######## x_scope_dump_flat ########
$ cat src/rtl/x_scope_dump_if.sv
// Signal bundle between the scope dump controller and its host, scope RAM read port and UART TX.
// Field names keep the original port names so existing hookups map one-to-one.
interface x_scope_dump_if #(
  parameter int ADDR_W = 11,
  parameter int DATA_W = 32
);
  logic              i_start;
  logic              i_abort;
  logic [ADDR_W-1:0] i_base;
  logic [ADDR_W:0]   i_count;
  logic              o_busy;
  logic              o_done;
  logic              o_ren;
  logic [ADDR_W-1:0] o_raddr;
  logic [DATA_W-1:0] i_rdata;
  logic [7:0]        o_tx_data;
  logic              o_tx_valid;
  logic              i_tx_accept;

  // The controller masters the read port and the TX byte stream.
  modport master (
    input  i_start, i_abort, i_base, i_count, i_rdata, i_tx_accept,
    output o_busy, o_done, o_ren, o_raddr, o_tx_data, o_tx_valid
  );

  modport slave (
    output i_start, i_abort, i_base, i_count, i_rdata, i_tx_accept,
    input  o_busy, o_done, o_ren, o_raddr, o_tx_data, o_tx_valid
  );
endinterface

$ cat src/rtl/x_scope_dump.sv
// Autonomous capture-RAM readout: reads a window of scope words after one start pulse
// and streams each word LSB byte first to the UART TX.
module x_scope_dump #(
  parameter int ADDR_W = 11,
  parameter int DATA_W = 32
) (
  input logic             i_clk,
  input logic             i_rst,
  x_scope_dump_if.master  bus
);

  localparam int BYTES  = DATA_W / 8;
  localparam int BIDX_W = (BYTES > 1) ? $clog2(BYTES) : 1;
  localparam logic [BIDX_W-1:0] LAST_IDX = BIDX_W'(BYTES - 1);

  typedef enum logic [2:0] {
    IDLE,
    RD,
    LAT,
    SEND,
    DONE
  } state_t;

  state_t            state;
  state_t            state_nx;
  logic [ADDR_W-1:0] addr;
  logic [ADDR_W:0]   rem;
  logic [DATA_W-1:0] shreg;
  logic [BIDX_W-1:0] byte_idx;

  logic start_ok;
  logic xfer;
  logic last_byte;

  always_ff @(posedge i_clk or posedge i_rst) begin
    if (i_rst) state <= IDLE;
    else       state <= state_nx;
  end

  always_comb begin
    state_nx  = state;
    start_ok  = 1'b0;
    xfer      = 1'b0;
    last_byte = 1'b0;
    case (state)
      IDLE: begin
        // Abort wins over a coincident start, so the start is dropped.
        if (bus.i_start && !bus.i_abort) begin
          start_ok = 1'b1;
          state_nx = (bus.i_count == '0) ? DONE : RD;
        end
      end
      RD:  state_nx = LAT;
      LAT: state_nx = SEND;
      SEND: begin
        xfer      = bus.i_tx_accept;
        last_byte = (byte_idx == LAST_IDX);
        if (xfer && last_byte)
          state_nx = (rem == (ADDR_W+1)'(1)) ? DONE : RD;
      end
      DONE:    state_nx = IDLE;
      default: state_nx = IDLE;
    endcase
    if (bus.i_abort && state != IDLE)
      state_nx = IDLE;
  end

  always_ff @(posedge i_clk or posedge i_rst) begin
    if (i_rst) begin
      addr     <= '0;
      rem      <= '0;
      shreg    <= '0;
      byte_idx <= '0;
    end else begin
      if (start_ok) begin
        addr <= bus.i_base;
        rem  <= bus.i_count;
      end
      if (state == LAT) begin
        shreg    <= bus.i_rdata;
        byte_idx <= '0;
      end
      if (xfer) begin
        if (!last_byte) begin
          shreg    <= shreg >> 8;
          byte_idx <= byte_idx + BIDX_W'(1);
        end else begin
          rem <= rem - (ADDR_W+1)'(1);
          // Address advances only when another word follows; wraps naturally at ADDR_W bits.
          if (rem != (ADDR_W+1)'(1))
            addr <= addr + ADDR_W'(1);
        end
      end
    end
  end

  assign bus.o_busy     = (state != IDLE);
  assign bus.o_done     = (state == DONE);
  assign bus.o_ren      = (state == RD);
  assign bus.o_raddr    = addr;
  assign bus.o_tx_valid = (state == SEND);
  assign bus.o_tx_data  = shreg[7:0];

endmodule

$ cat src/flat_wrapper.sv
// flat-port wrapper written by rule: the top's interface ports become plain ports
module x_scope_dump_flat 
#(
  parameter int ADDR_W = 11,
  parameter int DATA_W = 32
)
  (i_clk, i_rst, bus_i_start, bus_i_abort, bus_i_base, bus_i_count, bus_i_rdata, bus_i_tx_accept, bus_o_busy, bus_o_done, bus_o_ren, bus_o_raddr, bus_o_tx_data, bus_o_tx_valid);
  x_scope_dump_if #(.ADDR_W(ADDR_W), .DATA_W(DATA_W)) bus_i ();
  input logic i_clk;
  input logic i_rst;
  input wire logic [$bits(bus_i.i_start)-1:0] bus_i_start;
  input wire logic [$bits(bus_i.i_abort)-1:0] bus_i_abort;
  input wire logic [$bits(bus_i.i_base)-1:0] bus_i_base;
  input wire logic [$bits(bus_i.i_count)-1:0] bus_i_count;
  input wire logic [$bits(bus_i.i_rdata)-1:0] bus_i_rdata;
  input wire logic [$bits(bus_i.i_tx_accept)-1:0] bus_i_tx_accept;
  output wire logic [$bits(bus_i.o_busy)-1:0] bus_o_busy;
  output wire logic [$bits(bus_i.o_done)-1:0] bus_o_done;
  output wire logic [$bits(bus_i.o_ren)-1:0] bus_o_ren;
  output wire logic [$bits(bus_i.o_raddr)-1:0] bus_o_raddr;
  output wire logic [$bits(bus_i.o_tx_data)-1:0] bus_o_tx_data;
  output wire logic [$bits(bus_i.o_tx_valid)-1:0] bus_o_tx_valid;
  assign bus_i.i_start = bus_i_start;
  assign bus_i.i_abort = bus_i_abort;
  assign bus_i.i_base = bus_i_base;
  assign bus_i.i_count = bus_i_count;
  assign bus_i.i_rdata = bus_i_rdata;
  assign bus_i.i_tx_accept = bus_i_tx_accept;
  assign bus_o_busy = bus_i.o_busy;
  assign bus_o_done = bus_i.o_done;
  assign bus_o_ren = bus_i.o_ren;
  assign bus_o_raddr = bus_i.o_raddr;
  assign bus_o_tx_data = bus_i.o_tx_data;
  assign bus_o_tx_valid = bus_i.o_tx_valid;
  x_scope_dump #(.ADDR_W(ADDR_W), .DATA_W(DATA_W)) u_core (.i_clk(i_clk), .i_rst(i_rst), .bus(bus_i));
endmodule
$ cat config.mk
export PLATFORM = sky130hd
export DESIGN_NAME = x_scope_dump_flat
export DESIGN_NICKNAME = d
export VERILOG_FILES = /design/src/rtl/x_scope_dump_if.sv /design/src/rtl/x_scope_dump.sv /design/src/flat_wrapper.sv
export SDC_FILE = /design/constraint.sdc
export NUM_CORES = 1
export LEC_CHECK = 0
export CORE_AREA = 4 4 81 102
export CTS_CLUSTER_SIZE = 12
export DETAILED_ROUTE_END_ITERATION = 6
export DIE_AREA = 0 0 85 106
export GPL_ROUTABILITY_DRIVEN = 0
export PLACE_DENSITY = 0.83
export SLEW_MARGIN = 20
export SYNTH_ARGS = -nofsm -noshare
export SYNTH_HDL_FRONTEND = slang
export SYNTH_SLANG_ARGS = --single-unit
$ cat constraint.sdc
create_clock -name i_clk -period 2.8 [get_ports i_clk]
set_clock_uncertainty 0.15 [all_clocks]
set_input_delay 0.7 -clock i_clk [delete_from_list [all_inputs] [get_ports i_clk]]
set_output_delay 0.7 -clock i_clk [all_outputs]
set_load 0.1 [all_outputs]
######## execute_cycle ########
**src/rtl/execute_cycle_pkg.sv**
```systemverilog
// Shared pipeline constants for the execute stage, control unit and hazard unit.
//   - ALU operation codes (4 bit)
//   - forwarding select codes (2 bit)
//   - branch funct3 codes (3 bit)
//   - EX/MEM register payload struct
package execute_cycle_pkg;

  localparam logic [3:0] ALU_ADD   = 4'b0000;
  localparam logic [3:0] ALU_SUB   = 4'b0001;
  localparam logic [3:0] ALU_AND   = 4'b0010;
  localparam logic [3:0] ALU_OR    = 4'b0011;
  localparam logic [3:0] ALU_XOR   = 4'b0100;
  localparam logic [3:0] ALU_SLT   = 4'b0101;
  localparam logic [3:0] ALU_SLTU  = 4'b0110;
  localparam logic [3:0] ALU_SLL   = 4'b0111;
  localparam logic [3:0] ALU_SRL   = 4'b1000;
  localparam logic [3:0] ALU_SRA   = 4'b1001;
  localparam logic [3:0] ALU_PASSB = 4'b1010;

  localparam logic [1:0] FWD_RF  = 2'b00;
  localparam logic [1:0] FWD_WB  = 2'b01;
  localparam logic [1:0] FWD_MEM = 2'b10;

  localparam logic [2:0] BR_EQ  = 3'b000;
  localparam logic [2:0] BR_NE  = 3'b001;
  localparam logic [2:0] BR_LT  = 3'b100;
  localparam logic [2:0] BR_GE  = 3'b101;
  localparam logic [2:0] BR_LTU = 3'b110;
  localparam logic [2:0] BR_GEU = 3'b111;

  typedef struct packed {
    logic        reg_write;
    logic        mem_write;
    logic [1:0]  result_src;
    logic [2:0]  funct3;
    logic [4:0]  rd;
    logic [31:0] alu_result;
    logic [31:0] write_data;
    logic [31:0] pc_plus4;
  } ex_mem_t;

  // Operand forwarding select; the unused code 11 falls back to the register file.
  function automatic logic [31:0] fwd_sel(input logic [1:0]  code,
                                          input logic [31:0] rf,
                                          input logic [31:0] wb,
                                          input logic [31:0] mem);
    case (code)
      FWD_WB:  return wb;
      FWD_MEM: return mem;
      default: return rf;
    endcase
  endfunction

endpackage

```
**src/rtl/execute_cycle_alu.sv**
```systemverilog
// 32-bit integer ALU for the execute stage.
//   SrcA, SrcB  in  32  operands
//   ALUControl  in  4   operation code (see execute_cycle_pkg)
//   Result      out 32  combinational result; undefined codes give 0
module alu
  import execute_cycle_pkg::*;
(
  input  logic [31:0] SrcA,
  input  logic [31:0] SrcB,
  input  logic [3:0]  ALUControl,
  output logic [31:0] Result
);

  logic [4:0] shamt;
  assign shamt = SrcB[4:0];

  always_comb begin
    Result = '0;
    case (ALUControl)
      ALU_ADD:   Result = SrcA + SrcB;
      ALU_SUB:   Result = SrcA - SrcB;
      ALU_AND:   Result = SrcA & SrcB;
      ALU_OR:    Result = SrcA | SrcB;
      ALU_XOR:   Result = SrcA ^ SrcB;
      ALU_SLT:   Result = {31'b0, $signed(SrcA) < $signed(SrcB)};
      ALU_SLTU:  Result = {31'b0, SrcA < SrcB};
      ALU_SLL:   Result = SrcA << shamt;
      ALU_SRL:   Result = SrcA >> shamt;
      ALU_SRA:   Result = $unsigned($signed(SrcA) >>> shamt);
      ALU_PASSB: Result = SrcB;
      default:   Result = '0;
    endcase
  end

endmodule

```
**src/rtl/execute_cycle.sv**
```systemverilog
// Execute stage of a 5-stage RISC-V style pipeline.
//   clk, rst          clock, asynchronous active-low reset
//   *E inputs         ID/EX control and data
//   ForwardAE/BE      operand forwarding selects from the hazard unit
//   ResultW           writeback-stage result for forwarding
//   PCSrcE/PCTargetE  combinational redirect to fetch
//   *M outputs        EX/MEM pipeline register (ALUResultM also feeds forwarding)
module execute_cycle
  import execute_cycle_pkg::*;
(
  input  logic        clk,
  input  logic        rst,
  input  logic        RegWriteE,
  input  logic        ALUSrcE,
  input  logic        MemWriteE,
  input  logic        BranchE,
  input  logic        JumpE,
  input  logic [1:0]  ResultSrcE,
  input  logic [3:0]  ALUControlE,
  input  logic [2:0]  funct3E,
  input  logic [31:0] RD1_E,
  input  logic [31:0] RD2_E,
  input  logic [31:0] Imm_Ext_E,
  input  logic [31:0] PCE,
  input  logic [31:0] PCPlus4E,
  input  logic [4:0]  RD_E,
  input  logic [1:0]  ForwardAE,
  input  logic [1:0]  ForwardBE,
  input  logic [31:0] ResultW,
  output logic        PCSrcE,
  output logic [31:0] PCTargetE,
  output logic        RegWriteM,
  output logic        MemWriteM,
  output logic [1:0]  ResultSrcM,
  output logic [2:0]  funct3M,
  output logic [4:0]  RD_M,
  output logic [31:0] ALUResultM,
  output logic [31:0] WriteDataM,
  output logic [31:0] PCPlus4M
);

  logic [31:0] SrcAE, SrcBE, WriteDataE, ALUResultE;
  logic        cond;
  ex_mem_t     ex_e, ex_m;

  // Forwarding taps the registered EX/MEM result, never the live ALU output.
  assign SrcAE      = fwd_sel(ForwardAE, RD1_E, ResultW, ALUResultM);
  assign WriteDataE = fwd_sel(ForwardBE, RD2_E, ResultW, ALUResultM);
  assign SrcBE      = ALUSrcE ? Imm_Ext_E : WriteDataE;

  alu u_alu (
    .SrcA       (SrcAE),
    .SrcB       (SrcBE),
    .ALUControl (ALUControlE),
    .Result     (ALUResultE)
  );

  // Branches compare the two register operands, not the immediate-muxed SrcB.
  always_comb begin
    cond = 1'b0;
    case (funct3E)
      BR_EQ:   cond = (SrcAE == WriteDataE);
      BR_NE:   cond = (SrcAE != WriteDataE);
      BR_LT:   cond = ($signed(SrcAE) <  $signed(WriteDataE));
      BR_GE:   cond = ($signed(SrcAE) >= $signed(WriteDataE));
      BR_LTU:  cond = (SrcAE <  WriteDataE);
      BR_GEU:  cond = (SrcAE >= WriteDataE);
      default: cond = 1'b0;
    endcase
  end

  assign PCSrcE    = JumpE | (BranchE & cond);
  assign PCTargetE = PCE + Imm_Ext_E;

  always_comb begin
    ex_e            = '0;
    ex_e.reg_write  = RegWriteE;
    ex_e.mem_write  = MemWriteE;
    ex_e.result_src = ResultSrcE;
    ex_e.funct3     = funct3E;
    ex_e.rd         = RD_E;
    ex_e.alu_result = ALUResultE;
    ex_e.write_data = WriteDataE;
    ex_e.pc_plus4   = PCPlus4E;
  end

  // No stall or flush here; bubbles are inserted upstream in ID/EX.
  always_ff @(posedge clk or negedge rst) begin
    if (!rst) ex_m <= '0;
    else      ex_m <= ex_e;
  end

  assign RegWriteM  = ex_m.reg_write;
  assign MemWriteM  = ex_m.mem_write;
  assign ResultSrcM = ex_m.result_src;
  assign funct3M    = ex_m.funct3;
  assign RD_M       = ex_m.rd;
  assign ALUResultM = ex_m.alu_result;
  assign WriteDataM = ex_m.write_data;
  assign PCPlus4M   = ex_m.pc_plus4;

endmodule

```
**config.mk**
```make
export PLATFORM = sky130hd
export DESIGN_NAME = execute_cycle
export DESIGN_NICKNAME = d
export VERILOG_FILES = /design/src/rtl/execute_cycle_pkg.sv /design/src/rtl/execute_cycle_alu.sv /design/src/rtl/execute_cycle.sv
export SDC_FILE = /design/constraint.sdc
export NUM_CORES = 1
export LEC_CHECK = 0
export CORE_MARGIN = 8
export CORE_UTILIZATION = 48
export CTS_BUF_LIST = sky130_fd_sc_hd__clkbuf_4 sky130_fd_sc_hd__clkbuf_8
export DETAILED_ROUTE_END_ITERATION = 8
export HOLD_SLACK_MARGIN = 0.02
export PLACE_DENSITY = 0.8
export SYNTH_ARGS = -nofsm -noshare
export SYNTH_HDL_FRONTEND = slang
export SYNTH_SLANG_ARGS = --single-unit
```
**constraint.sdc**
```tcl
create_clock -name clk -period 5.5 [get_ports clk]
set_clock_uncertainty 0.1 [all_clocks]
set_input_delay 1.1 -clock clk [delete_from_list [all_inputs] [get_ports clk]]
set_output_delay 1.1 -clock clk [all_outputs]
set_load 0.1 [all_outputs]
```
######## gray_window_linebuffer_flat ########
File: config.mk
export PLATFORM = sky130hd
export DESIGN_NAME = gray_window_linebuffer_flat
export DESIGN_NICKNAME = d
export VERILOG_FILES = /design/src/rtl/gray_window_linebuffer_if.sv /design/src/rtl/gray_window_linebuffer.sv /design/src/flat_wrapper.sv
export SDC_FILE = /design/constraint.sdc
export NUM_CORES = 1
export LEC_CHECK = 0
export CAP_MARGIN = 20
export CORE_MARGIN = 2
export CORE_UTILIZATION = 50
export DETAILED_ROUTE_END_ITERATION = 12
export PLACE_DENSITY_LB_ADDON = 0.05
export SLEW_MARGIN = 15
export SYNTH_ARGS = -nofsm -noshare
export SYNTH_HDL_FRONTEND = slang
export SYNTH_SLANG_ARGS = --single-unit
File: constraint.sdc
create_clock -name clk -period 12.6 [get_ports clk]
set_input_delay 2.52 -clock clk [delete_from_list [all_inputs] [get_ports clk]]
set_output_delay 2.52 -clock clk [all_outputs]
set_load 0.02 [all_outputs]
File: src/rtl/gray_window_linebuffer_if.sv
// Pixel-in / window-column-out handshake bundle for gray_window_linebuffer.
// slave is the line buffer side, master is the pixel source and column sink.
interface gray_window_linebuffer_if #(
  parameter int DATA_W = 8,
  parameter int K      = 3,
  parameter int ADDR_W = 5
);
  logic                in_valid;
  logic                in_ready;
  logic [DATA_W-1:0]   in_data;
  logic                in_sof;
  logic                out_valid;
  logic                out_ready;
  logic [K*DATA_W-1:0] out_col;
  logic [ADDR_W-1:0]   out_x;
  logic [15:0]         out_y;
  logic                out_eof;

  modport slave (
    input  in_valid, in_data, in_sof, out_ready,
    output in_ready, out_valid, out_col, out_x, out_y, out_eof
  );

  modport master (
    output in_valid, in_data, in_sof, out_ready,
    input  in_ready, out_valid, out_col, out_x, out_y, out_eof
  );
endinterface

File: src/rtl/gray_window_linebuffer.sv
// K-row line buffer: emits a registered vertical column of K pixels per
// accepted pixel once the frame has K-1 complete rows behind it.
module gray_window_linebuffer #(
  parameter int DATA_W = 8,
  parameter int IMG_W  = 28,
  parameter int IMG_H  = 28,
  parameter int K      = 3,
  parameter int ADDR_W = 5
) (
  input logic clk,
  input logic rst,
  gray_window_linebuffer_if.slave pix
);
  localparam int BANK_W = (K > 1) ? $clog2(K) : 1;

  logic [DATA_W-1:0]   mem [K][IMG_W];

  logic [ADDR_W-1:0]   col_cnt;
  logic [15:0]         row_cnt;
  logic [BANK_W-1:0]   bank_ptr;

  logic                out_valid_q;
  logic [K*DATA_W-1:0] out_col_q;
  logic [ADDR_W-1:0]   out_x_q;
  logic [15:0]         out_y_q;
  logic                out_eof_q;

  logic                accept;
  logic                emit;
  logic [ADDR_W-1:0]   cur_x;
  logic [15:0]         cur_y;
  logic [BANK_W-1:0]   cur_bank;
  logic                last_col;
  logic                last_row;
  logic [K*DATA_W-1:0] col_next;

  function automatic logic [BANK_W-1:0] bank_back(input logic [BANK_W-1:0] b, input int k);
    int t;
    t = int'(b) - k;
    if (t < 0) t = t + K;
    return BANK_W'(t);
  endfunction

  assign pix.in_ready  = !out_valid_q || pix.out_ready;
  assign pix.out_valid = out_valid_q;
  assign pix.out_col   = out_col_q;
  assign pix.out_x     = out_x_q;
  assign pix.out_y     = out_y_q;
  assign pix.out_eof   = out_eof_q;

  assign accept = pix.in_valid && pix.in_ready;

  // A start-of-frame pixel overrides whatever position the counters hold.
  assign cur_x    = pix.in_sof ? '0 : col_cnt;
  assign cur_y    = pix.in_sof ? '0 : row_cnt;
  assign cur_bank = pix.in_sof ? '0 : bank_ptr;

  assign last_col = (cur_x == ADDR_W'(IMG_W - 1));
  assign last_row = (cur_y == 16'(IMG_H - 1));
  assign emit     = accept && (cur_y >= 16'(K - 1));

  always_comb begin
    col_next = '0;
    col_next[0 +: DATA_W] = pix.in_data;
    for (int k = 1; k < K; k++) begin
      col_next[k*DATA_W +: DATA_W] = mem[bank_back(cur_bank, k)][cur_x];
    end
  end

  always_ff @(posedge clk) begin
    if (accept && !rst) begin
      mem[cur_bank][cur_x] <= pix.in_data;
    end
  end

  always_ff @(posedge clk) begin
    if (rst) begin
      col_cnt  <= '0;
      row_cnt  <= '0;
      bank_ptr <= '0;
    end else if (accept) begin
      if (last_col) begin
        col_cnt <= '0;
        if (last_row) begin
          row_cnt  <= '0;
          bank_ptr <= '0;
        end else begin
          row_cnt  <= cur_y + 16'd1;
          bank_ptr <= (cur_bank == BANK_W'(K - 1)) ? '0 : cur_bank + 1'b1;
        end
      end else begin
        col_cnt  <= cur_x + 1'b1;
        row_cnt  <= cur_y;
        bank_ptr <= cur_bank;
      end
    end
  end

  // Single output stage: data only changes on load, so a stalled column holds.
  always_ff @(posedge clk) begin
    if (rst) begin
      out_valid_q <= 1'b0;
      out_col_q   <= '0;
      out_x_q     <= '0;
      out_y_q     <= '0;
      out_eof_q   <= 1'b0;
    end else if (emit) begin
      out_valid_q <= 1'b1;
      out_col_q   <= col_next;
      out_x_q     <= cur_x;
      out_y_q     <= cur_y;
      out_eof_q   <= last_col && last_row;
    end else if (pix.out_ready) begin
      out_valid_q <= 1'b0;
    end
  end
endmodule
File: src/flat_wrapper.sv
// flat-port wrapper written by rule: the top's interface ports become plain ports
module gray_window_linebuffer_flat 
#(
  parameter int DATA_W = 8,
  parameter int IMG_W  = 28,
  parameter int IMG_H  = 28,
  parameter int K      = 3,
  parameter int ADDR_W = 5
)
  (clk, rst, pix_in_valid, pix_in_data, pix_in_sof, pix_out_ready, pix_in_ready, pix_out_valid, pix_out_col, pix_out_x, pix_out_y, pix_out_eof);
  gray_window_linebuffer_if #(.DATA_W(DATA_W), .K(K), .ADDR_W(ADDR_W)) pix_i ();
  input logic clk;
  input logic rst;
  input wire logic [$bits(pix_i.in_valid)-1:0] pix_in_valid;
  input wire logic [$bits(pix_i.in_data)-1:0] pix_in_data;
  input wire logic [$bits(pix_i.in_sof)-1:0] pix_in_sof;
  input wire logic [$bits(pix_i.out_ready)-1:0] pix_out_ready;
  output wire logic [$bits(pix_i.in_ready)-1:0] pix_in_ready;
  output wire logic [$bits(pix_i.out_valid)-1:0] pix_out_valid;
  output wire logic [$bits(pix_i.out_col)-1:0] pix_out_col;
  output wire logic [$bits(pix_i.out_x)-1:0] pix_out_x;
  output wire logic [$bits(pix_i.out_y)-1:0] pix_out_y;
  output wire logic [$bits(pix_i.out_eof)-1:0] pix_out_eof;
  assign pix_i.in_valid = pix_in_valid;
  assign pix_i.in_data = pix_in_data;
  assign pix_i.in_sof = pix_in_sof;
  assign pix_i.out_ready = pix_out_ready;
  assign pix_in_ready = pix_i.in_ready;
  assign pix_out_valid = pix_i.out_valid;
  assign pix_out_col = pix_i.out_col;
  assign pix_out_x = pix_i.out_x;
  assign pix_out_y = pix_i.out_y;
  assign pix_out_eof = pix_i.out_eof;
  gray_window_linebuffer #(.DATA_W(DATA_W), .IMG_W(IMG_W), .IMG_H(IMG_H), .K(K), .ADDR_W(ADDR_W)) u_core (.clk(clk), .rst(rst), .pix(pix_i));
endmodule
######## inst_fetch_unit ########
**config.mk**
```make
export PLATFORM = sky130hd
export DESIGN_NAME = inst_fetch_unit
export DESIGN_NICKNAME = d
export VERILOG_FILES = /design/src/rtl/inst_fetch_unit.sv
export SDC_FILE = /design/constraint.sdc
export NUM_CORES = 1
export LEC_CHECK = 0
export ABC_AREA = 1
export CORE_MARGIN = 10
export CORE_UTILIZATION = 49
export DETAILED_ROUTE_END_ITERATION = 12
export HOLD_SLACK_MARGIN = 0.02
export PLACE_DENSITY = 0.87
export SLEW_MARGIN = 20
export SYNTH_ARGS = -nofsm -noshare
export SYNTH_HDL_FRONTEND = slang
export SYNTH_SLANG_ARGS = --single-unit
export TNS_END_PERCENT = 10
```
**constraint.sdc**
```tcl
create_clock -name clk -period 2.9 [get_ports clk]
set_input_delay 0.58 -clock clk [delete_from_list [all_inputs] [get_ports clk]]
set_output_delay 0.58 -clock clk [all_outputs]
set_load 0.05 [all_outputs]
```
**src/rtl/inst_fetch_unit.sv**
```systemverilog
// Instruction fetch stage: owns the PC, drives the ROM address and fills IF/ID with branch, jump, stall and halt handling.
// Optional fetch counter output enabled by defining IFU_PERF_CNT_EN.
module inst_fetch_unit #(
  parameter logic [31:0] RESET_PC  = 32'h0000_0000,
  parameter logic [31:0] HALT_INST = 32'hFFFF_FFFF
) (
  input  logic        clk,
  input  logic        rst_n,
  output logic [31:0] imem_addr,
  input  logic [31:0] imem_inst,
  input  logic        stall,
  input  logic        br_taken,
  input  logic [31:0] br_target,
  input  logic        jump,
  input  logic [25:0] jump_index,
  output logic [31:0] if_pc,
  output logic [31:0] if_pc4,
  output logic [31:0] if_inst,
  output logic        if_valid,
  output logic        halted
`ifdef IFU_PERF_CNT_EN
  ,
  output logic [31:0] fetch_cnt
`endif
);

  // state | meaning
  // BOOT  | first cycle after reset, pc at RESET_PC, IF/ID bubble
  // RUN   | normal fetch with redirect/stall handling
  // HALT  | halt word seen, pc frozen, IF/ID bubble until a branch redirect
  typedef enum logic [1:0] {BOOT, RUN, HALT} state_t;

  state_t      state, state_nx;
  logic [31:0] pc, pc_nx;
  logic [31:0] pc_plus4;
  logic [31:0] if_pc_nx, if_pc4_nx, if_inst_nx;
  logic        if_valid_nx;
  logic        load;

  assign imem_addr = pc;
  assign pc_plus4  = pc + 32'd4;

  always_comb begin
    state_nx    = state;
    pc_nx       = pc;
    if_pc_nx    = if_pc;
    if_pc4_nx   = if_pc4;
    if_inst_nx  = if_inst;
    if_valid_nx = if_valid;
    load        = 1'b0;
    case (state)
      BOOT: begin
        state_nx    = RUN;
        if_inst_nx  = 32'h0;
        if_valid_nx = 1'b0;
      end
      RUN: begin
        // Branch outranks jump and stall: it belongs to the older instruction.
        if (br_taken) begin
          pc_nx       = br_target & 32'hFFFF_FFFC;
          if_inst_nx  = 32'h0;
          if_valid_nx = 1'b0;
        end else if (jump) begin
          pc_nx       = {if_pc4[31:28], jump_index, 2'b00};
          if_inst_nx  = 32'h0;
          if_valid_nx = 1'b0;
        end else if (!stall) begin
          load        = 1'b1;
          if_pc_nx    = pc;
          if_pc4_nx   = pc_plus4;
          if_inst_nx  = imem_inst;
          if_valid_nx = 1'b1;
          pc_nx       = pc_plus4;
          if (imem_inst == HALT_INST) state_nx = HALT;
        end
      end
      HALT: begin
        if_inst_nx  = 32'h0;
        if_valid_nx = 1'b0;
        if (br_taken) begin
          pc_nx    = br_target & 32'hFFFF_FFFC;
          state_nx = RUN;
        end
      end
      default: begin
        state_nx    = BOOT;
        if_inst_nx  = 32'h0;
        if_valid_nx = 1'b0;
      end
    endcase
  end

  always_ff @(posedge clk or negedge rst_n) begin
    if (!rst_n) begin
      state    <= BOOT;
      pc       <= RESET_PC;
      if_pc    <= 32'h0;
      if_pc4   <= 32'h0;
      if_inst  <= 32'h0;
      if_valid <= 1'b0;
      halted   <= 1'b0;
    end else begin
      state    <= state_nx;
      pc       <= pc_nx;
      if_pc    <= if_pc_nx;
      if_pc4   <= if_pc4_nx;
      if_inst  <= if_inst_nx;
      if_valid <= if_valid_nx;
      halted   <= (state_nx == HALT);
    end
  end

`ifdef IFU_PERF_CNT_EN
  always_ff @(posedge clk or negedge rst_n) begin
    if (!rst_n)    fetch_cnt <= 32'h0;
    else if (load) fetch_cnt <= fetch_cnt + 32'd1;
  end
`else
  logic unused_load;
  assign unused_load = load;
`endif

endmodule
```
**execute_cycle: local utilization**

(2 px per micron) The die is cut into 19 by 19 equal tiles; white is low, dark blue is high, 0 to 100% covered.
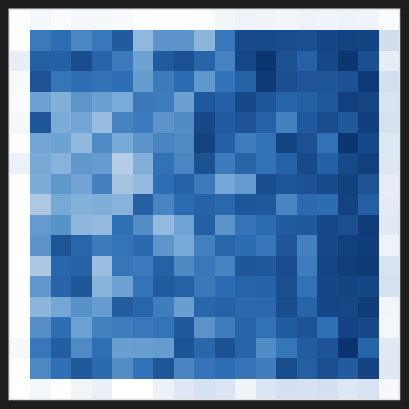
tiles over 75% full: 42%
fullest tile: 99%
nearly empty tiles: 5.8%
mean over tiles: 60%

==> results.sh, execute_cycle <==
# physical design summary
export IMPL_vias=20800
export IMPL_clkTransAtPathRegs_ps=120
export IMPL_p_leak_nw=10.9
export IMPL_synth_area_top_cells="dfrtp_1 18%, ha_1 13%, mux2i_1 9.4%"
export IMPL_antenna_found_initial=9
export IMPL_layout_top_cells="479 x buf_4, 318 x clkdlybuf4s50_1, 164 x nand2_1, 156 x o21ai_0, 156 x ha_1"
export IMPL_setup_viol=1
export IMPL_endpoint_kind="primary output"
export IMPL_worst_path_buf_inv=5
export IMPL_ys_flops=108
export IMPL_placed_area_sq_um=22600
export IMPL_rows=65
export IMPL_cp_num_cells=18
export IMPL_status="complete, but fails checks"
export IMPL_layout_area_comb_sq_um=11800
export IMPL_critPathSlowestCell="ha_4"
export IMPL_port_buffers=357
export IMPL_clock_sinks=108
export IMPL_synth_distinct_cells=79
export IMPL_grt_pass1_wl_microns=129000
export IMPL_drt_wl_total_microns=88400
export IMPL_violations="setup timing"
export IMPL_fin_ws_ps=-84.3
export IMPL_worstSetupStartpointType="primary input"
-- execute_cycle: cells in the mapped netlist, types with 12 or more instances --
library cell and count:
a211oi_1 30, a21o_1 35, a21oi_1 139, a221o_1 64, a221oi_1 37, a22oi_1 22
a31oi_1 21, buf_2 24, clkbuf_1 91, dfrtp_1 108, ha_1 164, inv_1 151
mux2_2 15, mux2i_1 144, nand2_1 164, nand2b_1 21, nand3_1 25, nand4_1 15
nor2_1 156, nor2b_1 23, nor3_1 34, o2111ai_1 17, o211ai_1 24, o21a_1 14
o21ai_0 174, o21ai_1 21, o22ai_1 23, o31ai_1 12, xnor2_1 34, xor2_1 12
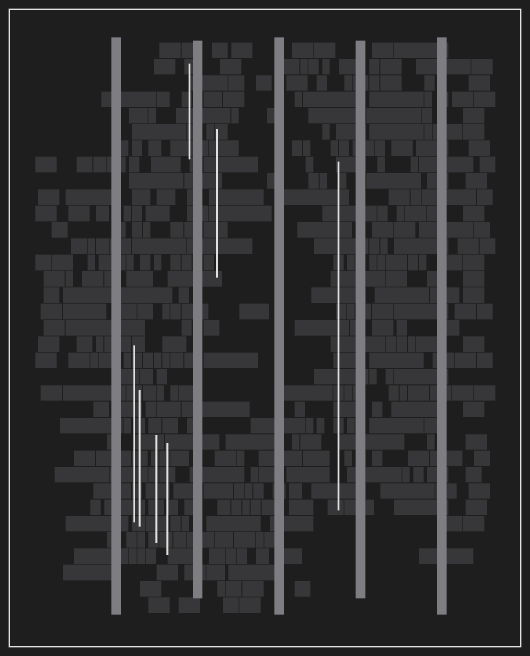
**Above:** x_scope_dump_flat (signal wires on met4).
(6 px per micron) Supply wires on this layer in gray.
main direction: vertical
wire length on this layer: 186 microns

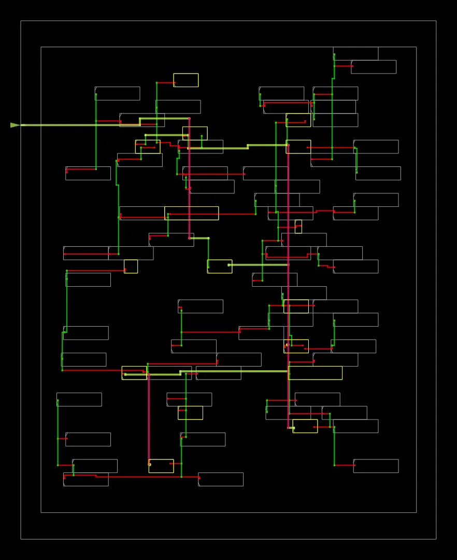
**Above:** x_scope_dump_flat (clock wiring as the flow saved it).
Clock group: 0.000915 W
seq_cells: 60
Late-Pin Clk Latency: 330 ps

==> results.sh, x_scope_dump_flat <==
# physical design summary
export IMPL_status="complete, no violations"
export IMPL_nets=488
export IMPL_postCtsSetupBuffers=0
export IMPL_layout_top_cells="60 x nand2_1, 60 x dfrtp_1, 59 x clkdlybuf4s50_1, 32 x o21ai_0"
export IMPL_worstPathArrival_ps=1460
export IMPL_io_pin_count=83
export IMPL_cts_buffers=9
export IMPL_rows=35
export IMPL_critPathMaxFanout=9
export IMPL_crit_family="flip-flops"
export IMPL_clock_buffers=13
export IMPL_hold_violations=0
export IMPL_hp_start="u_core.shreg[16]$_DFF_PP0_"
export IMPL_netlist_area_sq_um=3200
export IMPL_buffers=89
export IMPL_clkTransAtPathRegs_ps=70
export IMPL_worstMarginPinSlew_ps=657
export IMPL_design_area_sq_um=4280
export IMPL_coreArea_sq_um=7310
export IMPL_whs_path_depth=2
export IMPL_cts_root_buffer="clkbuf_8"
export IMPL_synth_warnings=0
export IMPL_critPathLaunch="u_core.state[0]$_DFFE_PP0P_"
export IMPL_endpoint_kind="primary output"
export IMPL_regToRegStartpoint="u_core.rem[7]$_DFF_PP0_"
export IMPL_detail_route_wl_per_cell_microns=15.3
export IMPL_p_leak_nw=1.75
export IMPL_dr_wl_met3_microns=500
## x_scope_dump_flat: state kept, by name, summed over array words and instances, names as in the netlist
name and count:
u_core.shreg 32, u_core.rem 12, u_core.bus.o_raddr 11, u_core.state 3, u_core.byte_idx 2
## x_scope_dump_flat: logic make-up after synthesis
group	Yosys count	share of synthesized area
adders and majority gates	4	0.0156
and+or+nand+nor	136	0.207
AOI/OAI and AO/OA	85	0.161
buffers and inverters	38	0.0594
DFF	60	0.469
muxes	28	0.0879
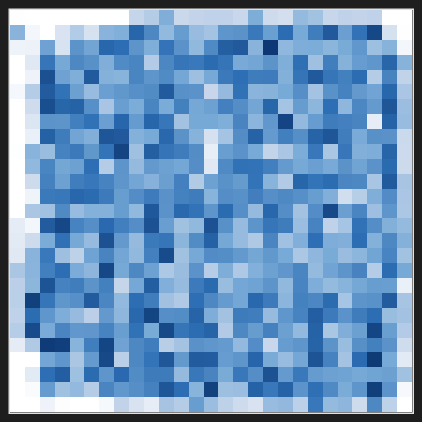
**Above:** gray_window_linebuffer_flat (local utilization).
(1.5 px per micron) The die is cut into 27 by 27 equal tiles; white is low, dark blue is high, 0 to 100% covered.
tiles over 75% full: 15%
mean over tiles: 52%
nearly empty tiles: 4.4%
fullest tile: 97%
emptiest ninth of the die: north-west

==> results.sh, gray_window_linebuffer_flat <==
# physical design summary
export IMPL_status="complete, no violations"
export IMPL_synthFlopType="edfxtp_1"
export IMPL_top_cell="edfxtp_1"
export IMPL_synthTopCellsByCount="672 x edfxtp_1, 376 x nand2_1, 178 x mux4_2"
export IMPL_n_fill_cell=5541
export IMPL_fp_dieW_microns=268
export IMPL_yosys_cells=2518
export IMPL_worst_path_buf_inv=4
export IMPL_edf_count=672
export IMPL_io_pin_count=61
export IMPL_use_met1=0.448
export IMPL_peakVddDrop_mv=0.0894
export IMPL_yosysSeqAreaShare=0.618
export IMPL_stdcell_count=3522
export IMPL_clock_sinks=742
export IMPL_synth_top_area_share=0.578
export IMPL_path_class="primary input to flop"
export IMPL_worstPathArrival_ps=7540
export IMPL_antenna_found_initial=3
export IMPL_die_h_microns=268
export IMPL_layout_area_comb_sq_um=12400
export IMPL_slew_viol_final=0
gray_window_linebuffer_flat: per-stage QoR:
step	power (W)	hold WS [ps]	cell area, sq um
floorplan	0.00288	443	34900
global placement	0.00297	442	36200
detailed placement	0.00297	443	36300
CTS	0.00530	452	38900
global route	0.00541	481	38900
finish	0.00528	449	38900
gray_window_linebuffer_flat: flip-flops by register name (all words and copies together), names as in the netlist:
register and cells:
u_core.mem 672, u_core.pix.out_col 24, u_core.pix.out_y 16, u_core.row_cnt 16
u_core.col_cnt 5, u_core.pix.out_x 5, u_core.bank_ptr 2, u_core.pix.out_eof 1
u_core.pix.out_valid 1
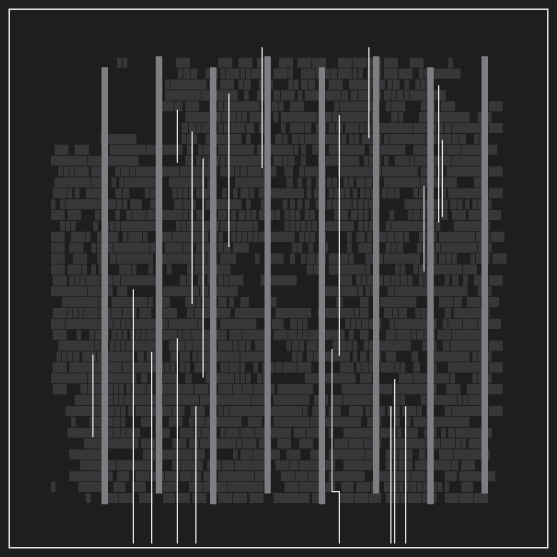
**Above:** inst_fetch_unit (signal wires on met4).
(4 px per micron) Supply wires on this layer in gray.
longest straight run: 63.2 microns
main direction: vertical

==> results.sh, inst_fetch_unit <==
# physical design summary
export IMPL_clock_buffers=26
export IMPL_endpoint="imem_addr[2]"
export IMPL_status="complete, no violations"
export IMPL_synthTopCellsByCount="206 x nand2_1, 129 x nor2_1, 126 x dfrtp_1"
export IMPL_ys_flops=126
export IMPL_stdcell_count=1190
export IMPL_worstMarginPinSlew_ps=675
export IMPL_aoi_share=0.137
export IMPL_cts_buffers=17
export IMPL_largest_cell_class="sequential cells"
export IMPL_cts_resized=0
export IMPL_synth_avg_cell_area_sq_um=8.01
export IMPL_n_fill_cell=939
export IMPL_r2r_cells=8
export IMPL_num_antenna_cells=0
export IMPL_clkTransAtPathRegs_ps=50
export IMPL_nets=1110
export IMPL_dp_cells=1163
export IMPL_flop_area_sq_um=3150
-- inst_fetch_unit: state kept, by name, summed over array words and instances (netlist names) --
| name | flops |
|---|---|
| if_pc | 30 |
| halted | 1 |
| if_valid | 1 |
| if_pc4 | 30 |
| state | 2 |
| imem_addr | 30 |
| if_inst | 32 |
-- inst_fetch_unit: report_power, final --
part / switching, W / internal, W / total, W
Clock: 0.000729 / 0.00127 / 0.00200
Sequential: 0.000712 / 0.00242 / 0.00313
Combinational: 0.00413 / 0.00188 / 0.00601

######## kbd_ps2_rx ########
**kbd_ps2_rx: floorplan with the power grid**

(4 px per micron) Pins as bars on the die edge. Tap cells in gray.
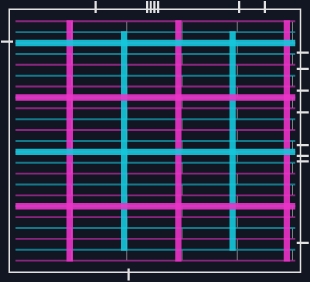

===== src/rtl/kbd_ps2_rx.sv =====
// PS/2 keyboard receiver: synchronises and filters the PS/2 lines, deserialises frames, tracks F0/E0 prefixes and pulses f on the F key.
// Optional build macro KBD_TYPEMATIC_FILTER_EN suppresses f on typematic repeats of the same make code.
module kbd_ps2_rx #(
  parameter int FILTER_LEN     = 4,
  parameter int TIMEOUT_CYCLES = 50000,
  parameter logic [7:0] F_CODE = 8'h2B
) (
  input  logic       vga_clk,
  input  logic       reset,
  input  logic       ps2_clk,
  input  logic       ps2_data,
  output logic [7:0] scan_code,
  output logic       code_valid,
  output logic       is_break,
  output logic       is_ext,
  output logic       f,
  output logic       frame_err
);

  localparam int TW = $clog2(TIMEOUT_CYCLES);

  typedef enum logic [1:0] {
    ST_IDLE   = 2'd0,
    ST_DATA   = 2'd1,
    ST_PARITY = 2'd2,
    ST_STOP   = 2'd3
  } state_t;

  // Odd parity across the data byte and its parity bit.
  function automatic logic parity_ok(input logic [7:0] byte_v, input logic par_v);
    return ^{byte_v, par_v};
  endfunction

  logic          clk_meta_r, clk_sync_r, data_meta_r, data_sync_r;
  logic          filt_r, filt_prev_r;
  logic [3:0]    filt_cnt_r;
  logic          fall_s;
  state_t        state_r, state_nxt_s, fsm_nxt_s;
  logic [2:0]    bit_cnt_r;
  logic [7:0]    shift_r;
  logic          par_r;
  logic [TW-1:0] to_cnt_r;
  logic          timeout_s, stop_edge_s, frame_ok_s, suppress_s;
  logic          ext_pend_r, brk_pend_r;
  logic [7:0]    scan_code_r;
  logic          code_valid_r, is_break_r, is_ext_r, f_r, frame_err_r;

  assign scan_code  = scan_code_r;
  assign code_valid = code_valid_r;
  assign is_break   = is_break_r;
  assign is_ext     = is_ext_r;
  assign f          = f_r;
  assign frame_err  = frame_err_r;

  // Two-flop synchronisers for both PS/2 lines.
  always_ff @(posedge vga_clk or negedge reset) begin
    if (!reset) begin
      clk_meta_r  <= 1'b1;
      clk_sync_r  <= 1'b1;
      data_meta_r <= 1'b1;
      data_sync_r <= 1'b1;
    end else begin
      clk_meta_r  <= ps2_clk;
      clk_sync_r  <= clk_meta_r;
      data_meta_r <= ps2_data;
      data_sync_r <= data_meta_r;
    end
  end

  // Glitch filter: a new clock level is taken only after FILTER_LEN consecutive differing samples.
  always_ff @(posedge vga_clk or negedge reset) begin
    if (!reset) begin
      filt_r      <= 1'b1;
      filt_prev_r <= 1'b1;
      filt_cnt_r  <= 4'd0;
    end else begin
      filt_prev_r <= filt_r;
      if (clk_sync_r != filt_r) begin
        if (filt_cnt_r == 4'(FILTER_LEN - 1)) begin
          filt_r     <= clk_sync_r;
          filt_cnt_r <= 4'd0;
        end else begin
          filt_cnt_r <= filt_cnt_r + 4'd1;
        end
      end else begin
        filt_cnt_r <= 4'd0;
      end
    end
  end

  assign fall_s      = filt_prev_r & ~filt_r;
  // A falling edge clears the timer, so a STOP edge beats a coincident terminal count.
  assign timeout_s   = (state_r != ST_IDLE) && !fall_s && (to_cnt_r == TW'(TIMEOUT_CYCLES - 1));
  assign stop_edge_s = (state_r == ST_STOP) && fall_s;
  assign frame_ok_s  = data_sync_r && parity_ok(shift_r, par_r);

`ifdef KBD_TYPEMATIC_FILTER_EN
  logic [8:0] last_make_r;
  logic       last_vld_r;
  assign suppress_s = last_vld_r && (last_make_r == {ext_pend_r, shift_r});
`else
  assign suppress_s = 1'b0;
`endif

  // Frame-level next-state logic; a timeout overrides everything and returns to IDLE.
  always_comb begin
    fsm_nxt_s = state_r;
    case (state_r)
      ST_IDLE:   if (fall_s && !data_sync_r)           fsm_nxt_s = ST_DATA;   else fsm_nxt_s = ST_IDLE;
      ST_DATA:   if (fall_s && (bit_cnt_r == 3'd7))    fsm_nxt_s = ST_PARITY; else fsm_nxt_s = ST_DATA;
      ST_PARITY: if (fall_s)                           fsm_nxt_s = ST_STOP;   else fsm_nxt_s = ST_PARITY;
      ST_STOP:   if (fall_s)                           fsm_nxt_s = ST_IDLE;   else fsm_nxt_s = ST_STOP;
      default:                                         fsm_nxt_s = ST_IDLE;
    endcase
    state_nxt_s = timeout_s ? ST_IDLE : fsm_nxt_s;
  end

  // State register.
  always_ff @(posedge vga_clk or negedge reset) begin
    if (!reset) begin
      state_r <= ST_IDLE;
    end else begin
      state_r <= state_nxt_s;
    end
  end

  // Bit capture and inactivity timer.
  always_ff @(posedge vga_clk or negedge reset) begin
    if (!reset) begin
      bit_cnt_r <= 3'd0;
      shift_r   <= 8'd0;
      par_r     <= 1'b0;
      to_cnt_r  <= '0;
    end else begin
      if (fall_s || (state_r == ST_IDLE)) begin
        to_cnt_r <= '0;
      end else begin
        to_cnt_r <= to_cnt_r + TW'(1);
      end
      if (fall_s && (state_r == ST_IDLE)) begin
        bit_cnt_r <= 3'd0;
      end else if (fall_s && (state_r == ST_DATA)) begin
        shift_r   <= {data_sync_r, shift_r[7:1]};
        bit_cnt_r <= bit_cnt_r + 3'd1;
      end else if (fall_s && (state_r == ST_PARITY)) begin
        par_r <= data_sync_r;
      end
    end
  end

  // Byte acceptance, prefix tracking and registered output pulses.
  always_ff @(posedge vga_clk or negedge reset) begin
    if (!reset) begin
      scan_code_r  <= 8'd0;
      code_valid_r <= 1'b0;
      is_break_r   <= 1'b0;
      is_ext_r     <= 1'b0;
      f_r          <= 1'b0;
      frame_err_r  <= 1'b0;
      ext_pend_r   <= 1'b0;
      brk_pend_r   <= 1'b0;
`ifdef KBD_TYPEMATIC_FILTER_EN
      last_make_r  <= 9'd0;
      last_vld_r   <= 1'b0;
`endif
    end else begin
      code_valid_r <= 1'b0;
      f_r          <= 1'b0;
      frame_err_r  <= 1'b0;
      if (timeout_s || (stop_edge_s && !frame_ok_s)) begin
        frame_err_r <= 1'b1;
        ext_pend_r  <= 1'b0;
        brk_pend_r  <= 1'b0;
      end else if (stop_edge_s) begin
        if (shift_r == 8'hE0) begin
          ext_pend_r <= 1'b1;
        end else if (shift_r == 8'hF0) begin
          brk_pend_r <= 1'b1;
        end else begin
          scan_code_r  <= shift_r;
          is_break_r   <= brk_pend_r;
          is_ext_r     <= ext_pend_r;
          code_valid_r <= 1'b1;
          f_r          <= (shift_r == F_CODE) && !brk_pend_r && !ext_pend_r && !suppress_s;
          ext_pend_r   <= 1'b0;
          brk_pend_r   <= 1'b0;
`ifdef KBD_TYPEMATIC_FILTER_EN
          if (!brk_pend_r) begin
            last_make_r <= {ext_pend_r, shift_r};
            last_vld_r  <= 1'b1;
          end else if (suppress_s) begin
            last_vld_r  <= 1'b0;
          end
`endif
        end
      end
    end
  end

endmodule


===== config.mk =====
export PLATFORM = sky130hd
export DESIGN_NAME = kbd_ps2_rx
export DESIGN_NICKNAME = d
export VERILOG_FILES = /design/src/rtl/kbd_ps2_rx.sv
export SDC_FILE = /design/constraint.sdc
export NUM_CORES = 1
export LEC_CHECK = 0
export ABC_AREA = 0
export CORE_ASPECT_RATIO = 0.9
export CORE_UTILIZATION = 58
export CTS_CLUSTER_SIZE = 30
export DETAILED_ROUTE_END_ITERATION = 16
export PLACE_DENSITY = 0.84
export SYNTH_ARGS = -nofsm -noshare
export SYNTH_HDL_FRONTEND = slang
export SYNTH_SLANG_ARGS = --single-unit

===== constraint.sdc =====
create_clock -name vga_clk -period 2.3 [get_ports vga_clk]
set_clock_uncertainty 0.2 [all_clocks]
set_input_delay 0.23 -clock vga_clk [delete_from_list [all_inputs] [get_ports vga_clk]]
set_output_delay 0.23 -clock vga_clk [all_outputs]
set_load 0.01 [all_outputs]

######## spi_rx_controller ########
File: config.mk
export PLATFORM = sky130hd
export DESIGN_NAME = spi_rx_controller
export DESIGN_NICKNAME = d
export VERILOG_FILES = /design/src/rtl/spi_pkg.sv /design/src/rtl/spi_sync_edge.sv /design/src/rtl/spi_rx_controller.sv
export SDC_FILE = /design/constraint.sdc
export NUM_CORES = 1
export LEC_CHECK = 0
export CELL_PAD_IN_SITES_DETAIL_PLACEMENT = 0
export CELL_PAD_IN_SITES_GLOBAL_PLACEMENT = 1
export CORE_ASPECT_RATIO = 2
export CORE_UTILIZATION = 32
export DETAILED_ROUTE_END_ITERATION = 8
export PLACE_DENSITY_LB_ADDON = 0.25
export SLEW_MARGIN = 20
export SYNTH_ARGS = -nofsm -noshare
export SYNTH_HDL_FRONTEND = slang
export SYNTH_SLANG_ARGS = --single-unit
File: constraint.sdc
create_clock -name clock -period 1.4 [get_ports clock]
set_input_delay 0.21 -clock clock [delete_from_list [all_inputs] [get_ports clock]]
set_output_delay 0.21 -clock clock [all_outputs]
set_load 0.005 [all_outputs]
File: src/rtl/spi_pkg.sv
// -----------------------------------------------------------------------------
// spi_pkg
//
// Shared definitions for the SPI-slave receive front end:
//   - rx_state_t      : receive FSM state encoding (IDLE / SHIFT / CAPTURE)
//   - DATA_WIDTH_DEF  : default word length in bits
//   - SYNC_STAGES_MIN : shallowest synchroniser that still resolves metastability
//   - cnt_width()     : bit-counter width for a given word length
// -----------------------------------------------------------------------------
package spi_pkg;

    localparam int DATA_WIDTH_DEF  = 8;
    localparam int SYNC_STAGES_DEF = 2;
    localparam int SYNC_STAGES_MIN = 2;

    typedef enum logic [1:0] {
        ST_IDLE    = 2'd0,  // waiting for chip select
        ST_SHIFT   = 2'd1,  // issuing one shift strobe per sampled SCK edge
        ST_CAPTURE = 2'd2   // one cycle: latch the shift register's parallel word
    } rx_state_t;

    // Counter width able to index bits 0..w-1; never narrower than one bit.
    function automatic int cnt_width(input int w);
        return (w > 1) ? $clog2(w) : 1;
    endfunction

endpackage : spi_pkg

File: src/rtl/spi_sync_edge.sv
// -----------------------------------------------------------------------------
// spi_sync_edge
//
// Multi-flop synchroniser for one asynchronous pin, followed by a single
// history register that turns level changes into one-cycle edge pulses.
//
// Parameters:
//   SYNC_STAGES  flops in the synchroniser chain (2 or more)
//   RESET_LEVEL  value loaded into the whole chain at reset, i.e. the pin's
//                idle level, so no false edge is seen when reset releases
//
// Ports:
//   clock     in   system clock
//   reset     in   synchronous, active-low reset
//   async_in  in   raw pin, asynchronous to clock
//   level     out  synchronised level
//   rise      out  one-cycle pulse: level went 0 -> 1
//   fall      out  one-cycle pulse: level went 1 -> 0
// -----------------------------------------------------------------------------
module spi_sync_edge #(
    parameter int   SYNC_STAGES = 2,
    parameter logic RESET_LEVEL = 1'b0
) (
    input  logic clock,
    input  logic reset,
    input  logic async_in,
    output logic level,
    output logic rise,
    output logic fall
);

    logic [SYNC_STAGES-1:0] sync_q;
    logic                   prev_q;

    // NOTE: sequential state is updated with non-blocking assignments so every
    // flop samples the values from before the edge; blocking here would collapse
    // the synchroniser chain into a single stage.
    // NOTE: the chain is small and must not wake up holding X or a non-idle
    // value, so every stage is reset; wide storage arrays would not be.
    always_ff @(posedge clock) begin
        if (!reset) begin
            sync_q <= {SYNC_STAGES{RESET_LEVEL}};
            prev_q <= RESET_LEVEL;
        end else begin
            sync_q <= {sync_q[SYNC_STAGES-2:0], async_in};
            prev_q <= sync_q[SYNC_STAGES-1];
        end
    end

    assign level = sync_q[SYNC_STAGES-1];
    assign rise  =  level & ~prev_q;
    assign fall  = ~level &  prev_q;

endmodule : spi_sync_edge

File: src/rtl/spi_rx_controller.sv
// -----------------------------------------------------------------------------
// spi_rx_controller
//
// SPI-slave receive front end sitting directly upstream of an external shift
// register. Raw SCK / MOSI / CSn are synchronised into the clock domain; each
// sampled SCK edge produces one shift strobe carrying the sampled MOSI bit.
// After DATA_WIDTH strobes the shift register's parallel output is captured
// into a single-entry valid/ready buffer. A word completing while the buffer
// is full and not being drained is dropped and flagged as a sticky overrun.
//
// Parameters:
//   DATA_WIDTH     word length; must match the attached shift register
//   SYNC_STAGES    synchroniser depth per pin (2 or more)
//   SAMPLE_RISING  1: sample MOSI on SCK rising edge (mode 0)
//                  0: sample MOSI on SCK falling edge (mode 1)
//
// Ports:
//   clock           in   system clock, rising edge
//   reset           in   synchronous, active-low reset
//   io_sck          in   raw SPI clock
//   io_mosi         in   raw SPI data
//   io_csn          in   raw SPI chip select, active low
//   io_shiftIn      out  serial bit to the shift register (held between strobes)
//   io_shiftEnable  out  one-cycle shift strobe
//   io_shiftData    in   shift register parallel output
//   io_outData      out  buffered word
//   io_outValid     out  buffer holds a word
//   io_outReady     in   consumer takes the word when valid && ready
//   io_overrun      out  sticky: a completed word was dropped this frame
//   io_busy         out  FSM is in SHIFT or CAPTURE
//
// Timing: pin SCK edge to io_shiftEnable is SYNC_STAGES+1 clocks; the last
// strobe to io_outValid is 2 clocks (strobe -> shift register updates ->
// CAPTURE samples it). SCK high and low times must each be at least
// SYNC_STAGES+2 clocks or edges may be missed.
// -----------------------------------------------------------------------------
module spi_rx_controller
    import spi_pkg::*;
#(
    parameter int DATA_WIDTH    = DATA_WIDTH_DEF,
    parameter int SYNC_STAGES   = SYNC_STAGES_DEF,
    parameter bit SAMPLE_RISING = 1'b1
) (
    input  logic                  clock,
    input  logic                  reset,
    input  logic                  io_sck,
    input  logic                  io_mosi,
    input  logic                  io_csn,
    output logic                  io_shiftIn,
    output logic                  io_shiftEnable,
    input  logic [DATA_WIDTH-1:0] io_shiftData,
    output logic [DATA_WIDTH-1:0] io_outData,
    output logic                  io_outValid,
    input  logic                  io_outReady,
    output logic                  io_overrun,
    output logic                  io_busy
);

    localparam int               CNT_W    = cnt_width(DATA_WIDTH);
    localparam logic [CNT_W-1:0] LAST_BIT = CNT_W'(DATA_WIDTH - 1);

    // ------------------------------------------------------------------
    // Pin synchronisation
    // ------------------------------------------------------------------
    logic sck_level_unused;
    logic sck_rise;
    logic sck_fall;
    logic csn_level;
    // The FSM works from the chip-select level; its transitions are not needed.
    logic csn_rise_unused;
    logic csn_fall_unused;

    spi_sync_edge #(
        .SYNC_STAGES (SYNC_STAGES),
        .RESET_LEVEL (1'b0)
    ) u_sck_sync (
        .clock    (clock),
        .reset    (reset),
        .async_in (io_sck),
        .level    (sck_level_unused),
        .rise     (sck_rise),
        .fall     (sck_fall)
    );

    spi_sync_edge #(
        .SYNC_STAGES (SYNC_STAGES),
        .RESET_LEVEL (1'b1)
    ) u_csn_sync (
        .clock    (clock),
        .reset    (reset),
        .async_in (io_csn),
        .level    (csn_level),
        .rise     (csn_rise_unused),
        .fall     (csn_fall_unused)
    );

    // MOSI only needs its level. Same depth as SCK, so the bit seen alongside a
    // detected SCK edge is the bit that was on the pin at that SCK edge.
    logic [SYNC_STAGES-1:0] mosi_sync_q;
    logic                   mosi_level;

    always_ff @(posedge clock) begin
        if (!reset) begin
            mosi_sync_q <= '0;
        end else begin
            mosi_sync_q <= {mosi_sync_q[SYNC_STAGES-2:0], io_mosi};
        end
    end

    assign mosi_level = mosi_sync_q[SYNC_STAGES-1];

    logic sample_edge;
    assign sample_edge = SAMPLE_RISING ? sck_rise : sck_fall;

    // ------------------------------------------------------------------
    // Receive FSM and output buffer
    // ------------------------------------------------------------------
    rx_state_t              state_q,     state_d;
    logic [CNT_W-1:0]       bit_cnt_q,   bit_cnt_d;
    logic                   shift_en_q,  shift_en_d;
    logic                   shift_in_q,  shift_in_d;
    logic [DATA_WIDTH-1:0]  out_data_q,  out_data_d;
    logic                   out_valid_q, out_valid_d;
    logic                   overrun_q,   overrun_d;
    logic                   accept;

    assign accept = out_valid_q && io_outReady;

    always_ff @(posedge clock) begin
        if (!reset) begin
            state_q     <= ST_IDLE;
            bit_cnt_q   <= '0;
            shift_en_q  <= 1'b0;
            shift_in_q  <= 1'b0;
            out_data_q  <= '0;
            out_valid_q <= 1'b0;
            overrun_q   <= 1'b0;
        end else begin
            state_q     <= state_d;
            bit_cnt_q   <= bit_cnt_d;
            shift_en_q  <= shift_en_d;
            shift_in_q  <= shift_in_d;
            out_data_q  <= out_data_d;
            out_valid_q <= out_valid_d;
            overrun_q   <= overrun_d;
        end
    end

    // NOTE: every signal driven here gets a default before the case statement,
    // so no path leaves one unassigned and no latch is inferred.
    always_comb begin
        state_d     = state_q;
        bit_cnt_d   = bit_cnt_q;
        shift_en_d  = 1'b0;
        shift_in_d  = shift_in_q;
        out_data_d  = out_data_q;
        out_valid_d = out_valid_q;
        overrun_d   = overrun_q;

        // A word taken by the consumer empties the buffer unless CAPTURE
        // reloads it below in the same cycle.
        if (accept) begin
            out_valid_d = 1'b0;
        end

        unique case (state_q)
            ST_IDLE: begin
                if (!csn_level) begin
                    state_d   = ST_SHIFT;
                    bit_cnt_d = '0;
                    overrun_d = 1'b0;
                end
            end

            ST_SHIFT: begin
                if (csn_level) begin
                    // Frame ended mid-word: the partial word is abandoned.
                    state_d   = ST_IDLE;
                    bit_cnt_d = '0;
                end else begin
                    if (sample_edge) begin
                        shift_en_d = 1'b1;
                        shift_in_d = mosi_level;
                    end
                    // Bits are counted while their strobe is on the output, so
                    // the strobe for the last bit moves the FSM to CAPTURE just
                    // as the shift register absorbs that bit.
                    if (shift_en_q) begin
                        if (bit_cnt_q == LAST_BIT) begin
                            bit_cnt_d = '0;
                            state_d   = ST_CAPTURE;
                        end else begin
                            bit_cnt_d = bit_cnt_q + 1'b1;
                        end
                    end
                end
            end

            ST_CAPTURE: begin
                if (!out_valid_q || accept) begin
                    out_data_d  = io_shiftData;
                    out_valid_d = 1'b1;
                end else begin
                    overrun_d = 1'b1;
                end
                state_d = csn_level ? ST_IDLE : ST_SHIFT;
            end

            default: begin
                state_d = ST_IDLE;
            end
        endcase
    end

    assign io_shiftIn     = shift_in_q;
    assign io_shiftEnable = shift_en_q;
    assign io_outData     = out_data_q;
    assign io_outValid    = out_valid_q;
    assign io_overrun     = overrun_q;
    assign io_busy        = (state_q == ST_SHIFT) || (state_q == ST_CAPTURE);

endmodule : spi_rx_controller

######## adc_sample_packer ########
--- src/rtl/adc_sample_packer_pkg.sv ---
// Shared widths and the buffer entry type for the ADC sample packer.
package adc_pkg;

   localparam int unsigned SAMPLE_W = 16;
   localparam int unsigned WORD_W   = 64;
   localparam int unsigned LANES    = 4;

   // One buffered output beat: packed samples plus its end-of-frame tag.
   typedef struct packed {
      logic [WORD_W-1:0] data;
      logic              last;
   } packed_word_t;

endpackage

--- src/rtl/adc_sample_packer_fifo.sv ---
// First-word-fall-through buffer of packed words; accepts a write while full
// when a read happens on the same edge. Output reads as zero while empty.
module packer_fifo
   import adc_pkg::*;
#(
   parameter int unsigned DEPTH = 16
) (
   input  logic         clk,
   input  logic         reset_n,
   input  logic         wr_en,
   input  packed_word_t wr_data,
   input  logic         rd_en,
   output packed_word_t rd_data,
   output logic         full,
   output logic         empty
);

   localparam int unsigned AW = $clog2(DEPTH);

   packed_word_t  mem_q [DEPTH];
   logic [AW:0]   wr_ptr_q, wr_ptr_d;
   logic [AW:0]   rd_ptr_q, rd_ptr_d;
   logic          do_rd;
   logic          do_wr;

   // Extra pointer MSB distinguishes full from empty when the indices match.
   assign empty = (wr_ptr_q == rd_ptr_q);
   assign full  = (wr_ptr_q[AW] != rd_ptr_q[AW]) &&
                  (wr_ptr_q[AW-1:0] == rd_ptr_q[AW-1:0]);

   assign do_rd = rd_en & ~empty;
   assign do_wr = wr_en & (~full | do_rd);

   assign rd_data = empty ? '0 : mem_q[rd_ptr_q[AW-1:0]];

   // Pointer next-state.
   always_comb begin
      wr_ptr_d = wr_ptr_q;
      rd_ptr_d = rd_ptr_q;
      if (do_wr) wr_ptr_d = wr_ptr_q + (AW+1)'(1);
      if (do_rd) rd_ptr_d = rd_ptr_q + (AW+1)'(1);
   end

   // Pointer registers with synchronous active-low reset.
   always_ff @(posedge clk) begin
      if (!reset_n) begin
         wr_ptr_q <= '0;
         rd_ptr_q <= '0;
      end else begin
         wr_ptr_q <= wr_ptr_d;
         rd_ptr_q <= rd_ptr_d;
      end
   end

   // Storage write; contents are don't-care until the pointers expose them.
   always_ff @(posedge clk) begin
      if (do_wr) mem_q[wr_ptr_q[AW-1:0]] <= wr_data;
   end

endmodule

--- src/rtl/adc_sample_packer.sv ---
// Packs 16-bit ADC samples into 64-bit AXI-Stream words with frame tlast,
// buffering and overflow accounting.
// Optional build macro ADC_PACKER_TEST_PATTERN_EN adds a test_mode input that
// replaces accepted samples with an incrementing 16-bit counter.
module adc_sample_packer
   import adc_pkg::*;
#(
   parameter int unsigned DEPTH       = 16,
   parameter int unsigned FRAME_BEATS = 512
) (
   input  logic                clk,
   input  logic                reset_n,
   input  logic                enable,
   input  logic                adc_valid,
   input  logic [SAMPLE_W-1:0] adc_data,
`ifdef ADC_PACKER_TEST_PATTERN_EN
   input  logic                test_mode,
`endif
   output logic [WORD_W-1:0]   m_axis_tdata,
   output logic [7:0]          m_axis_tkeep,
   output logic                m_axis_tlast,
   output logic                m_axis_tvalid,
   input  logic                m_axis_tready,
   output logic                overflow,
   output logic [15:0]         drop_count
);

   localparam int unsigned LW = $clog2(LANES);

   logic [LW-1:0]              lane_q, lane_d;
   logic [WORD_W-SAMPLE_W-1:0] pack_q, pack_d;
   logic [15:0]                beat_q, beat_d;
   logic [15:0]                drop_q, drop_d;
   logic                       ovf_q, ovf_d;
   logic [SAMPLE_W-1:0]        sample;
   logic                       accept;
   logic                       word_done;
   logic                       pop;
   logic                       push_ok;
   logic                       drop;
   logic                       fifo_full;
   logic                       fifo_empty;
   packed_word_t               wr_word;
   packed_word_t               rd_word;

   assign accept = enable & adc_valid;

`ifdef ADC_PACKER_TEST_PATTERN_EN
   logic [SAMPLE_W-1:0] pat_q, pat_d;

   assign sample = test_mode ? pat_q : adc_data;

   // Test-pattern counter advances on every sample it replaces.
   always_comb begin
      pat_d = pat_q;
      if (accept && test_mode) pat_d = pat_q + 16'd1;
   end

   // Test-pattern counter register.
   always_ff @(posedge clk) begin
      if (!reset_n) pat_q <= '0;
      else          pat_q <= pat_d;
   end
`else
   assign sample = adc_data;
`endif

   assign word_done = accept && (lane_q == LW'(LANES-1));
   assign pop       = m_axis_tvalid & m_axis_tready;
   assign push_ok   = word_done & (~fifo_full | pop);
   assign drop      = word_done & ~push_ok;

   // The final lane is never stored in pack_q: it goes straight into the word.
   assign wr_word.data = {sample, pack_q};
   assign wr_word.last = (beat_q == 16'(FRAME_BEATS-1));

   // Lane, packing, frame and drop accounting next-state.
   always_comb begin
      lane_d = lane_q;
      pack_d = pack_q;
      beat_d = beat_q;
      drop_d = drop_q;
      ovf_d  = ovf_q;
      if (!enable) begin
         lane_d = '0;
         pack_d = '0;
      end else if (adc_valid) begin
         lane_d = lane_q + LW'(1);
         case (lane_q)
            2'd0:    pack_d[15:0]  = sample;
            2'd1:    pack_d[31:16] = sample;
            2'd2:    pack_d[47:32] = sample;
            default: pack_d        = '0;
         endcase
      end
      if (push_ok) begin
         beat_d = (beat_q == 16'(FRAME_BEATS-1)) ? '0 : beat_q + 16'd1;
      end
      if (drop) begin
         ovf_d = 1'b1;
         if (drop_q != '1) drop_d = drop_q + 16'd1;
      end
   end

   // State registers with synchronous active-low reset.
   always_ff @(posedge clk) begin
      if (!reset_n) begin
         lane_q <= '0;
         pack_q <= '0;
         beat_q <= '0;
         drop_q <= '0;
         ovf_q  <= 1'b0;
      end else begin
         lane_q <= lane_d;
         pack_q <= pack_d;
         beat_q <= beat_d;
         drop_q <= drop_d;
         ovf_q  <= ovf_d;
      end
   end

   packer_fifo #(
      .DEPTH (DEPTH)
   ) u_fifo (
      .clk     (clk),
      .reset_n (reset_n),
      .wr_en   (push_ok),
      .wr_data (wr_word),
      .rd_en   (m_axis_tready),
      .rd_data (rd_word),
      .full    (fifo_full),
      .empty   (fifo_empty)
   );

   assign m_axis_tdata  = rd_word.data;
   assign m_axis_tlast  = rd_word.last;
   assign m_axis_tvalid = ~fifo_empty;
   assign m_axis_tkeep  = 8'hFF;
   assign overflow      = ovf_q;
   assign drop_count    = drop_q;

endmodule
--- config.mk ---
export PLATFORM = sky130hd
export DESIGN_NAME = adc_sample_packer
export DESIGN_NICKNAME = d
export VERILOG_FILES = /design/src/rtl/adc_sample_packer_pkg.sv /design/src/rtl/adc_sample_packer_fifo.sv /design/src/rtl/adc_sample_packer.sv
export SDC_FILE = /design/constraint.sdc
export NUM_CORES = 1
export LEC_CHECK = 0
export CAP_MARGIN = 20
export CORE_UTILIZATION = 45
export CTS_CLUSTER_SIZE = 24
export DETAILED_ROUTE_END_ITERATION = 8
export GPL_TIMING_DRIVEN = 0
export SYNTH_ARGS = -nofsm -noshare
export SYNTH_HDL_FRONTEND = slang
export SYNTH_SLANG_ARGS = --single-unit
export TNS_END_PERCENT = 30
--- constraint.sdc ---
create_clock -name clk -period 6.2 [get_ports clk]
set_input_delay 0.93 -clock clk [delete_from_list [all_inputs] [get_ports clk]]
set_output_delay 0.93 -clock clk [all_outputs]
set_load 0.01 [all_outputs]
######## pipe_hazard_ctrl ########
$ cat src/rtl/pipe_ctrl_pkg.sv
// Shared pipeline-control types and constants for the SimpleRISC five-stage pipeline.
package pipe_ctrl_pkg;
  localparam int REG_W = 5;
  // SimpleRISC nop encoding (opcode 01101), loaded by pipeline registers on flush/bubble.
  localparam logic [31:0] NOP = 32'h6800_0000;

  typedef enum logic {IDLE = 1'b0, WAIT = 1'b1} state_t;
endpackage

$ cat src/rtl/load_use_detect.sv
// Combinational load-use compare between the OF sources and the ALU-stage load destination.
module load_use_detect
  import pipe_ctrl_pkg::*;
(
  input  logic [REG_W-1:0] rs1_OF,
  input  logic [REG_W-1:0] rs2_OF,
  input  logic             uses_rs1_OF,
  input  logic             uses_rs2_OF,
  input  logic             is_Ld_ALU,
  input  logic             isWb_ALU,
  input  logic [REG_W-1:0] rd_ALU,
  output logic             hazard
);
  // r0 is compared like any other register.
  assign hazard = is_Ld_ALU & isWb_ALU &
                  ((uses_rs1_OF & (rs1_OF == rd_ALU)) |
                   (uses_rs2_OF & (rs2_OF == rd_ALU)));
endmodule

$ cat src/rtl/pipe_hazard_ctrl.sv
// Stall/flush controller: memory wait FSM with timeout, taken-branch flush and load-use bubble.
module pipe_hazard_ctrl
  import pipe_ctrl_pkg::*;
#(
  parameter int TIMEOUT = 16,
  parameter int CNT_W   = 32
) (
  input  logic             clk,
  input  logic             rst_n,
  input  logic [REG_W-1:0] rs1_OF,
  input  logic [REG_W-1:0] rs2_OF,
  input  logic             uses_rs1_OF,
  input  logic             uses_rs2_OF,
  input  logic             is_Ld_ALU,
  input  logic [REG_W-1:0] rd_ALU,
  input  logic             isWb_ALU,
  input  logic             branch_taken_ALU,
  input  logic             is_Ld_DM,
  input  logic             is_St_DM,
  input  logic             mem_ready,
  output logic             stall_IFOF,
  output logic             stall_OFALU,
  output logic             stall_ALUDM,
  output logic             stall_DMWB,
  output logic             flush_IFOF,
  output logic             bubble_ALU,
  output logic             bubble_WB,
  output logic             mem_req,
  output logic             mem_we,
  output logic             mem_err,
  output logic [CNT_W-1:0] stall_cycles
);
  localparam int WC_W = (TIMEOUT > 2) ? $clog2(TIMEOUT) : 1;

  state_t          state;
  logic [WC_W-1:0] wcnt;
  logic            lu_hazard;
  logic            req_raw, timeout, mem_stall, br, lu;

  load_use_detect u_lud (
    .rs1_OF      (rs1_OF),
    .rs2_OF      (rs2_OF),
    .uses_rs1_OF (uses_rs1_OF),
    .uses_rs2_OF (uses_rs2_OF),
    .is_Ld_ALU   (is_Ld_ALU),
    .isWb_ALU    (isWb_ALU),
    .rd_ALU      (rd_ALU),
    .hazard      (lu_hazard)
  );

  always_comb begin
    req_raw   = (state == WAIT) | is_Ld_DM | is_St_DM;
    timeout   = (state == WAIT) & ~mem_ready & (wcnt == WC_W'(TIMEOUT - 1));
    mem_stall = req_raw & ~mem_ready & ~timeout;
    // Memory freeze outranks branch, which outranks load-use.
    br        = ~mem_stall & branch_taken_ALU;
    lu        = ~mem_stall & ~branch_taken_ALU & lu_hazard;
  end

  // Every output is forced low while reset is held, including mid-WAIT.
  assign stall_IFOF  = rst_n & (mem_stall | lu);
  assign stall_OFALU = rst_n & (mem_stall | lu);
  assign stall_ALUDM = rst_n & mem_stall;
  assign stall_DMWB  = rst_n & mem_stall;
  assign bubble_WB   = rst_n & mem_stall;
  assign flush_IFOF  = rst_n & br;
  assign bubble_ALU  = rst_n & (br | lu);
  assign mem_req     = rst_n & req_raw;
  assign mem_we      = rst_n & req_raw & is_St_DM;

  always_ff @(posedge clk or negedge rst_n) begin
    if (!rst_n) begin
      state   <= IDLE;
      wcnt    <= '0;
      mem_err <= 1'b0;
    end else begin
      case (state)
        IDLE: if (req_raw && !mem_ready) begin
          state <= WAIT;
          wcnt  <= WC_W'(1);
        end
        WAIT: if (mem_ready) begin
          state <= IDLE;
          wcnt  <= '0;
        end else if (timeout) begin
          state   <= IDLE;
          wcnt    <= '0;
          mem_err <= 1'b1;
        end else begin
          wcnt <= wcnt + WC_W'(1);
        end
        default: state <= IDLE;
      endcase
    end
  end

  always_ff @(posedge clk or negedge rst_n) begin
    if (!rst_n)
      stall_cycles <= '0;
    else if (stall_IFOF && stall_cycles != '1)
      stall_cycles <= stall_cycles + CNT_W'(1);
  end
endmodule
$ cat config.mk
export PLATFORM = sky130hd
export DESIGN_NAME = pipe_hazard_ctrl
export DESIGN_NICKNAME = d
export VERILOG_FILES = /design/src/rtl/pipe_ctrl_pkg.sv /design/src/rtl/load_use_detect.sv /design/src/rtl/pipe_hazard_ctrl.sv
export SDC_FILE = /design/constraint.sdc
export NUM_CORES = 1
export LEC_CHECK = 0
export ABC_AREA = 1
export CORE_MARGIN = 5
export CORE_UTILIZATION = 25
export CTS_BUF_LIST = sky130_fd_sc_hd__clkbuf_8
export DETAILED_ROUTE_END_ITERATION = 8
export SETUP_SLACK_MARGIN = 0.4
export SLEW_MARGIN = 20
export SYNTH_ARGS = -nofsm -noshare
export SYNTH_HDL_FRONTEND = slang
export SYNTH_SLANG_ARGS = --single-unit
$ cat constraint.sdc
create_clock -name clk -period 2.2 [get_ports clk]
set_input_delay 0.44 -clock clk [delete_from_list [all_inputs] [get_ports clk]]
set_output_delay 0.44 -clock clk [all_outputs]
set_load 0.01 [all_outputs]
**adc_sample_packer: local utilization**

(1 px per micron) The die is cut into 31 by 31 equal tiles; white is low, dark blue is high, 0 to 100% covered.
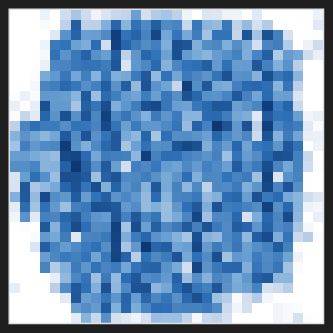
fullest tile: 97%
nearly empty tiles: 13%
tiles over 75% full: 19%
mean over tiles: 50%

==> results.sh, adc_sample_packer <==
# physical design summary
export IMPL_status="complete, no violations"
export IMPL_drtIter0Drc=2196
export IMPL_relSlewSlack=0.239
export IMPL_gr_total_overflow=0
export IMPL_aoi_share=0.0164
export IMPL_clk_latency_ps=670
export IMPL_power_frac_comb=0.008
export IMPL_whs_path_depth=2
export IMPL_design_area_sq_um=50900
export IMPL_use_met1=0.318
export IMPL_path_class="flop to primary output"
export IMPL_max_freq_mhz=168
export IMPL_async_reset_ff_frac=0
export IMPL_fin_setup_tns_ps=0
export IMPL_synthTopCellsByCount="1040 x edfxtp_1, 325 x mux4_2, 97 x dfxtp_1"
export IMPL_hold_violations=0
export IMPL_synth_warnings=0
export IMPL_nets=2288
export IMPL_place_congestion=0.795
export IMPL_initial_core_util=0.456
export IMPL_grt_pass1_vias=21700
export IMPL_yosysTopAreaCell="edfxtp_1"
export IMPL_inverters=10
export IMPL_ys_chip_area_sq_um=43500
export IMPL_n_fill_cell=7257
export IMPL_rows=113
-- adc_sample_packer: power by group through the flow --
stage | Combinational (W) | Clock, W | Sequential (W)
after CTS | 0.000128 | 0.00692 | 0.00831
final | 0.000130 | 0.00682 | 0.00831
after global placement | 0.000124 | 0 | 0.00847
after global routing | 0.000137 | 0.00721 | 0.00831
after floorplan | 0.0000477 | 0 | 0.00847
after detailed placement | 0.000128 | 0 | 0.00847
-- adc_sample_packer: through the flow --
step	instances	setup WS (ps)
2_1_floorplan	1992	1130
3_3_place_gp	3360	-4240
3_5_place_dp	3393	982
4_1_cts	3600	210
5_1_grt	3614	111
6_report	3614	232
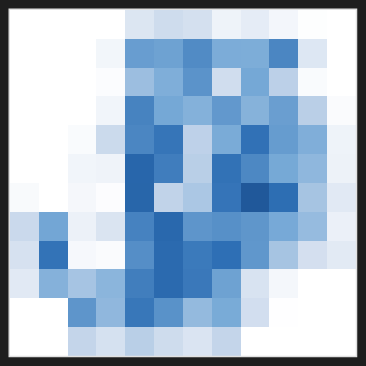
**Above:** pipe_hazard_ctrl (local utilization).
(3 px per micron) The die is cut into 12 by 12 equal tiles; white is low, dark blue is high, 0 to 100% covered.
emptiest ninth of the die: north-west
nearly empty tiles: 26%
fullest tile: 84%

==> results.sh, pipe_hazard_ctrl <==
# physical design summary
export IMPL_place_congestion=0.918
export IMPL_rr_endpoint="stall_cycles[3]$_DFFE_PN0P_"
export IMPL_critPathMaxStageDelay_ps=420
export IMPL_use_met1=0.160
export IMPL_utilization=0.380
export IMPL_cp_cell_sequence="ha_4 -> nand3_4 -> nor2_4 -> nor2_4 -> nor2_2 -> nand2_2 -> nand2_4 -> buf_6"
export IMPL_synth_avg_cell_area_sq_um=6.34
export IMPL_switching_share=0.297
export IMPL_max_freq_mhz=510
export IMPL_cts_root_buffer="clkbuf_8"
export IMPL_worst_path_buf_inv=1
export IMPL_num_antenna_cells=0
export IMPL_total_power_w=0.00176
export IMPL_ys_chip_area_sq_um=2770
export IMPL_rrSetupSlack_ps=380
export IMPL_coreArea_sq_um=10800
export IMPL_status="complete, no violations"
export IMPL_power_leader="registers"
export IMPL_fin_ws_ps=238
export IMPL_hold_slack_ps=88.8
export IMPL_critPathSlowestCell="dfrtp_1"
export IMPL_logic_gate_count=348
export IMPL_n_fill_cell=1158
-- pipe_hazard_ctrl: registers in the layout (all words and copies together), names as in the netlist --
name / count
stall_cycles: 32
wcnt: 4
mem_err: 1
state: 1
-- pipe_hazard_ctrl: layout by cell type, fill, tap and decap left out, types with 10 or more instances in the layout --
cell	synthesis	final
nand3_1	44	42
inv_1	39	37
dfrtp_1	38	22
dfrtp_2	0	16
buf_4	3	27
xor2_1	10	10
nand2_1	195	191
dlygate4sd2_1	0	17
clkdlybuf4s50_1	0	36
nor2_1	58	52
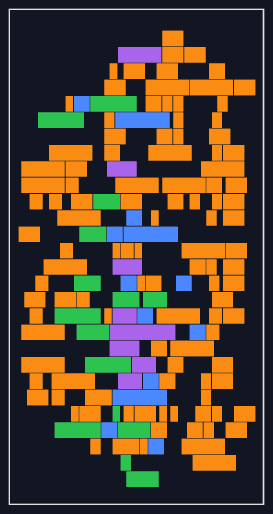
**Above:** spi_rx_controller (sizing map).
(6 px per micron)
legend:
  green:
    size: _2 cells
    cells: 15
    most_used: dfxtp_2
  orange:
    size: _0 and _1 cells
    cells: 108
    most_used: clkdlybuf4s50_1
  blue:
    size: _3 and _4 cells
    cells: 13
    most_used: buf_4
  purple:
    size: _6 and larger
    cells: 8

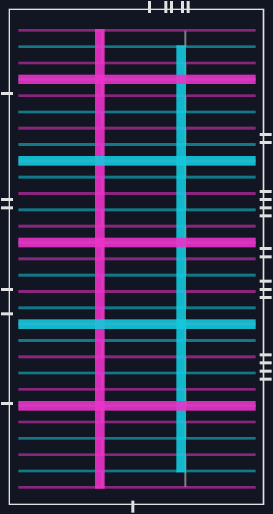
**Above:** spi_rx_controller (floorplan with the power grid).
(6 px per micron) Pins as bars on the die edge. Tap cells in gray.
legend:
  cyan:
    net: VDD
  magenta:
    net: VSS
rows: 28
met4 straps: 2
met1 rails: 29

==> results.sh, spi_rx_controller <==
# physical design summary
export IMPL_synthTopLogicFamily="simple AND/OR/NAND/NOR gates"
export IMPL_port_buffers=26
export IMPL_design_area_sq_um=1570
export IMPL_drt_wl_total_microns=2220
export IMPL_drc=0
export IMPL_grt_pass1_vias=940
export IMPL_max_cap_violations=0
export IMPL_synth_distinct_cells=24
export IMPL_rr_endpoint="state_q[0]$_SDFFE_PN0P_"
export IMPL_edf_count=0
export IMPL_async_reset_ff_frac=0
export IMPL_synth_area_top_cells="dfxtp_1 47%, ha_1 8.5%, a21boi_0 7.3%"
export IMPL_ys_sh_adder=0.0850
export IMPL_finalCritPeriodShare=0.994
export IMPL_peakVddDrop_mv=0.905
export IMPL_yosysTopAreaCell="dfxtp_1"
export IMPL_status="complete, no violations"
export IMPL_slew_viol_final=0
export IMPL_cts_resized=16
export IMPL_drt_pass1_iterations=3
export IMPL_warning_count=32
export IMPL_setup_viol=0
export IMPL_aoi_share=0.158
export IMPL_cts_root_buffer="clkbuf_8"
export IMPL_met3_usage=0.0283
export IMPL_worstSetupStartpointType="flop"
export IMPL_postRouteAntennaNets=0
export IMPL_postCtsSetupBuffers=4
export IMPL_yosys_cells=105
export IMPL_p_leak_nw=0.583
export IMPL_critPathMaxFanout=3
export IMPL_worstMarginPinSlew_ps=482
export IMPL_wl_met2_microns=1240
export IMPL_detail_route_wl_per_cell_microns=12.8
export IMPL_place_congestion=0.711
export IMPL_hp_start="u_csn_sync.sync_q[0]$_SDFF_PN1_"
export IMPL_internal_power_w=0.00117
export IMPL_dp_hpwl_microns=1590
export IMPL_cts_hold_buffers=0
export IMPL_met1_length_microns=821
-- spi_rx_controller: cell type report --
type                            count  area [sq um]
Sequential cell                    24           487
Clock buffer                        3          41.3
Tap cell                           30          37.5
Fill cell                         289          1450
Timing Repair Buffer               40           384
Multi-Input combinational cell     69           561
Clock inverter                      1          30.0
Inverter                            7          26.3
-- spi_rx_controller: worst max-delay path, cell delays in order (launching register included) --
cell      delay, ps
dfxtp_2         330
buf_6           120
ha_4            160
buf_6           110
a221oi_2        230
buf_4           170
mux2i_1         190
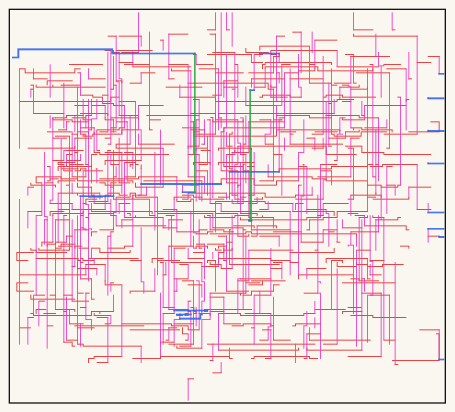
**Above:** kbd_ps2_rx (signal wires by layer).
(6 px per micron)
legend:
  green:
    layer: metal 4
    wire_length: 44.9 microns
  red:
    layer: metal 1
    wire_length: 2070 microns
  blue:
    layer: metal 3
    wire_length: 92.7 microns
  magenta:
    layer: metal 2
    wire_length: 2180 microns

Notes on 'floorplan with the power grid' of kbd_ps2_rx above:
legend:
  magenta:
    net: VSS
  cyan:
    net: VDD
rows: 22
signal pins: 17
met5 straps: 4
met1 rails: 23
tap cells: 60

==> results.sh, kbd_ps2_rx <==
# physical design summary
export IMPL_inverters=5
export IMPL_coreArea_sq_um=4180
export IMPL_max_cap_violations=0
export IMPL_max_freq_mhz=456
export IMPL_edf_count=0
export IMPL_hp_start="ps2_clk"
export IMPL_power_frac_comb=0.364
export IMPL_use_met1=0.268
export IMPL_clock_buffers=8
export IMPL_dp_cells=293
export IMPL_place_congestion=0.828
export IMPL_met2_usage=0.366
export IMPL_status="complete, no violations"
export IMPL_buffers=27
export IMPL_logic_gate_count=147
export IMPL_met1_length_microns=2070
export IMPL_ys_flops=55
export IMPL_io_pin_count=17
export IMPL_postRouteAntennaNets=0
export IMPL_track_usage=0.209
export IMPL_cts_buffers=5
export IMPL_hold_slack_ps=136
export IMPL_clock_sinks=55
export IMPL_dp_hpwl_microns=3110
export IMPL_cp_cell_sequence="xor2_1 -> xnor3_2 -> mux2i_4 -> buf_4 -> mux2_4"
export IMPL_seq_share=0.465
export IMPL_pg_comb_w=0.00107
export IMPL_p_leak_nw=1.30
export IMPL_bufAreaShareNonClock=0.0850
export IMPL_cts_max_level=2
export IMPL_async_reset_ff_frac=1.00
export IMPL_grt_pass1_wl_microns=7650
export IMPL_placed_area_sq_um=2860
export IMPL_p_switching_w=0.000952
export IMPL_stdcell_count=302
export IMPL_met3_usage=0.0414
export IMPL_synth_avg_cell_area_sq_um=12.1
export IMPL_worstMarginPinSlew_ps=622
export IMPL_critPathMaxStageDelay_ps=470
export IMPL_worstSetupStartpointType="flop"
export IMPL_port_buffers=16
export IMPL_chipArea_sq_um=4730
export IMPL_clk_share=0.0337
export IMPL_n_fill_cell=303
export IMPL_synth_top_area_share=0.474
export IMPL_endpoint="scan_code[7]$_DFFE_PN0P_"
export IMPL_internal_power_w=0.00199
export IMPL_ys_chip_area_sq_um=2590
export IMPL_die_h_microns=65.4
export IMPL_relSlewSlack=0.585
export IMPL_drtIter0Drc=96
export IMPL_cts_hold_buffers=1
export IMPL_clkTransAtPathRegs_ps=90
export IMPL_comb_share=0.384
export IMPL_vias=1691
## kbd_ps2_rx: cells by family (layout without fill, tap and decap cells)
logic type,Yosys count,count (layout),share of synthesized area
xor gates and xnor gates,18,18,0.0807
DFF,55,55,0.535
buffers and inverters,12,40,0.0242
adders and majority gates,4,4,0.0193
muxes,23,23,0.114
and+or+nand+nor,77,77,0.162
AOI/OAI and AO/OA,25,25,0.0652
## kbd_ps2_rx: metrics by stage
stage	utilization	worst slack [ps]
floorplan	-	189
global placement	0.684	172
detailed placement	0.684	114
CTS	0.711	92.2
global route	0.711	34.0
finish	0.711	106

######## ex_hazard_ctrl ########
**ex_hazard_ctrl: signal wires on met4**

(6 px per micron) Supply wires on this layer in gray.
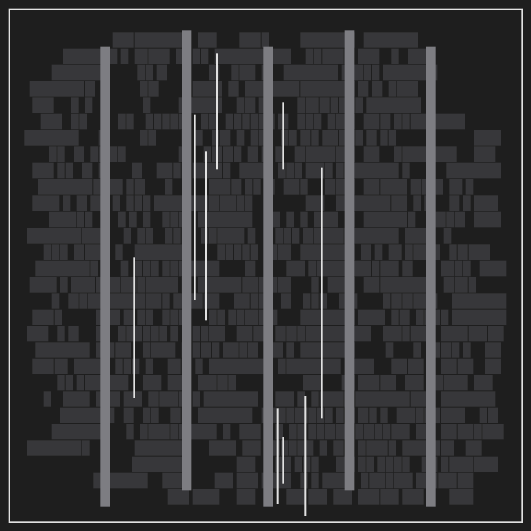

$ cat src/rtl/ex_hazard_ctrl.sv
`default_nettype none
// ============================================================================
// Module   : ex_hazard_ctrl
// Brief    : EX-stage hazard/stall sequencer for the 5-stage RISC-V core.
//            Load-use bubbles, branch/jump flushes, multi-cycle mul/div hold
//            and a saturating stall-cycle counter for performance debug.
// Revision : 1.0  initial release
// ============================================================================
module ex_hazard_ctrl #(
    parameter int MUL_LAT = 2,
    parameter int DIV_LAT = 32,
    parameter int CNT_W   = 6
) (
    input  logic        clk,
    input  logic        rst_n,
    input  logic        MemRead_ex,
    input  logic [4:0]  rdAddr_ex,
    input  logic [4:0]  rs1Addr_id,
    input  logic [4:0]  rs2Addr_id,
    input  logic        rs1Used_id,
    input  logic        rs2Used_id,
    input  logic        BranchTaken_ex,
    input  logic        MulDiv_ex,
    input  logic        IsDiv_ex,
    output logic        PC_IFWrite,
    output logic        IF_ID_Flush,
    output logic        ID_EX_Write,
    output logic        ID_EX_Flush,
    output logic        EX_MEM_Flush,
    output logic        MulDivBusy,
    output logic        MulDivDone,
    output logic [31:0] StallCount
);

    localparam logic [1:0] c_st_idle = 2'd0;
    localparam logic [1:0] c_st_busy = 2'd1;
    localparam logic [1:0] c_st_done = 2'd2;

    // Countdown preloads: the issue cycle is not counted, so LAT-1 leaves
    // exactly LAT cycles spent in BUSY (cnt runs LAT-1 .. 0).
    localparam logic [CNT_W-1:0] c_mul_ld  = CNT_W'(MUL_LAT - 1);
    localparam logic [CNT_W-1:0] c_div_ld  = CNT_W'(DIV_LAT - 1);
    localparam logic [CNT_W-1:0] c_cnt_one = CNT_W'(1);

    logic [1:0]       r_state;
    logic [CNT_W-1:0] r_cnt;
    logic [31:0]      r_stall_cnt;

    logic [1:0]       w_state_nxt;
    logic [CNT_W-1:0] w_cnt_nxt;
    logic             w_load_use;

    // A load in EX feeding a source read by ID; x0 is hard-wired and never stalls.
    always_comb begin
        w_load_use = MemRead_ex && (rdAddr_ex != 5'd0) &&
                     ((rs1Used_id && (rs1Addr_id == rdAddr_ex)) ||
                      (rs2Used_id && (rs2Addr_id == rdAddr_ex)));
    end

    // Pipeline controls and next state; priority branch > muldiv > load-use.
    always_comb begin
        PC_IFWrite   = 1'b1;
        IF_ID_Flush  = 1'b0;
        ID_EX_Write  = 1'b1;
        ID_EX_Flush  = 1'b0;
        EX_MEM_Flush = 1'b0;
        MulDivBusy   = 1'b0;
        MulDivDone   = 1'b0;
        w_state_nxt  = r_state;
        w_cnt_nxt    = r_cnt;
        // While reset is held every control sits at its pass-through value,
        // regardless of what the upstream stages present.
        if (rst_n) begin
            case (r_state)
                c_st_busy: begin
                    PC_IFWrite   = 1'b0;
                    ID_EX_Write  = 1'b0;
                    EX_MEM_Flush = 1'b1;
                    MulDivBusy   = 1'b1;
                    if (r_cnt == '0) begin
                        w_state_nxt = c_st_done;
                    end else begin
                        w_cnt_nxt = r_cnt - c_cnt_one;
                    end
                end
                c_st_done: begin
                    // Result leaves EX this cycle; a still-high MulDiv_ex is the
                    // same instruction and must not restart the sequence.
                    MulDivDone  = 1'b1;
                    w_state_nxt = c_st_idle;
                end
                default: begin
                    w_state_nxt = c_st_idle;
                    if (BranchTaken_ex) begin
                        IF_ID_Flush = 1'b1;
                        ID_EX_Flush = 1'b1;
                    end else if (MulDiv_ex) begin
                        PC_IFWrite   = 1'b0;
                        ID_EX_Write  = 1'b0;
                        EX_MEM_Flush = 1'b1;
                        MulDivBusy   = 1'b1;
                        w_cnt_nxt    = IsDiv_ex ? c_div_ld : c_mul_ld;
                        w_state_nxt  = c_st_busy;
                    end else if (w_load_use) begin
                        PC_IFWrite  = 1'b0;
                        ID_EX_Flush = 1'b1;
                    end
                end
            endcase
        end
    end

    // FSM state and countdown; reset discards any in-flight mul/div.
    always_ff @(posedge clk or negedge rst_n) begin
        if (!rst_n) begin
            r_state <= c_st_idle;
            r_cnt   <= '0;
        end else begin
            r_state <= w_state_nxt;
            r_cnt   <= w_cnt_nxt;
        end
    end

    // Saturating count of cycles in which fetch was held.
    always_ff @(posedge clk or negedge rst_n) begin
        if (!rst_n) begin
            r_stall_cnt <= 32'd0;
        end else if (!PC_IFWrite && (r_stall_cnt != 32'hFFFF_FFFF)) begin
            r_stall_cnt <= r_stall_cnt + 32'd1;
        end
    end

    assign StallCount = r_stall_cnt;

endmodule
`default_nettype wire

$ cat config.mk
export PLATFORM = sky130hd
export DESIGN_NAME = ex_hazard_ctrl
export DESIGN_NICKNAME = d
export VERILOG_FILES = /design/src/rtl/ex_hazard_ctrl.sv
export SDC_FILE = /design/constraint.sdc
export NUM_CORES = 1
export LEC_CHECK = 0
export ABC_AREA = 1
export CORE_MARGIN = 2
export CORE_UTILIZATION = 45
export DETAILED_ROUTE_END_ITERATION = 8
export PLACE_DENSITY = 0.75
export SYNTH_ARGS = -nofsm -noshare
export SYNTH_HDL_FRONTEND = slang
export SYNTH_SLANG_ARGS = --single-unit
$ cat constraint.sdc
create_clock -name clk -period 1.8 [get_ports clk]
set_input_delay 0.36 -clock clk [delete_from_list [all_inputs] [get_ports clk]]
set_output_delay 0.36 -clock clk [all_outputs]
set_load 0.02 [all_outputs]
######## chip8_mem_arbiter ########
## config.mk

```make
export PLATFORM = sky130hd
export DESIGN_NAME = chip8_mem_arbiter
export DESIGN_NICKNAME = d
export VERILOG_FILES = /design/src/rtl/chip8_mem_arbiter.sv
export SDC_FILE = /design/constraint.sdc
export NUM_CORES = 1
export LEC_CHECK = 0
export CORE_MARGIN = 2
export CORE_UTILIZATION = 42
export DETAILED_ROUTE_END_ITERATION = 10
export GPL_TIMING_DRIVEN = 0
export PLACE_DENSITY = 0.86
export RECOVER_POWER = 25
export SYNTH_ARGS = -nofsm -noshare
export SYNTH_HDL_FRONTEND = slang
export SYNTH_SLANG_ARGS = --single-unit
```

## constraint.sdc

```tcl
create_clock -name clk_in -period 1.89 [get_ports clk_in]
set_input_delay 0.378 -clock clk_in [delete_from_list [all_inputs] [get_ports clk_in]]
set_output_delay 0.378 -clock clk_in [all_outputs]
set_load 0.05 [all_outputs]
```

## src/rtl/chip8_mem_arbiter.sv

```systemverilog
// chip8_mem_arbiter
//   Two-port (CPU, video) arbiter in front of a RAM BRAM and a VRAM BRAM that
//   share one address/write-data bus. Offers strictly alternate between the
//   ports. A port may strobe a request only in the cycle after it saw its
//   ready offer. One transaction is in flight at a time.
//
//   Timeline of a read, counted from the strobe cycle S:
//     S+0        ACCEPT  request latched
//     S+1        ISSUE   memory enable pulse
//     S+2..S+L+1 WAIT    BRAM pipeline
//                        (rdata is sampled on the last WAIT edge)
//     S+L+2      RESP    rsp_valid pulse
//
// Ports
//   clk_in, rst_in           clock, asynchronous active-high reset
//   ad_in                    VRAM back-buffer bank select (latched on accept)
//   cpu_* / vid_*            requester ports:
//                            valid/we/type/addr/data in;
//                            ready, rsp_valid, rsp_data out
//   mem_addr_out             RAM: addr[11:0]
//                            VRAM: {3'b0, bank, addr[7:0]}
//   mem_we_out, mem_wdata_out, ram_en_out, vram_en_out
//                            one-cycle issue pulse, 0 otherwise
//   ram_rdata_in, vram_rdata_in
//                            BRAM read data, RD_LATENCY cycles after issue
//   proto_err_out            sticky: a strobe arrived outside its accept slot
//   busy_out                 high in every state except OFFER

module chip8_mem_arbiter #(
  parameter int RD_LATENCY = 2
) (
  input  logic        clk_in,
  input  logic        rst_in,
  input  logic        ad_in,

  input  logic        cpu_valid_in,
  input  logic        cpu_we_in,
  input  logic        cpu_type_in,
  input  logic [15:0] cpu_addr_in,
  input  logic [7:0]  cpu_data_in,
  output logic        cpu_ready_out,
  output logic        cpu_rsp_valid_out,
  output logic [7:0]  cpu_rsp_data_out,

  input  logic        vid_valid_in,
  input  logic        vid_we_in,
  input  logic        vid_type_in,
  input  logic [15:0] vid_addr_in,
  input  logic [7:0]  vid_data_in,
  output logic        vid_ready_out,
  output logic        vid_rsp_valid_out,
  output logic [7:0]  vid_rsp_data_out,

  output logic [11:0] mem_addr_out,
  output logic        mem_we_out,
  output logic [7:0]  mem_wdata_out,
  output logic        ram_en_out,
  output logic        vram_en_out,
  input  logic [7:0]  ram_rdata_in,
  input  logic [7:0]  vram_rdata_in,

  output logic        proto_err_out,
  output logic        busy_out
);

  typedef enum logic [2:0] {
    S_OFFER,
    S_ACCEPT,
    S_ISSUE,
    S_WAIT,
    S_RESP
  } state_t;

  localparam logic [2:0] WAIT_LOAD = 3'(RD_LATENCY - 1);

  state_t      state;
  logic        ptr;
  logic        l_port;
  logic        l_we;
  logic        l_type;
  logic [11:0] l_addr;
  logic [7:0]  l_data;
  logic [2:0]  wait_cnt;
  logic [7:0]  cpu_rsp_data_q;
  logic [7:0]  vid_rsp_data_q;
  logic        proto_err_q;

  // Request fields of the port currently holding the offer.
  logic        sel_valid;
  logic        sel_we;
  logic        sel_type;
  logic [15:0] sel_addr;
  logic [7:0]  sel_data;
  logic        bad_strobe;

  always_comb begin
    sel_valid = ptr ? vid_valid_in : cpu_valid_in;
    sel_we    = ptr ? vid_we_in    : cpu_we_in;
    sel_type  = ptr ? vid_type_in  : cpu_type_in;
    sel_addr  = ptr ? vid_addr_in  : cpu_addr_in;
    sel_data  = ptr ? vid_data_in  : cpu_data_in;
  end

  // A strobe is legal only in ACCEPT for the port that was just offered.
  always_comb begin
    bad_strobe = 1'b0;
    if (cpu_valid_in && !(state == S_ACCEPT && !ptr)) bad_strobe = 1'b1;
    if (vid_valid_in && !(state == S_ACCEPT &&  ptr)) bad_strobe = 1'b1;
  end

  always_ff @(posedge clk_in or posedge rst_in) begin
    if (rst_in) begin
      state          <= S_OFFER;
      ptr            <= 1'b0;
      l_port         <= 1'b0;
      l_we           <= 1'b0;
      l_type         <= 1'b0;
      l_addr         <= '0;
      l_data         <= '0;
      wait_cnt       <= '0;
      cpu_rsp_data_q <= '0;
      vid_rsp_data_q <= '0;
      proto_err_q    <= 1'b0;
    end else begin
      if (bad_strobe) proto_err_q <= 1'b1;

      case (state)
        S_OFFER: state <= S_ACCEPT;

        S_ACCEPT: begin
          if (sel_valid) begin
            l_port <= ptr;
            l_we   <= sel_we;
            l_type <= sel_type;
            l_data <= sel_data;
            // Address is truncated and the VRAM bank frozen here, so later
            // ad_in changes cannot leak into this transaction.
            l_addr <= sel_type ? {3'b000, ad_in, sel_addr[7:0]}
                               : sel_addr[11:0];
            state  <= S_ISSUE;
          end else begin
            ptr   <= ~ptr;
            state <= S_OFFER;
          end
        end

        S_ISSUE: begin
          if (l_we) begin
            ptr   <= ~ptr;
            state <= S_OFFER;
          end else begin
            wait_cnt <= WAIT_LOAD;
            state    <= S_WAIT;
          end
        end

        // RD_LATENCY-1 counted cycles, then one more in which the BRAM output
        // is valid and gets captured into the requester's data register.
        S_WAIT: begin
          if (wait_cnt == 3'd0) begin
            if (l_port) vid_rsp_data_q <= l_type ? vram_rdata_in : ram_rdata_in;
            else        cpu_rsp_data_q <= l_type ? vram_rdata_in : ram_rdata_in;
            state <= S_RESP;
          end else begin
            wait_cnt <= wait_cnt - 3'd1;
          end
        end

        S_RESP: begin
          ptr   <= ~ptr;
          state <= S_OFFER;
        end

        default: state <= S_OFFER;
      endcase
    end
  end

  logic offer;
  logic issue;

  // Reset forces OFFER with ptr=0, so the offer is masked by rst_in to keep
  // every output low while reset is held.
  assign offer = (state == S_OFFER) && !rst_in;
  assign issue = (state == S_ISSUE);

  assign cpu_ready_out     = offer && !ptr;
  assign vid_ready_out     = offer &&  ptr;
  assign cpu_rsp_valid_out = (state == S_RESP) && !l_port;
  assign vid_rsp_valid_out = (state == S_RESP) &&  l_port;
  assign cpu_rsp_data_out  = cpu_rsp_data_q;
  assign vid_rsp_data_out  = vid_rsp_data_q;

  assign mem_addr_out  = issue ? l_addr : 12'h000;
  assign mem_we_out    = issue && l_we;
  assign mem_wdata_out = issue ? l_data : 8'h00;
  assign ram_en_out    = issue && !l_type;
  assign vram_en_out   = issue &&  l_type;

  assign proto_err_out = proto_err_q;
  assign busy_out      = (state != S_OFFER);

endmodule
```


==> layout pictures side by side <==
Signal wires by layer.
(6 px per micron)
shot_01.png
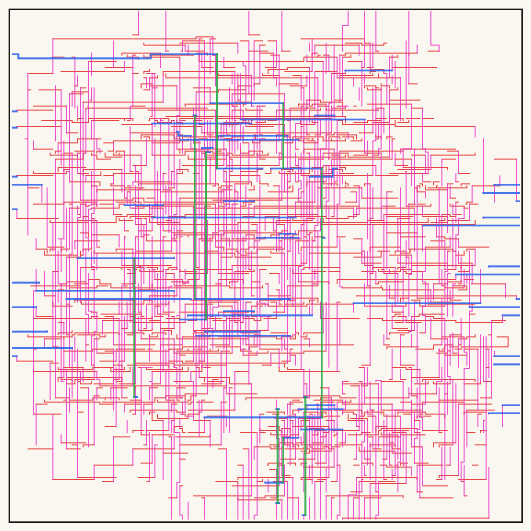
shot_02.png
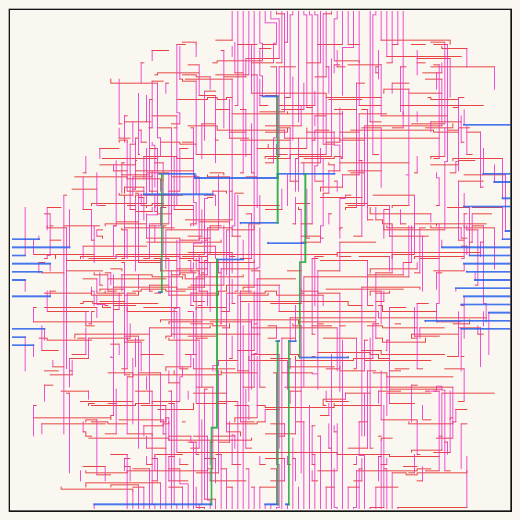
chip8_mem_arbiter: shot_02.png
ex_hazard_ctrl: shot_01.png
Of these, most wire: shot_01.png

Key to shot_01.png:
legend:
  magenta:
    layer: metal 2
    wire_length: 4480 microns
  blue:
    layer: metal 3
    wire_length: 505 microns
  green:
    layer: metal 4
    wire_length: 196 microns
  red:
    layer: metal 1
    wire_length: 3900 microns

**ex_hazard_ctrl: local utilization**

(4 px per micron) The die is cut into 9 by 9 equal tiles; white is low, dark blue is high, 0 to 100% covered.
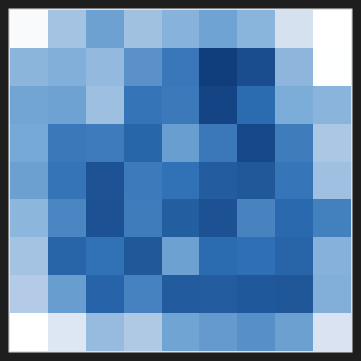
tiles over 75% full: 27%
densest ninth of the die: center
mean over tiles: 59%
fullest tile: 95%
nearly empty tiles: 3.7%

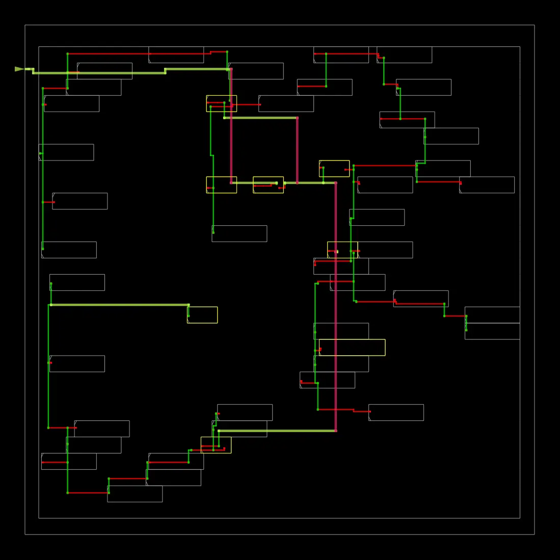
**Above:** ex_hazard_ctrl (clock wiring as the flow saved it).
CTS buffer count: 5
Clock group: 0.000811 W
clock skew: 7.47 ps
Sinks on Clock Net: 40
seq_cells: 40

About 'signal wires on met4' of ex_hazard_ctrl:
nets with wire on the layer: 8
main direction: vertical
wire length on this layer: 196 microns
share of all routed wire: 2.2%
longest straight run: 41.5 microns

==> results.sh, ex_hazard_ctrl <==
# physical design summary
export IMPL_grt_max_degree=41
export IMPL_sequentialPowerShare=0.260
export IMPL_synth_area_top_cells="dfrtp_1 34%, nand2_1 24%, nand3_1 8.1%"
export IMPL_ys_sh_simple=0.457
export IMPL_use_met1=0.310
export IMPL_io_pin_count=62
export IMPL_yosysTopAreaCell="dfrtp_1"
export IMPL_routed_top_layer="met4"
export IMPL_period_needed_ps=1970
export IMPL_synth_top_area_share=0.337
export IMPL_antenna_found_initial=0
export IMPL_p_switching_w=0.00161
export IMPL_n_fill_cell=553
export IMPL_synthTopCellsByCount="186 x nand2_1, 58 x nor2_1, 51 x inv_1"
export IMPL_num_antenna_cells=0
export IMPL_internal_power_w=0.00273
export IMPL_aoi_share=0.0379
export IMPL_worstMarginPinSlew_ps=537
export IMPL_drc=0
export IMPL_fin_setup_tns_ps=-2260
export IMPL_ys_flops=40
export IMPL_clk_latency_ps=300
export IMPL_regToRegStartpoint="r_state[1]$_DFFE_PN0P_"
export IMPL_ys_chip_area_sq_um=2970
export IMPL_hold_slack_ps=301
export IMPL_chipArea_sq_um=7260
export IMPL_drt_pass1_iterations=4
export IMPL_yosys_cells=468
export IMPL_grt_pass1_vias=3193
export IMPL_violations="setup timing"
export IMPL_rrSetupSlack_ps=-80
export IMPL_setup_viol=36
export IMPL_power_density_nw_per_um2=1000
export IMPL_grt_pass1_wl_microns=14200
export IMPL_pg_comb_w=0.00241
export IMPL_rr_endpoint="StallCount[22]$_DFFE_PN0P_"
export IMPL_fp_dieW_microns=85.2
export IMPL_layout_top_cells="180 x nand2_1, 55 x nor2_1, 48 x inv_1, 47 x nand3_1, 40 x dfrtp_1"
export IMPL_drtIter0Drc=203
export IMPL_dp_cells=631
export IMPL_muxShareOfSynthArea=0
export IMPL_rsz0062_at_grt="yes"
export IMPL_worstPathArrival_ps=1610
export IMPL_dp_slack_ps=-728
export IMPL_layout_top_cell="nand2_1"
export IMPL_grt_busiest_layer="met2"
export IMPL_max_cap_violations=0
export IMPL_rows=29
export IMPL_stdcell_count=654
export IMPL_status="complete, but fails checks"
export IMPL_utilization=0.684
export IMPL_met3_usage=0.0350
export IMPL_endpoint="PC_IFWrite"
export IMPL_nets=604
export IMPL_fin_ws_ps=-172
export IMPL_cts_hold_buffers=0
export IMPL_ys_sh_adder=0.0211
export IMPL_synth_avg_cell_area_sq_um=6.34
export IMPL_postCtsSetupBuffers=2
export IMPL_crit_family="flip-flops"
export IMPL_cts_root_buffer="clkbuf_8"
==> ex_hazard_ctrl: registers in the layout (all words and copies together), names as in the netlist <==
signal      cells
r_state         2
StallCount     32
r_cnt           6
==> ex_hazard_ctrl: area by class of cell <==
cell class	instances	area, sq um	share of cell area
multi-input cells	365	1800	0.415
repair buffers	111	1120	0.258
flip-flops and latches	40	1000	0.230
inverters	53	199	0.0458
clock buffers	7	96.3	0.0222
well taps	77	96.3	0.0222
clock inverters	1	30.0	0.00691
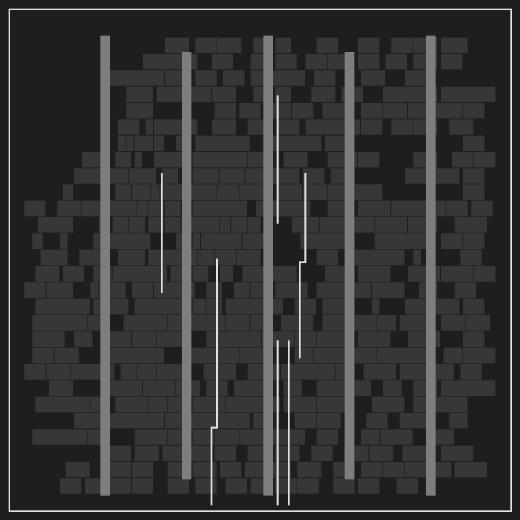
**Above:** chip8_mem_arbiter (signal wires on met4).
(6 px per micron) Supply wires on this layer in gray.
longest straight run: 28.0 microns
main direction: vertical
wire length on this layer: 168 microns
share of all routed wire: 2.5%

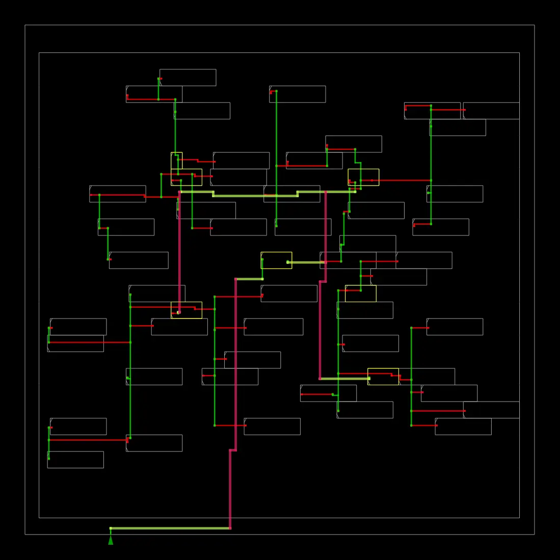
**Above:** chip8_mem_arbiter (clock wiring as the flow saved it).
seq_cells: 47
CTS buffer count: 5
Late-Pin Clk Latency: 300 ps
clock buf count: 6

==> results.sh, chip8_mem_arbiter <==
# physical design summary
export IMPL_critPathLaunch="state[2]$_DFFE_PP0P_"
export IMPL_yosysTopAreaCell="dfrtp_1"
export IMPL_power_frac_comb=0.653
export IMPL_cts_hold_buffers=0
export IMPL_critPathMaxStageDelay_ps=460
export IMPL_worst_clock_skew_ps=7.34
export IMPL_power_density_nw_per_um2=1670
export IMPL_switching_share=0.427
export IMPL_coreArea_sq_um=5990
export IMPL_grt_max_degree=41
export IMPL_postRouteAntennaNets=0
export IMPL_drc=0
export IMPL_critPathSlowestCell="dfrtp_2"
export IMPL_clkTransAtPathRegs_ps=80
export IMPL_netlist_area_sq_um=2650
export IMPL_syn_inst=203
export IMPL_critPathMaxFanout=5
export IMPL_setup_viol=21
export IMPL_rows=28
export IMPL_synth_distinct_cells=37
export IMPL_period_needed_ps=1950
export IMPL_drt_wl_total_microns=6790
export IMPL_grt_busiest_layer="met2"
export IMPL_finalCritPeriodShare=1.03
export IMPL_muxShareOfSynthArea=0.340
export IMPL_dp_cells=388
export IMPL_r2r_cells=6
export IMPL_status="complete, but fails checks"
export IMPL_placed_area_sq_um=3910
export IMPL_yosys_cells=203
export IMPL_fin_ws_ps=-64.8
export IMPL_power_leader="combinational cells"
export IMPL_detail_route_wl_per_cell_microns=16.8
export IMPL_synthFlopType="dfrtp_1"
export IMPL_antenna_found_initial=0
export IMPL_violations="setup timing"
export IMPL_path_class="flop to primary output"
export IMPL_nets=404
## chip8_mem_arbiter: area by class of cell
| cell class | instances | area [sq um] |
|---|---|---|
| Sequential cell | 47 | 1180 |
| Multi-Input combinational cell | 141 | 1450 |
| Buffer | 8 | 111 |
| Timing Repair Buffer | 122 | 1310 |
| Clock buffer | 6 | 82.6 |
| Tap cell | 75 | 93.8 |
| Fill cell | 419 | 1740 |
| Clock inverter | 1 | 5.00 |
| Inverter | 4 | 15.0 |

######## retire_trace_buf ########
**retire_trace_buf: signal wires on met4**

(2 px per micron) Supply wires on this layer in gray.
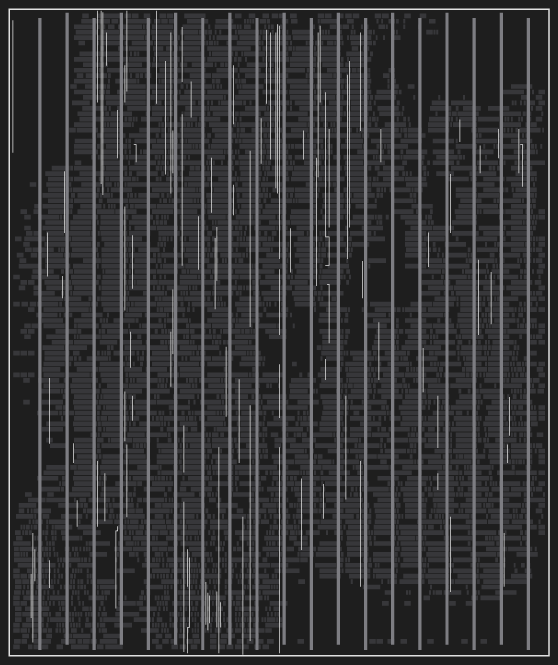

File: src/rtl/trace_pkg.sv
// trace_pkg: shared types for the retire trace collector.
package trace_pkg;
   localparam int XLEN = 32;
   typedef struct packed {
      logic [XLEN-1:0] pc;
      logic [31:0]     inst;
   } if_entry_t;
   typedef struct packed {
      logic [XLEN-1:0] pc;
      logic [31:0]     inst;
      logic            rd_v;
      logic [4:0]      rd;
      logic [XLEN-1:0] data;
   } trace_rec_t;
   localparam int IF_W  = $bits(if_entry_t);
   localparam int REC_W = $bits(trace_rec_t);
   // Instructions without a register write carry zero rd/data so records compare cleanly.
   function automatic trace_rec_t mk_rec(if_entry_t e, logic rd_v, logic [4:0] rd, logic [XLEN-1:0] data);
      mk_rec = '{pc: e.pc, inst: e.inst, rd_v: rd_v, rd: rd_v ? rd : 5'd0, data: rd_v ? data : {XLEN{1'b0}}};
   endfunction
endpackage

File: src/rtl/trace_fifo.sv
// trace_fifo: synchronous FIFO with wrap-bit pointers; push while full succeeds only with a same-cycle pop.
module trace_fifo #(
   parameter int WIDTH = 8,
   parameter int DEPTH = 4
) (
   input  logic                     clk,
   input  logic                     rst_n,
   input  logic                     push,
   input  logic                     pop,
   input  logic [WIDTH-1:0]         din,
   output logic [WIDTH-1:0]         dout,
   output logic                     full,
   output logic                     empty,
   output logic [$clog2(DEPTH):0]   count
);
   localparam int AW = $clog2(DEPTH);
   logic [WIDTH-1:0] r_mem [DEPTH];
   logic [AW:0]      r_wp, r_rp;
   logic             w_push, w_pop;
   assign empty  = r_wp == r_rp;
   assign full   = (r_wp[AW] != r_rp[AW]) && (r_wp[AW-1:0] == r_rp[AW-1:0]);
   assign count  = r_wp - r_rp;
   assign w_pop  = pop && !empty;
   assign w_push = push && (!full || w_pop);
   // Head is masked while empty so stale storage never reaches the consumer.
   assign dout   = empty ? '0 : r_mem[r_rp[AW-1:0]];
   always_ff @(posedge clk or negedge rst_n)
      if (!rst_n) begin
         r_wp <= '0;
         r_rp <= '0;
      end else begin
         if (w_push) r_wp <= r_wp + 1'b1;
         if (w_pop) r_rp <= r_rp + 1'b1;
      end
   always_ff @(posedge clk)
      if (w_push) r_mem[r_wp[AW-1:0]] <= din;
endmodule

File: src/rtl/retire_trace_buf.sv
// retire_trace_buf: pairs issued instructions with their write-back and streams retire records in order.
module retire_trace_buf
   import trace_pkg::*;
#(
   parameter int IF_DEPTH = 4,
   parameter int DEPTH    = 8
) (
   input  logic            clk,
   input  logic            reset,
   input  logic            iss_v,
   input  logic [XLEN-1:0] iss_pc,
   input  logic [31:0]     iss_inst,
   input  logic            ret_v,
   input  logic            ret_rd_v,
   input  logic [4:0]      ret_rd,
   input  logic [XLEN-1:0] ret_data,
   output logic            out_valid,
   input  logic            out_ready,
   output trace_rec_t      out_rec,
   output logic            stall_o,
   output logic [31:0]     n_iss,
   output logic [31:0]     n_ret,
   output logic            err_o,
   output logic            drop_o
);
   localparam int IAW = $clog2(IF_DEPTH);
   localparam int OAW = $clog2(DEPTH);
   if_entry_t   w_if_dout;
   trace_rec_t  w_rec;
   logic        w_if_full, w_if_empty, w_out_full, w_out_empty;
   logic [IAW:0] w_if_cnt, w_if_cnt_n;
   logic [OAW:0] w_out_cnt, w_out_cnt_n;
   logic        w_ret_ok, w_iss_ok, w_out_pop, w_out_ok, w_err, w_drop;
   logic [31:0] r_n_iss, r_n_ret;
   logic        r_err, r_drop, r_stall;
   // Retire only consumes entries issued in earlier cycles, so the check uses registered empty.
   assign w_ret_ok  = ret_v && !w_if_empty;
   assign w_iss_ok  = iss_v && (!w_if_full || w_ret_ok);
   assign w_out_pop = !w_out_empty && out_ready;
   assign w_out_ok  = w_ret_ok && (!w_out_full || w_out_pop);
   assign w_err     = (ret_v && w_if_empty) || (iss_v && !w_iss_ok);
   assign w_drop    = w_ret_ok && !w_out_ok;
   assign w_rec     = mk_rec(w_if_dout, ret_rd_v, ret_rd, ret_data);
   assign w_if_cnt_n  = w_if_cnt + (IAW+1)'(w_iss_ok) - (IAW+1)'(w_ret_ok);
   assign w_out_cnt_n = w_out_cnt + (OAW+1)'(w_out_ok) - (OAW+1)'(w_out_pop);
   trace_fifo #(.WIDTH(IF_W), .DEPTH(IF_DEPTH)) u_if_fifo (
      .clk(clk), .rst_n(reset), .push(iss_v), .pop(w_ret_ok),
      .din({iss_pc, iss_inst}), .dout(w_if_dout),
      .full(w_if_full), .empty(w_if_empty), .count(w_if_cnt)
   );
   trace_fifo #(.WIDTH(REC_W), .DEPTH(DEPTH)) u_out_fifo (
      .clk(clk), .rst_n(reset), .push(w_ret_ok), .pop(out_ready),
      .din(w_rec), .dout(out_rec),
      .full(w_out_full), .empty(w_out_empty), .count(w_out_cnt)
   );
   always_ff @(posedge clk or negedge reset)
      if (!reset) begin
         r_n_iss <= '0;
         r_n_ret <= '0;
         r_err   <= 1'b0;
         r_drop  <= 1'b0;
         r_stall <= 1'b0;
      end else begin
         if (iss_v) r_n_iss <= r_n_iss + 1'b1;
         if (w_ret_ok) r_n_ret <= r_n_ret + 1'b1;
         if (w_err) r_err <= 1'b1;
         if (w_drop) r_drop <= 1'b1;
         r_stall <= (w_out_cnt_n >= (OAW+1)'(DEPTH-2)) || (w_if_cnt_n >= (IAW+1)'(IF_DEPTH-1));
      end
   assign out_valid = !w_out_empty;
   assign stall_o   = r_stall;
   assign n_iss     = r_n_iss;
   assign n_ret     = r_n_ret;
   assign err_o     = r_err;
   assign drop_o    = r_drop;
endmodule

File: config.mk
export PLATFORM = sky130hd
export DESIGN_NAME = retire_trace_buf
export DESIGN_NICKNAME = d
export VERILOG_FILES = /design/src/rtl/trace_pkg.sv /design/src/rtl/trace_fifo.sv /design/src/rtl/retire_trace_buf.sv
export SDC_FILE = /design/constraint.sdc
export NUM_CORES = 1
export LEC_CHECK = 0
export ABC_AREA = 1
export CAP_MARGIN = 25
export CORE_ASPECT_RATIO = 1.2
export CORE_UTILIZATION = 55
export CTS_CLUSTER_SIZE = 10
export DETAILED_ROUTE_END_ITERATION = 10
export PLACE_DENSITY = 0.77
export SLEW_MARGIN = 10
export SYNTH_ARGS = -nofsm -noshare
export SYNTH_HDL_FRONTEND = slang
export SYNTH_SLANG_ARGS = --single-unit
File: constraint.sdc
create_clock -name clk -period 10 [get_ports clk]
set_input_delay 2.5 -clock clk [delete_from_list [all_inputs] [get_ports clk]]
set_output_delay 2.5 -clock clk [all_outputs]
set_load 0.01 [all_outputs]
######## mpc_tx_scheduler ########
<file path="config.mk">
export PLATFORM = sky130hd
export DESIGN_NAME = mpc_tx_scheduler
export DESIGN_NICKNAME = d
export VERILOG_FILES = /design/src/rtl/mpc_tx_scheduler.sv
export SDC_FILE = /design/constraint.sdc
export NUM_CORES = 1
export LEC_CHECK = 0
export CAP_MARGIN = 5
export CORE_ASPECT_RATIO = 1.1
export CORE_MARGIN = 10
export CORE_UTILIZATION = 35
export DETAILED_ROUTE_END_ITERATION = 10
export PLACE_DENSITY = 0.71
export SKIP_LAST_GASP = 1
export SLEW_MARGIN = 20
export SYNTH_ARGS = -nofsm -noshare
export SYNTH_HDL_FRONTEND = slang
export SYNTH_SLANG_ARGS = --single-unit
</file>
<file path="constraint.sdc">
create_clock -name clock -period 2.93 [get_ports clock]
set_input_delay 0.879 -clock clock [delete_from_list [all_inputs] [get_ports clock]]
set_output_delay 0.879 -clock clock [all_outputs]
set_load 0.005 [all_outputs]
</file>
<file path="src/rtl/mpc_tx_scheduler.sv">
// Two-requester scheduler for the MPC DDR output mux: LCT pairs preempt injections, which resume afterwards.
// Registered outputs, one-edge latency (inj_rd is combinational); requesters hold their req until acked.
module mpc_tx_scheduler #(
  parameter int WIDTH        = 8,
  parameter int BLANK_CYCLES = 16
) (
  input  logic               clock,
  input  logic               reset,
  input  logic               tx_en,
  input  logic               lct_req,
  input  logic [2*WIDTH-1:0] lct_frame0,
  input  logic [2*WIDTH-1:0] lct_frame1,
  output logic               lct_ack,
  input  logic               inj_req,
  input  logic [7:0]         inj_len,
  input  logic [2*WIDTH-1:0] inj_data,
  output logic               inj_rd,
  output logic               inj_ack,
  output logic               inj_abort,
  output logic [WIDTH-1:0]   mux_din1st,
  output logic [WIDTH-1:0]   mux_din2nd,
  output logic               mux_ce,
  output logic               mux_set,
  output logic [15:0]        lct_count
);

  localparam int              W2   = 2 * WIDTH;
  localparam logic [W2-1:0]   ONES = '1;

  typedef enum logic [1:0] {S_BLANK, S_IDLE, S_LCT1, S_INJ} state_t;

  state_t          state;
  logic [7:0]      blank_cnt;
  logic [7:0]      rem;
  logic [W2-1:0]   frame1_q;
  logic            suspended;
  logic            gap;

  // Must mirror exactly the branches below that load inj_data.
  always_comb begin
    inj_rd = 1'b0;
    case (state)
      S_IDLE:  inj_rd = tx_en && !gap && !lct_req &&
                        (suspended || (inj_req && inj_len != 8'd0));
      S_INJ:   inj_rd = tx_en && !lct_req && (rem != 8'd0);
      default: inj_rd = 1'b0;
    endcase
  end

  always_ff @(posedge clock or posedge reset) begin
    if (reset) begin
      state                    <= S_BLANK;
      blank_cnt                <= 8'(BLANK_CYCLES);
      rem                      <= 8'd0;
      frame1_q                 <= '0;
      suspended                <= 1'b0;
      gap                      <= 1'b0;
      mux_set                  <= 1'b1;
      mux_ce                   <= 1'b0;
      {mux_din1st, mux_din2nd} <= ONES;
      lct_ack                  <= 1'b0;
      inj_ack                  <= 1'b0;
      inj_abort                <= 1'b0;
      lct_count                <= 16'd0;
    end else begin
      lct_ack   <= 1'b0;
      inj_ack   <= 1'b0;
      inj_abort <= 1'b0;
      case (state)
        S_BLANK: begin
          if (blank_cnt == 8'd1) begin
            blank_cnt <= 8'd0;
            state     <= S_IDLE;
            mux_set   <= 1'b0;
            mux_ce    <= 1'b1;
          end else begin
            blank_cnt <= blank_cnt - 8'd1;
          end
        end
        S_IDLE: begin
          {mux_din1st, mux_din2nd} <= ONES;
          // The edge right after an LCT pair always idles, so a pair is never butted against other traffic.
          if (gap) begin
            gap <= 1'b0;
          end else if (!tx_en) begin
            if (suspended) begin
              suspended <= 1'b0;
              rem       <= 8'd0;
              inj_ack   <= 1'b1;
              inj_abort <= 1'b1;
            end
          end else if (lct_req) begin
            {mux_din1st, mux_din2nd} <= lct_frame0;
            frame1_q <= lct_frame1;
            lct_ack  <= 1'b1;
            state    <= S_LCT1;
            if (lct_count != 16'hffff) lct_count <= lct_count + 16'd1;
          end else if (suspended) begin
            {mux_din1st, mux_din2nd} <= inj_data;
            suspended <= 1'b0;
            rem       <= rem - 8'd1;
            state     <= S_INJ;
          end else if (inj_req) begin
            if (inj_len == 8'd0) begin
              inj_ack <= 1'b1;
            end else begin
              {mux_din1st, mux_din2nd} <= inj_data;
              rem   <= inj_len - 8'd1;
              state <= S_INJ;
            end
          end
        end
        S_LCT1: begin
          {mux_din1st, mux_din2nd} <= frame1_q;
          gap   <= 1'b1;
          state <= S_IDLE;
        end
        S_INJ: begin
          if (rem == 8'd0) begin
            {mux_din1st, mux_din2nd} <= ONES;
            inj_ack <= 1'b1;
            state   <= S_IDLE;
          end else if (lct_req && tx_en) begin
            {mux_din1st, mux_din2nd} <= lct_frame0;
            frame1_q  <= lct_frame1;
            lct_ack   <= 1'b1;
            suspended <= 1'b1;
            state     <= S_LCT1;
            if (lct_count != 16'hffff) lct_count <= lct_count + 16'd1;
          end else if (!tx_en) begin
            {mux_din1st, mux_din2nd} <= ONES;
            rem       <= 8'd0;
            inj_ack   <= 1'b1;
            inj_abort <= 1'b1;
            state     <= S_IDLE;
          end else begin
            {mux_din1st, mux_din2nd} <= inj_data;
            rem <= rem - 8'd1;
          end
        end
        default: state <= S_IDLE;
      endcase
    end
  end

endmodule
</file>
**retire_trace_buf: register map, names as in the netlist**

(1.5 px per micron) Other sequential cells in the stronger gray, the rest of the logic in the fainter gray.
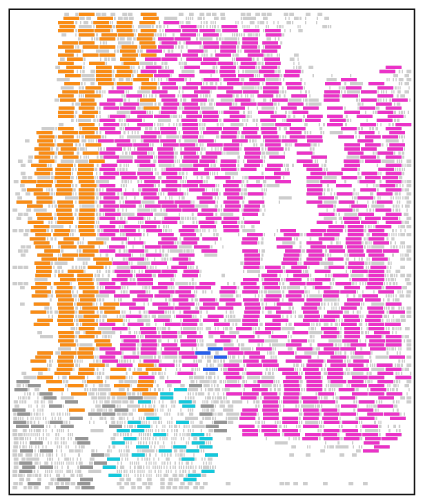
legend:
  magenta:
    signal: `u_out_fifo.r_mem`
    sequential_cells: 816
  cyan:
    signal: `n_ret`
    sequential_cells: 32
    where: south
  blue:
    signal: `u_out_fifo.r_rp`
    sequential_cells: 4
  orange:
    signal: `u_if_fifo.r_mem`
    sequential_cells: 256
    where: a column on the left
not colored: 45

Notes on 'signal wires on met4' of retire_trace_buf above:
main direction: vertical
wire length on this layer: 3880 microns

==> results.sh, retire_trace_buf <==
# physical design summary
export IMPL_p_switching_w=0.00677
export IMPL_inverters=175
export IMPL_cp_cell_sequence="inv_8 -> nand2_1 -> nand3_1 -> nor2_2 -> nand2_4 -> buf_4 -> nand2_1 -> nor2_1 -> clkdlybuf4s50_1"
export IMPL_gr_total_overflow=0
export IMPL_worst_path_buf_inv=3
export IMPL_num_antenna_cells=3
export IMPL_critPathSlowestCell="inv_8"
export IMPL_endpoint="out_rec[39]"
export IMPL_synthFlopType="edfxtp_1"
export IMPL_nets=4332
export IMPL_port_buffers=276
export IMPL_hold_path_endpoint="drop_o$_DFFE_PN0P_"
export IMPL_endpoint_kind="primary output"
export IMPL_grt_pass1_wl_microns=166000
export IMPL_synthTopCellsByCount="1072 x edfxtp_1, 956 x nor2_1, 548 x o21ai_0"
export IMPL_crit_top_cell="nand2_1"
export IMPL_fp_dieW_microns=269
export IMPL_seq_share=0.630
export IMPL_clkTransAtPathRegs_ps=50
export IMPL_power_density_nw_per_um2=338
export IMPL_comb_share=0.208
export IMPL_cp_num_cells=9
export IMPL_ys_chip_area_sq_um=47100
export IMPL_netlist_area_sq_um=47100
export IMPL_bufAreaShareNonClock=0.0575
export IMPL_cts_max_level=4
export IMPL_peakVddDrop_mv=0.331
export IMPL_cts_root_buffer="clkbuf_16"
export IMPL_period_needed_ps=7600
export IMPL_initial_core_util=0.555
export IMPL_pg_comb_w=0.00680
export IMPL_synth_top_area_share=0.684
export IMPL_clock_sinks=1153
export IMPL_worstPathArrival_ps=5100
export IMPL_synth_warnings=0
export IMPL_vias_per_cell=5.77
export IMPL_clockBufferDepth=3
export IMPL_dp_slack_ps=3040
export IMPL_edf_count=1072
export IMPL_internal_power_w=0.0116
export IMPL_regToRegStartpoint="u_out_fifo.r_rp[0]$_DFFE_PN0P_"
export IMPL_hold_violations=0
export IMPL_layout_top_cell="edfxtp_1"
export IMPL_drc=0
export IMPL_grt_max_degree=238
export IMPL_io_pin_count=277
export IMPL_coreArea_sq_um=84800
export IMPL_rsz0062_at_grt="no"
export IMPL_status="complete, no violations"
export IMPL_detail_route_wl_per_cell_microns=20.4
export IMPL_yosysTopAreaCell="edfxtp_1"
export IMPL_setup_viol=0
export IMPL_track_usage=0.252
export IMPL_dp_cells=5199
export IMPL_cp_required_ps=7500
export IMPL_clk_share=0.0664
export IMPL_die_h_microns=323
==> retire_trace_buf: layer usage <==
metal  track usage  part of all wire  vias to the layer above  wire length [microns]
met5             0                 0                        -                      0
met4         0.108             0.035                        0                   3880
met3        0.0458             0.081                      227                   8810
met2         0.412              0.48                     1367                  53000
met1         0.332              0.40                    15000                  43700
li1              -                 -                    14400                      -
==> retire_trace_buf: kinds of logic after synthesis <==
kind of cell	after synthesis	synth area share
AND/OR/NAND/NOR	1549	0.126
XOR/XNOR	43	0.00800
buffers and inverters	407	0.0357
flip-flops	1153	0.727
adder cells (fa/ha/maj)	19	0.00585
AND-OR/OR-AND	822	0.0974
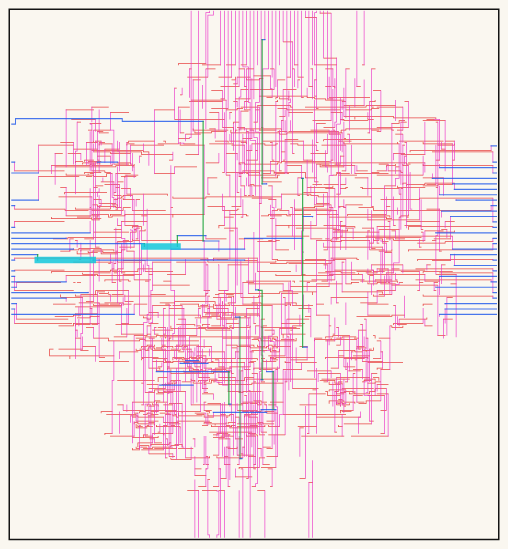
**Above:** mpc_tx_scheduler (signal wires by layer).
(4 px per micron)
legend:
  green:
    layer: metal 4
    wire_length: 189 microns
  red:
    layer: metal 1
    wire_length: 4720 microns
  cyan:
    layer: metal 5
    wire_length: 22.1 microns
  blue:
    layer: metal 3
    wire_length: 617 microns
  magenta:
    layer: metal 2
    wire_length: 5500 microns

==> results.sh, mpc_tx_scheduler <==
# physical design summary
export IMPL_clk_share=0.0461
export IMPL_cts_hold_buffers=0
export IMPL_clock_sinks=73
export IMPL_bufAreaShareNonClock=0.219
export IMPL_vias=3457
export IMPL_buffers=129
export IMPL_logic_gate_count=286
export IMPL_whs_path_depth=1
export IMPL_critPathLaunch="inj_len[3]"
export IMPL_edf_count=0
export IMPL_ys_sh_adder=0.0312
export IMPL_clock_buffers=13
export IMPL_status="complete, no violations"
export IMPL_synth_avg_cell_area_sq_um=10.1
export IMPL_clockBufferDepth=2
export IMPL_postRouteAntennaNets=0
export IMPL_pg_comb_w=0.00213
export IMPL_top_cell="dfrtp_1"
export IMPL_slew_viol_final=0
export IMPL_internal_power_w=0.00317
export IMPL_rr_endpoint="rem[1]$_DFFE_PP0P_"
export IMPL_nets=588
export IMPL_drtIter0Drc=125
export IMPL_synth_top_area_share=0.344
export IMPL_cp_required_ps=2050
export IMPL_hold_violations=0
export IMPL_muxShareOfSynthArea=0.0956
export IMPL_power_leader="combinational cells"
export IMPL_flop_area_sq_um=1850
export IMPL_worstMarginPinSlew_ps=837
export IMPL_max_cap_violations=0
export IMPL_grt_pass1_vias=3609
## mpc_tx_scheduler: per-stage QoR
step	cell area, sq um	worst slack, ps
floorplan	4010	228
global placement	5320	-472
detailed placement	5320	-629
CTS	5610	61.9
global route	5620	-20.8
finish	5620	56.0
## mpc_tx_scheduler: critical path, delay by kind of cell
| kind | cells | cell delay [ps] |
|---|---|---|
| buffers and inverters | 2 | 400 |
| AND/OR/NAND/NOR | 1 | 330 |
| AND-OR/OR-AND | 3 | 390 |


==> layout pictures side by side <==
Local utilization.
picture 1
(3 px per micron) The die is cut into 12 by 13 equal tiles; white is low, dark blue is high, 0 to 100% covered.
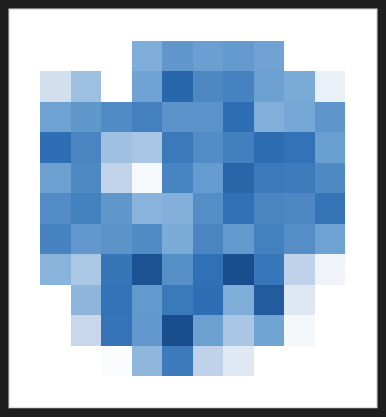
picture 2
(4 px per micron) The die is cut into 8 by 8 equal tiles; white is low, dark blue is high, 0 to 100% covered.
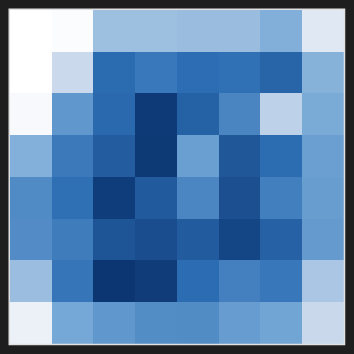
picture 3
(1 px per micron) The die is cut into 27 by 32 equal tiles; white is low, dark blue is high, 0 to 100% covered.
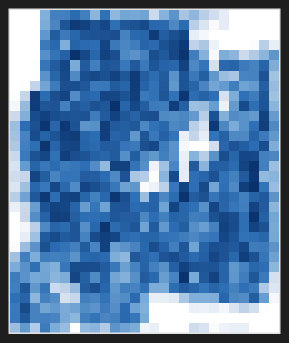
picture 4
(4 px per micron) The die is cut into 7 by 7 equal tiles; white is low, dark blue is high, 0 to 100% covered.
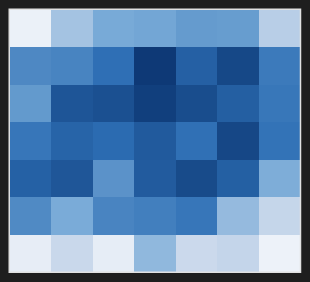
picture 5
(4 px per micron) The die is cut into 8 by 11 equal tiles; white is low, dark blue is high, 0 to 100% covered.
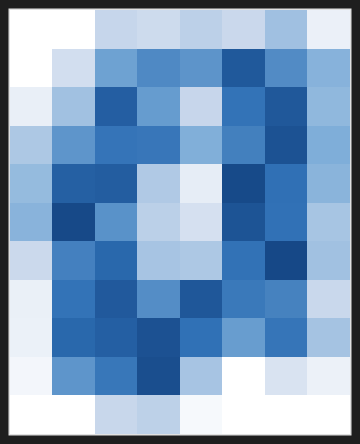
picture 6
(3 px per micron) The die is cut into 13 by 13 equal tiles; white is low, dark blue is high, 0 to 100% covered.
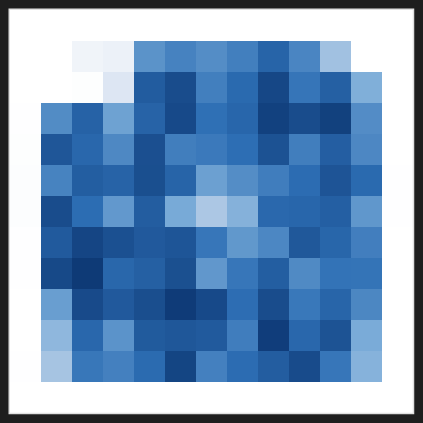
mpc_tx_scheduler is picture 1.
retire_trace_buf is picture 3.
kbd_ps2_rx is picture 4.
inst_fetch_unit is picture 6.
chip8_mem_arbiter is picture 2.
x_scope_dump_flat is picture 5.

Key to picture 6:
emptiest ninth of the die: north-west
mean over tiles: 50%
nearly empty tiles: 31%
densest ninth of the die: center
fullest tile: 96%


## Gallery

Signal wires by layer.
panel A
(4 px per micron)
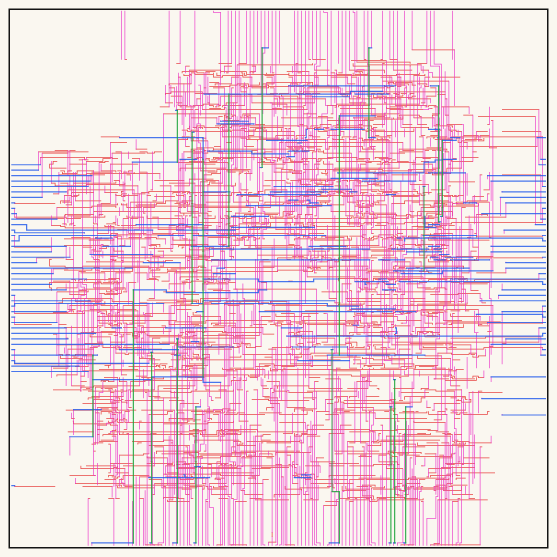
panel B
(4 px per micron)
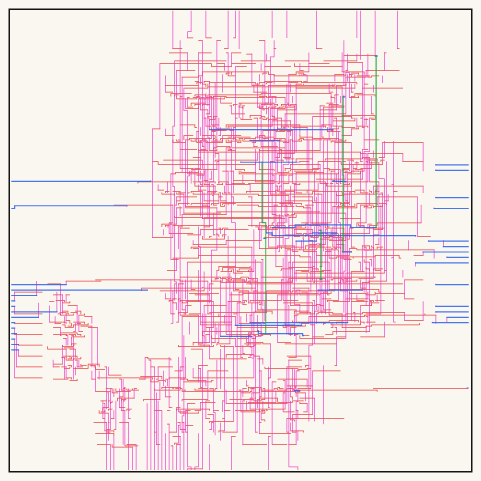
panel C
(2 px per micron)
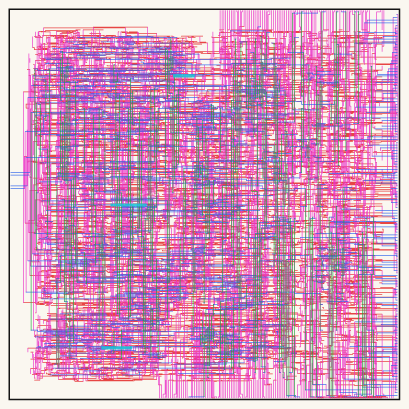
panel D
(8 px per micron)
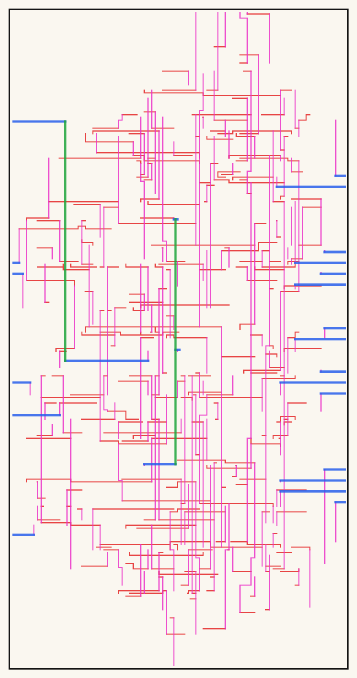
panel E
(2 px per micron)
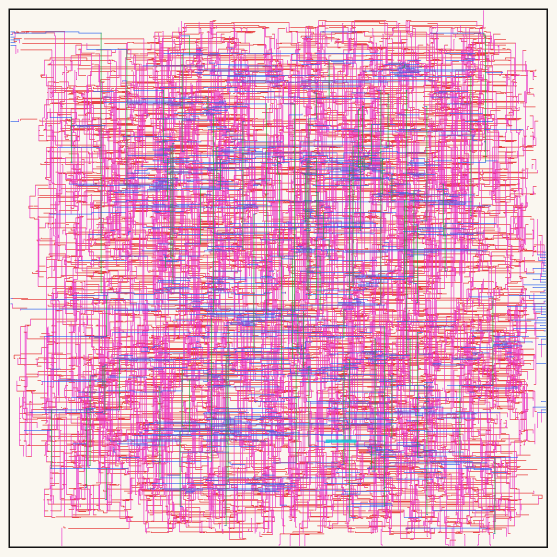
panel F
(1.5 px per micron)
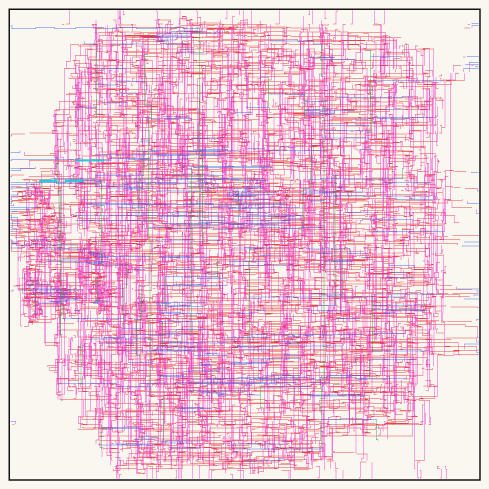
For inst_fetch_unit, see panel A.
For gray_window_linebuffer_flat, see panel E.
For spi_rx_controller, see panel D.
For pipe_hazard_ctrl, see panel B.
For adc_sample_packer, see panel F.
For execute_cycle, see panel C.
Of these, smallest die: panel D

No activity file was given, so power comes from the tool's default toggle rates.
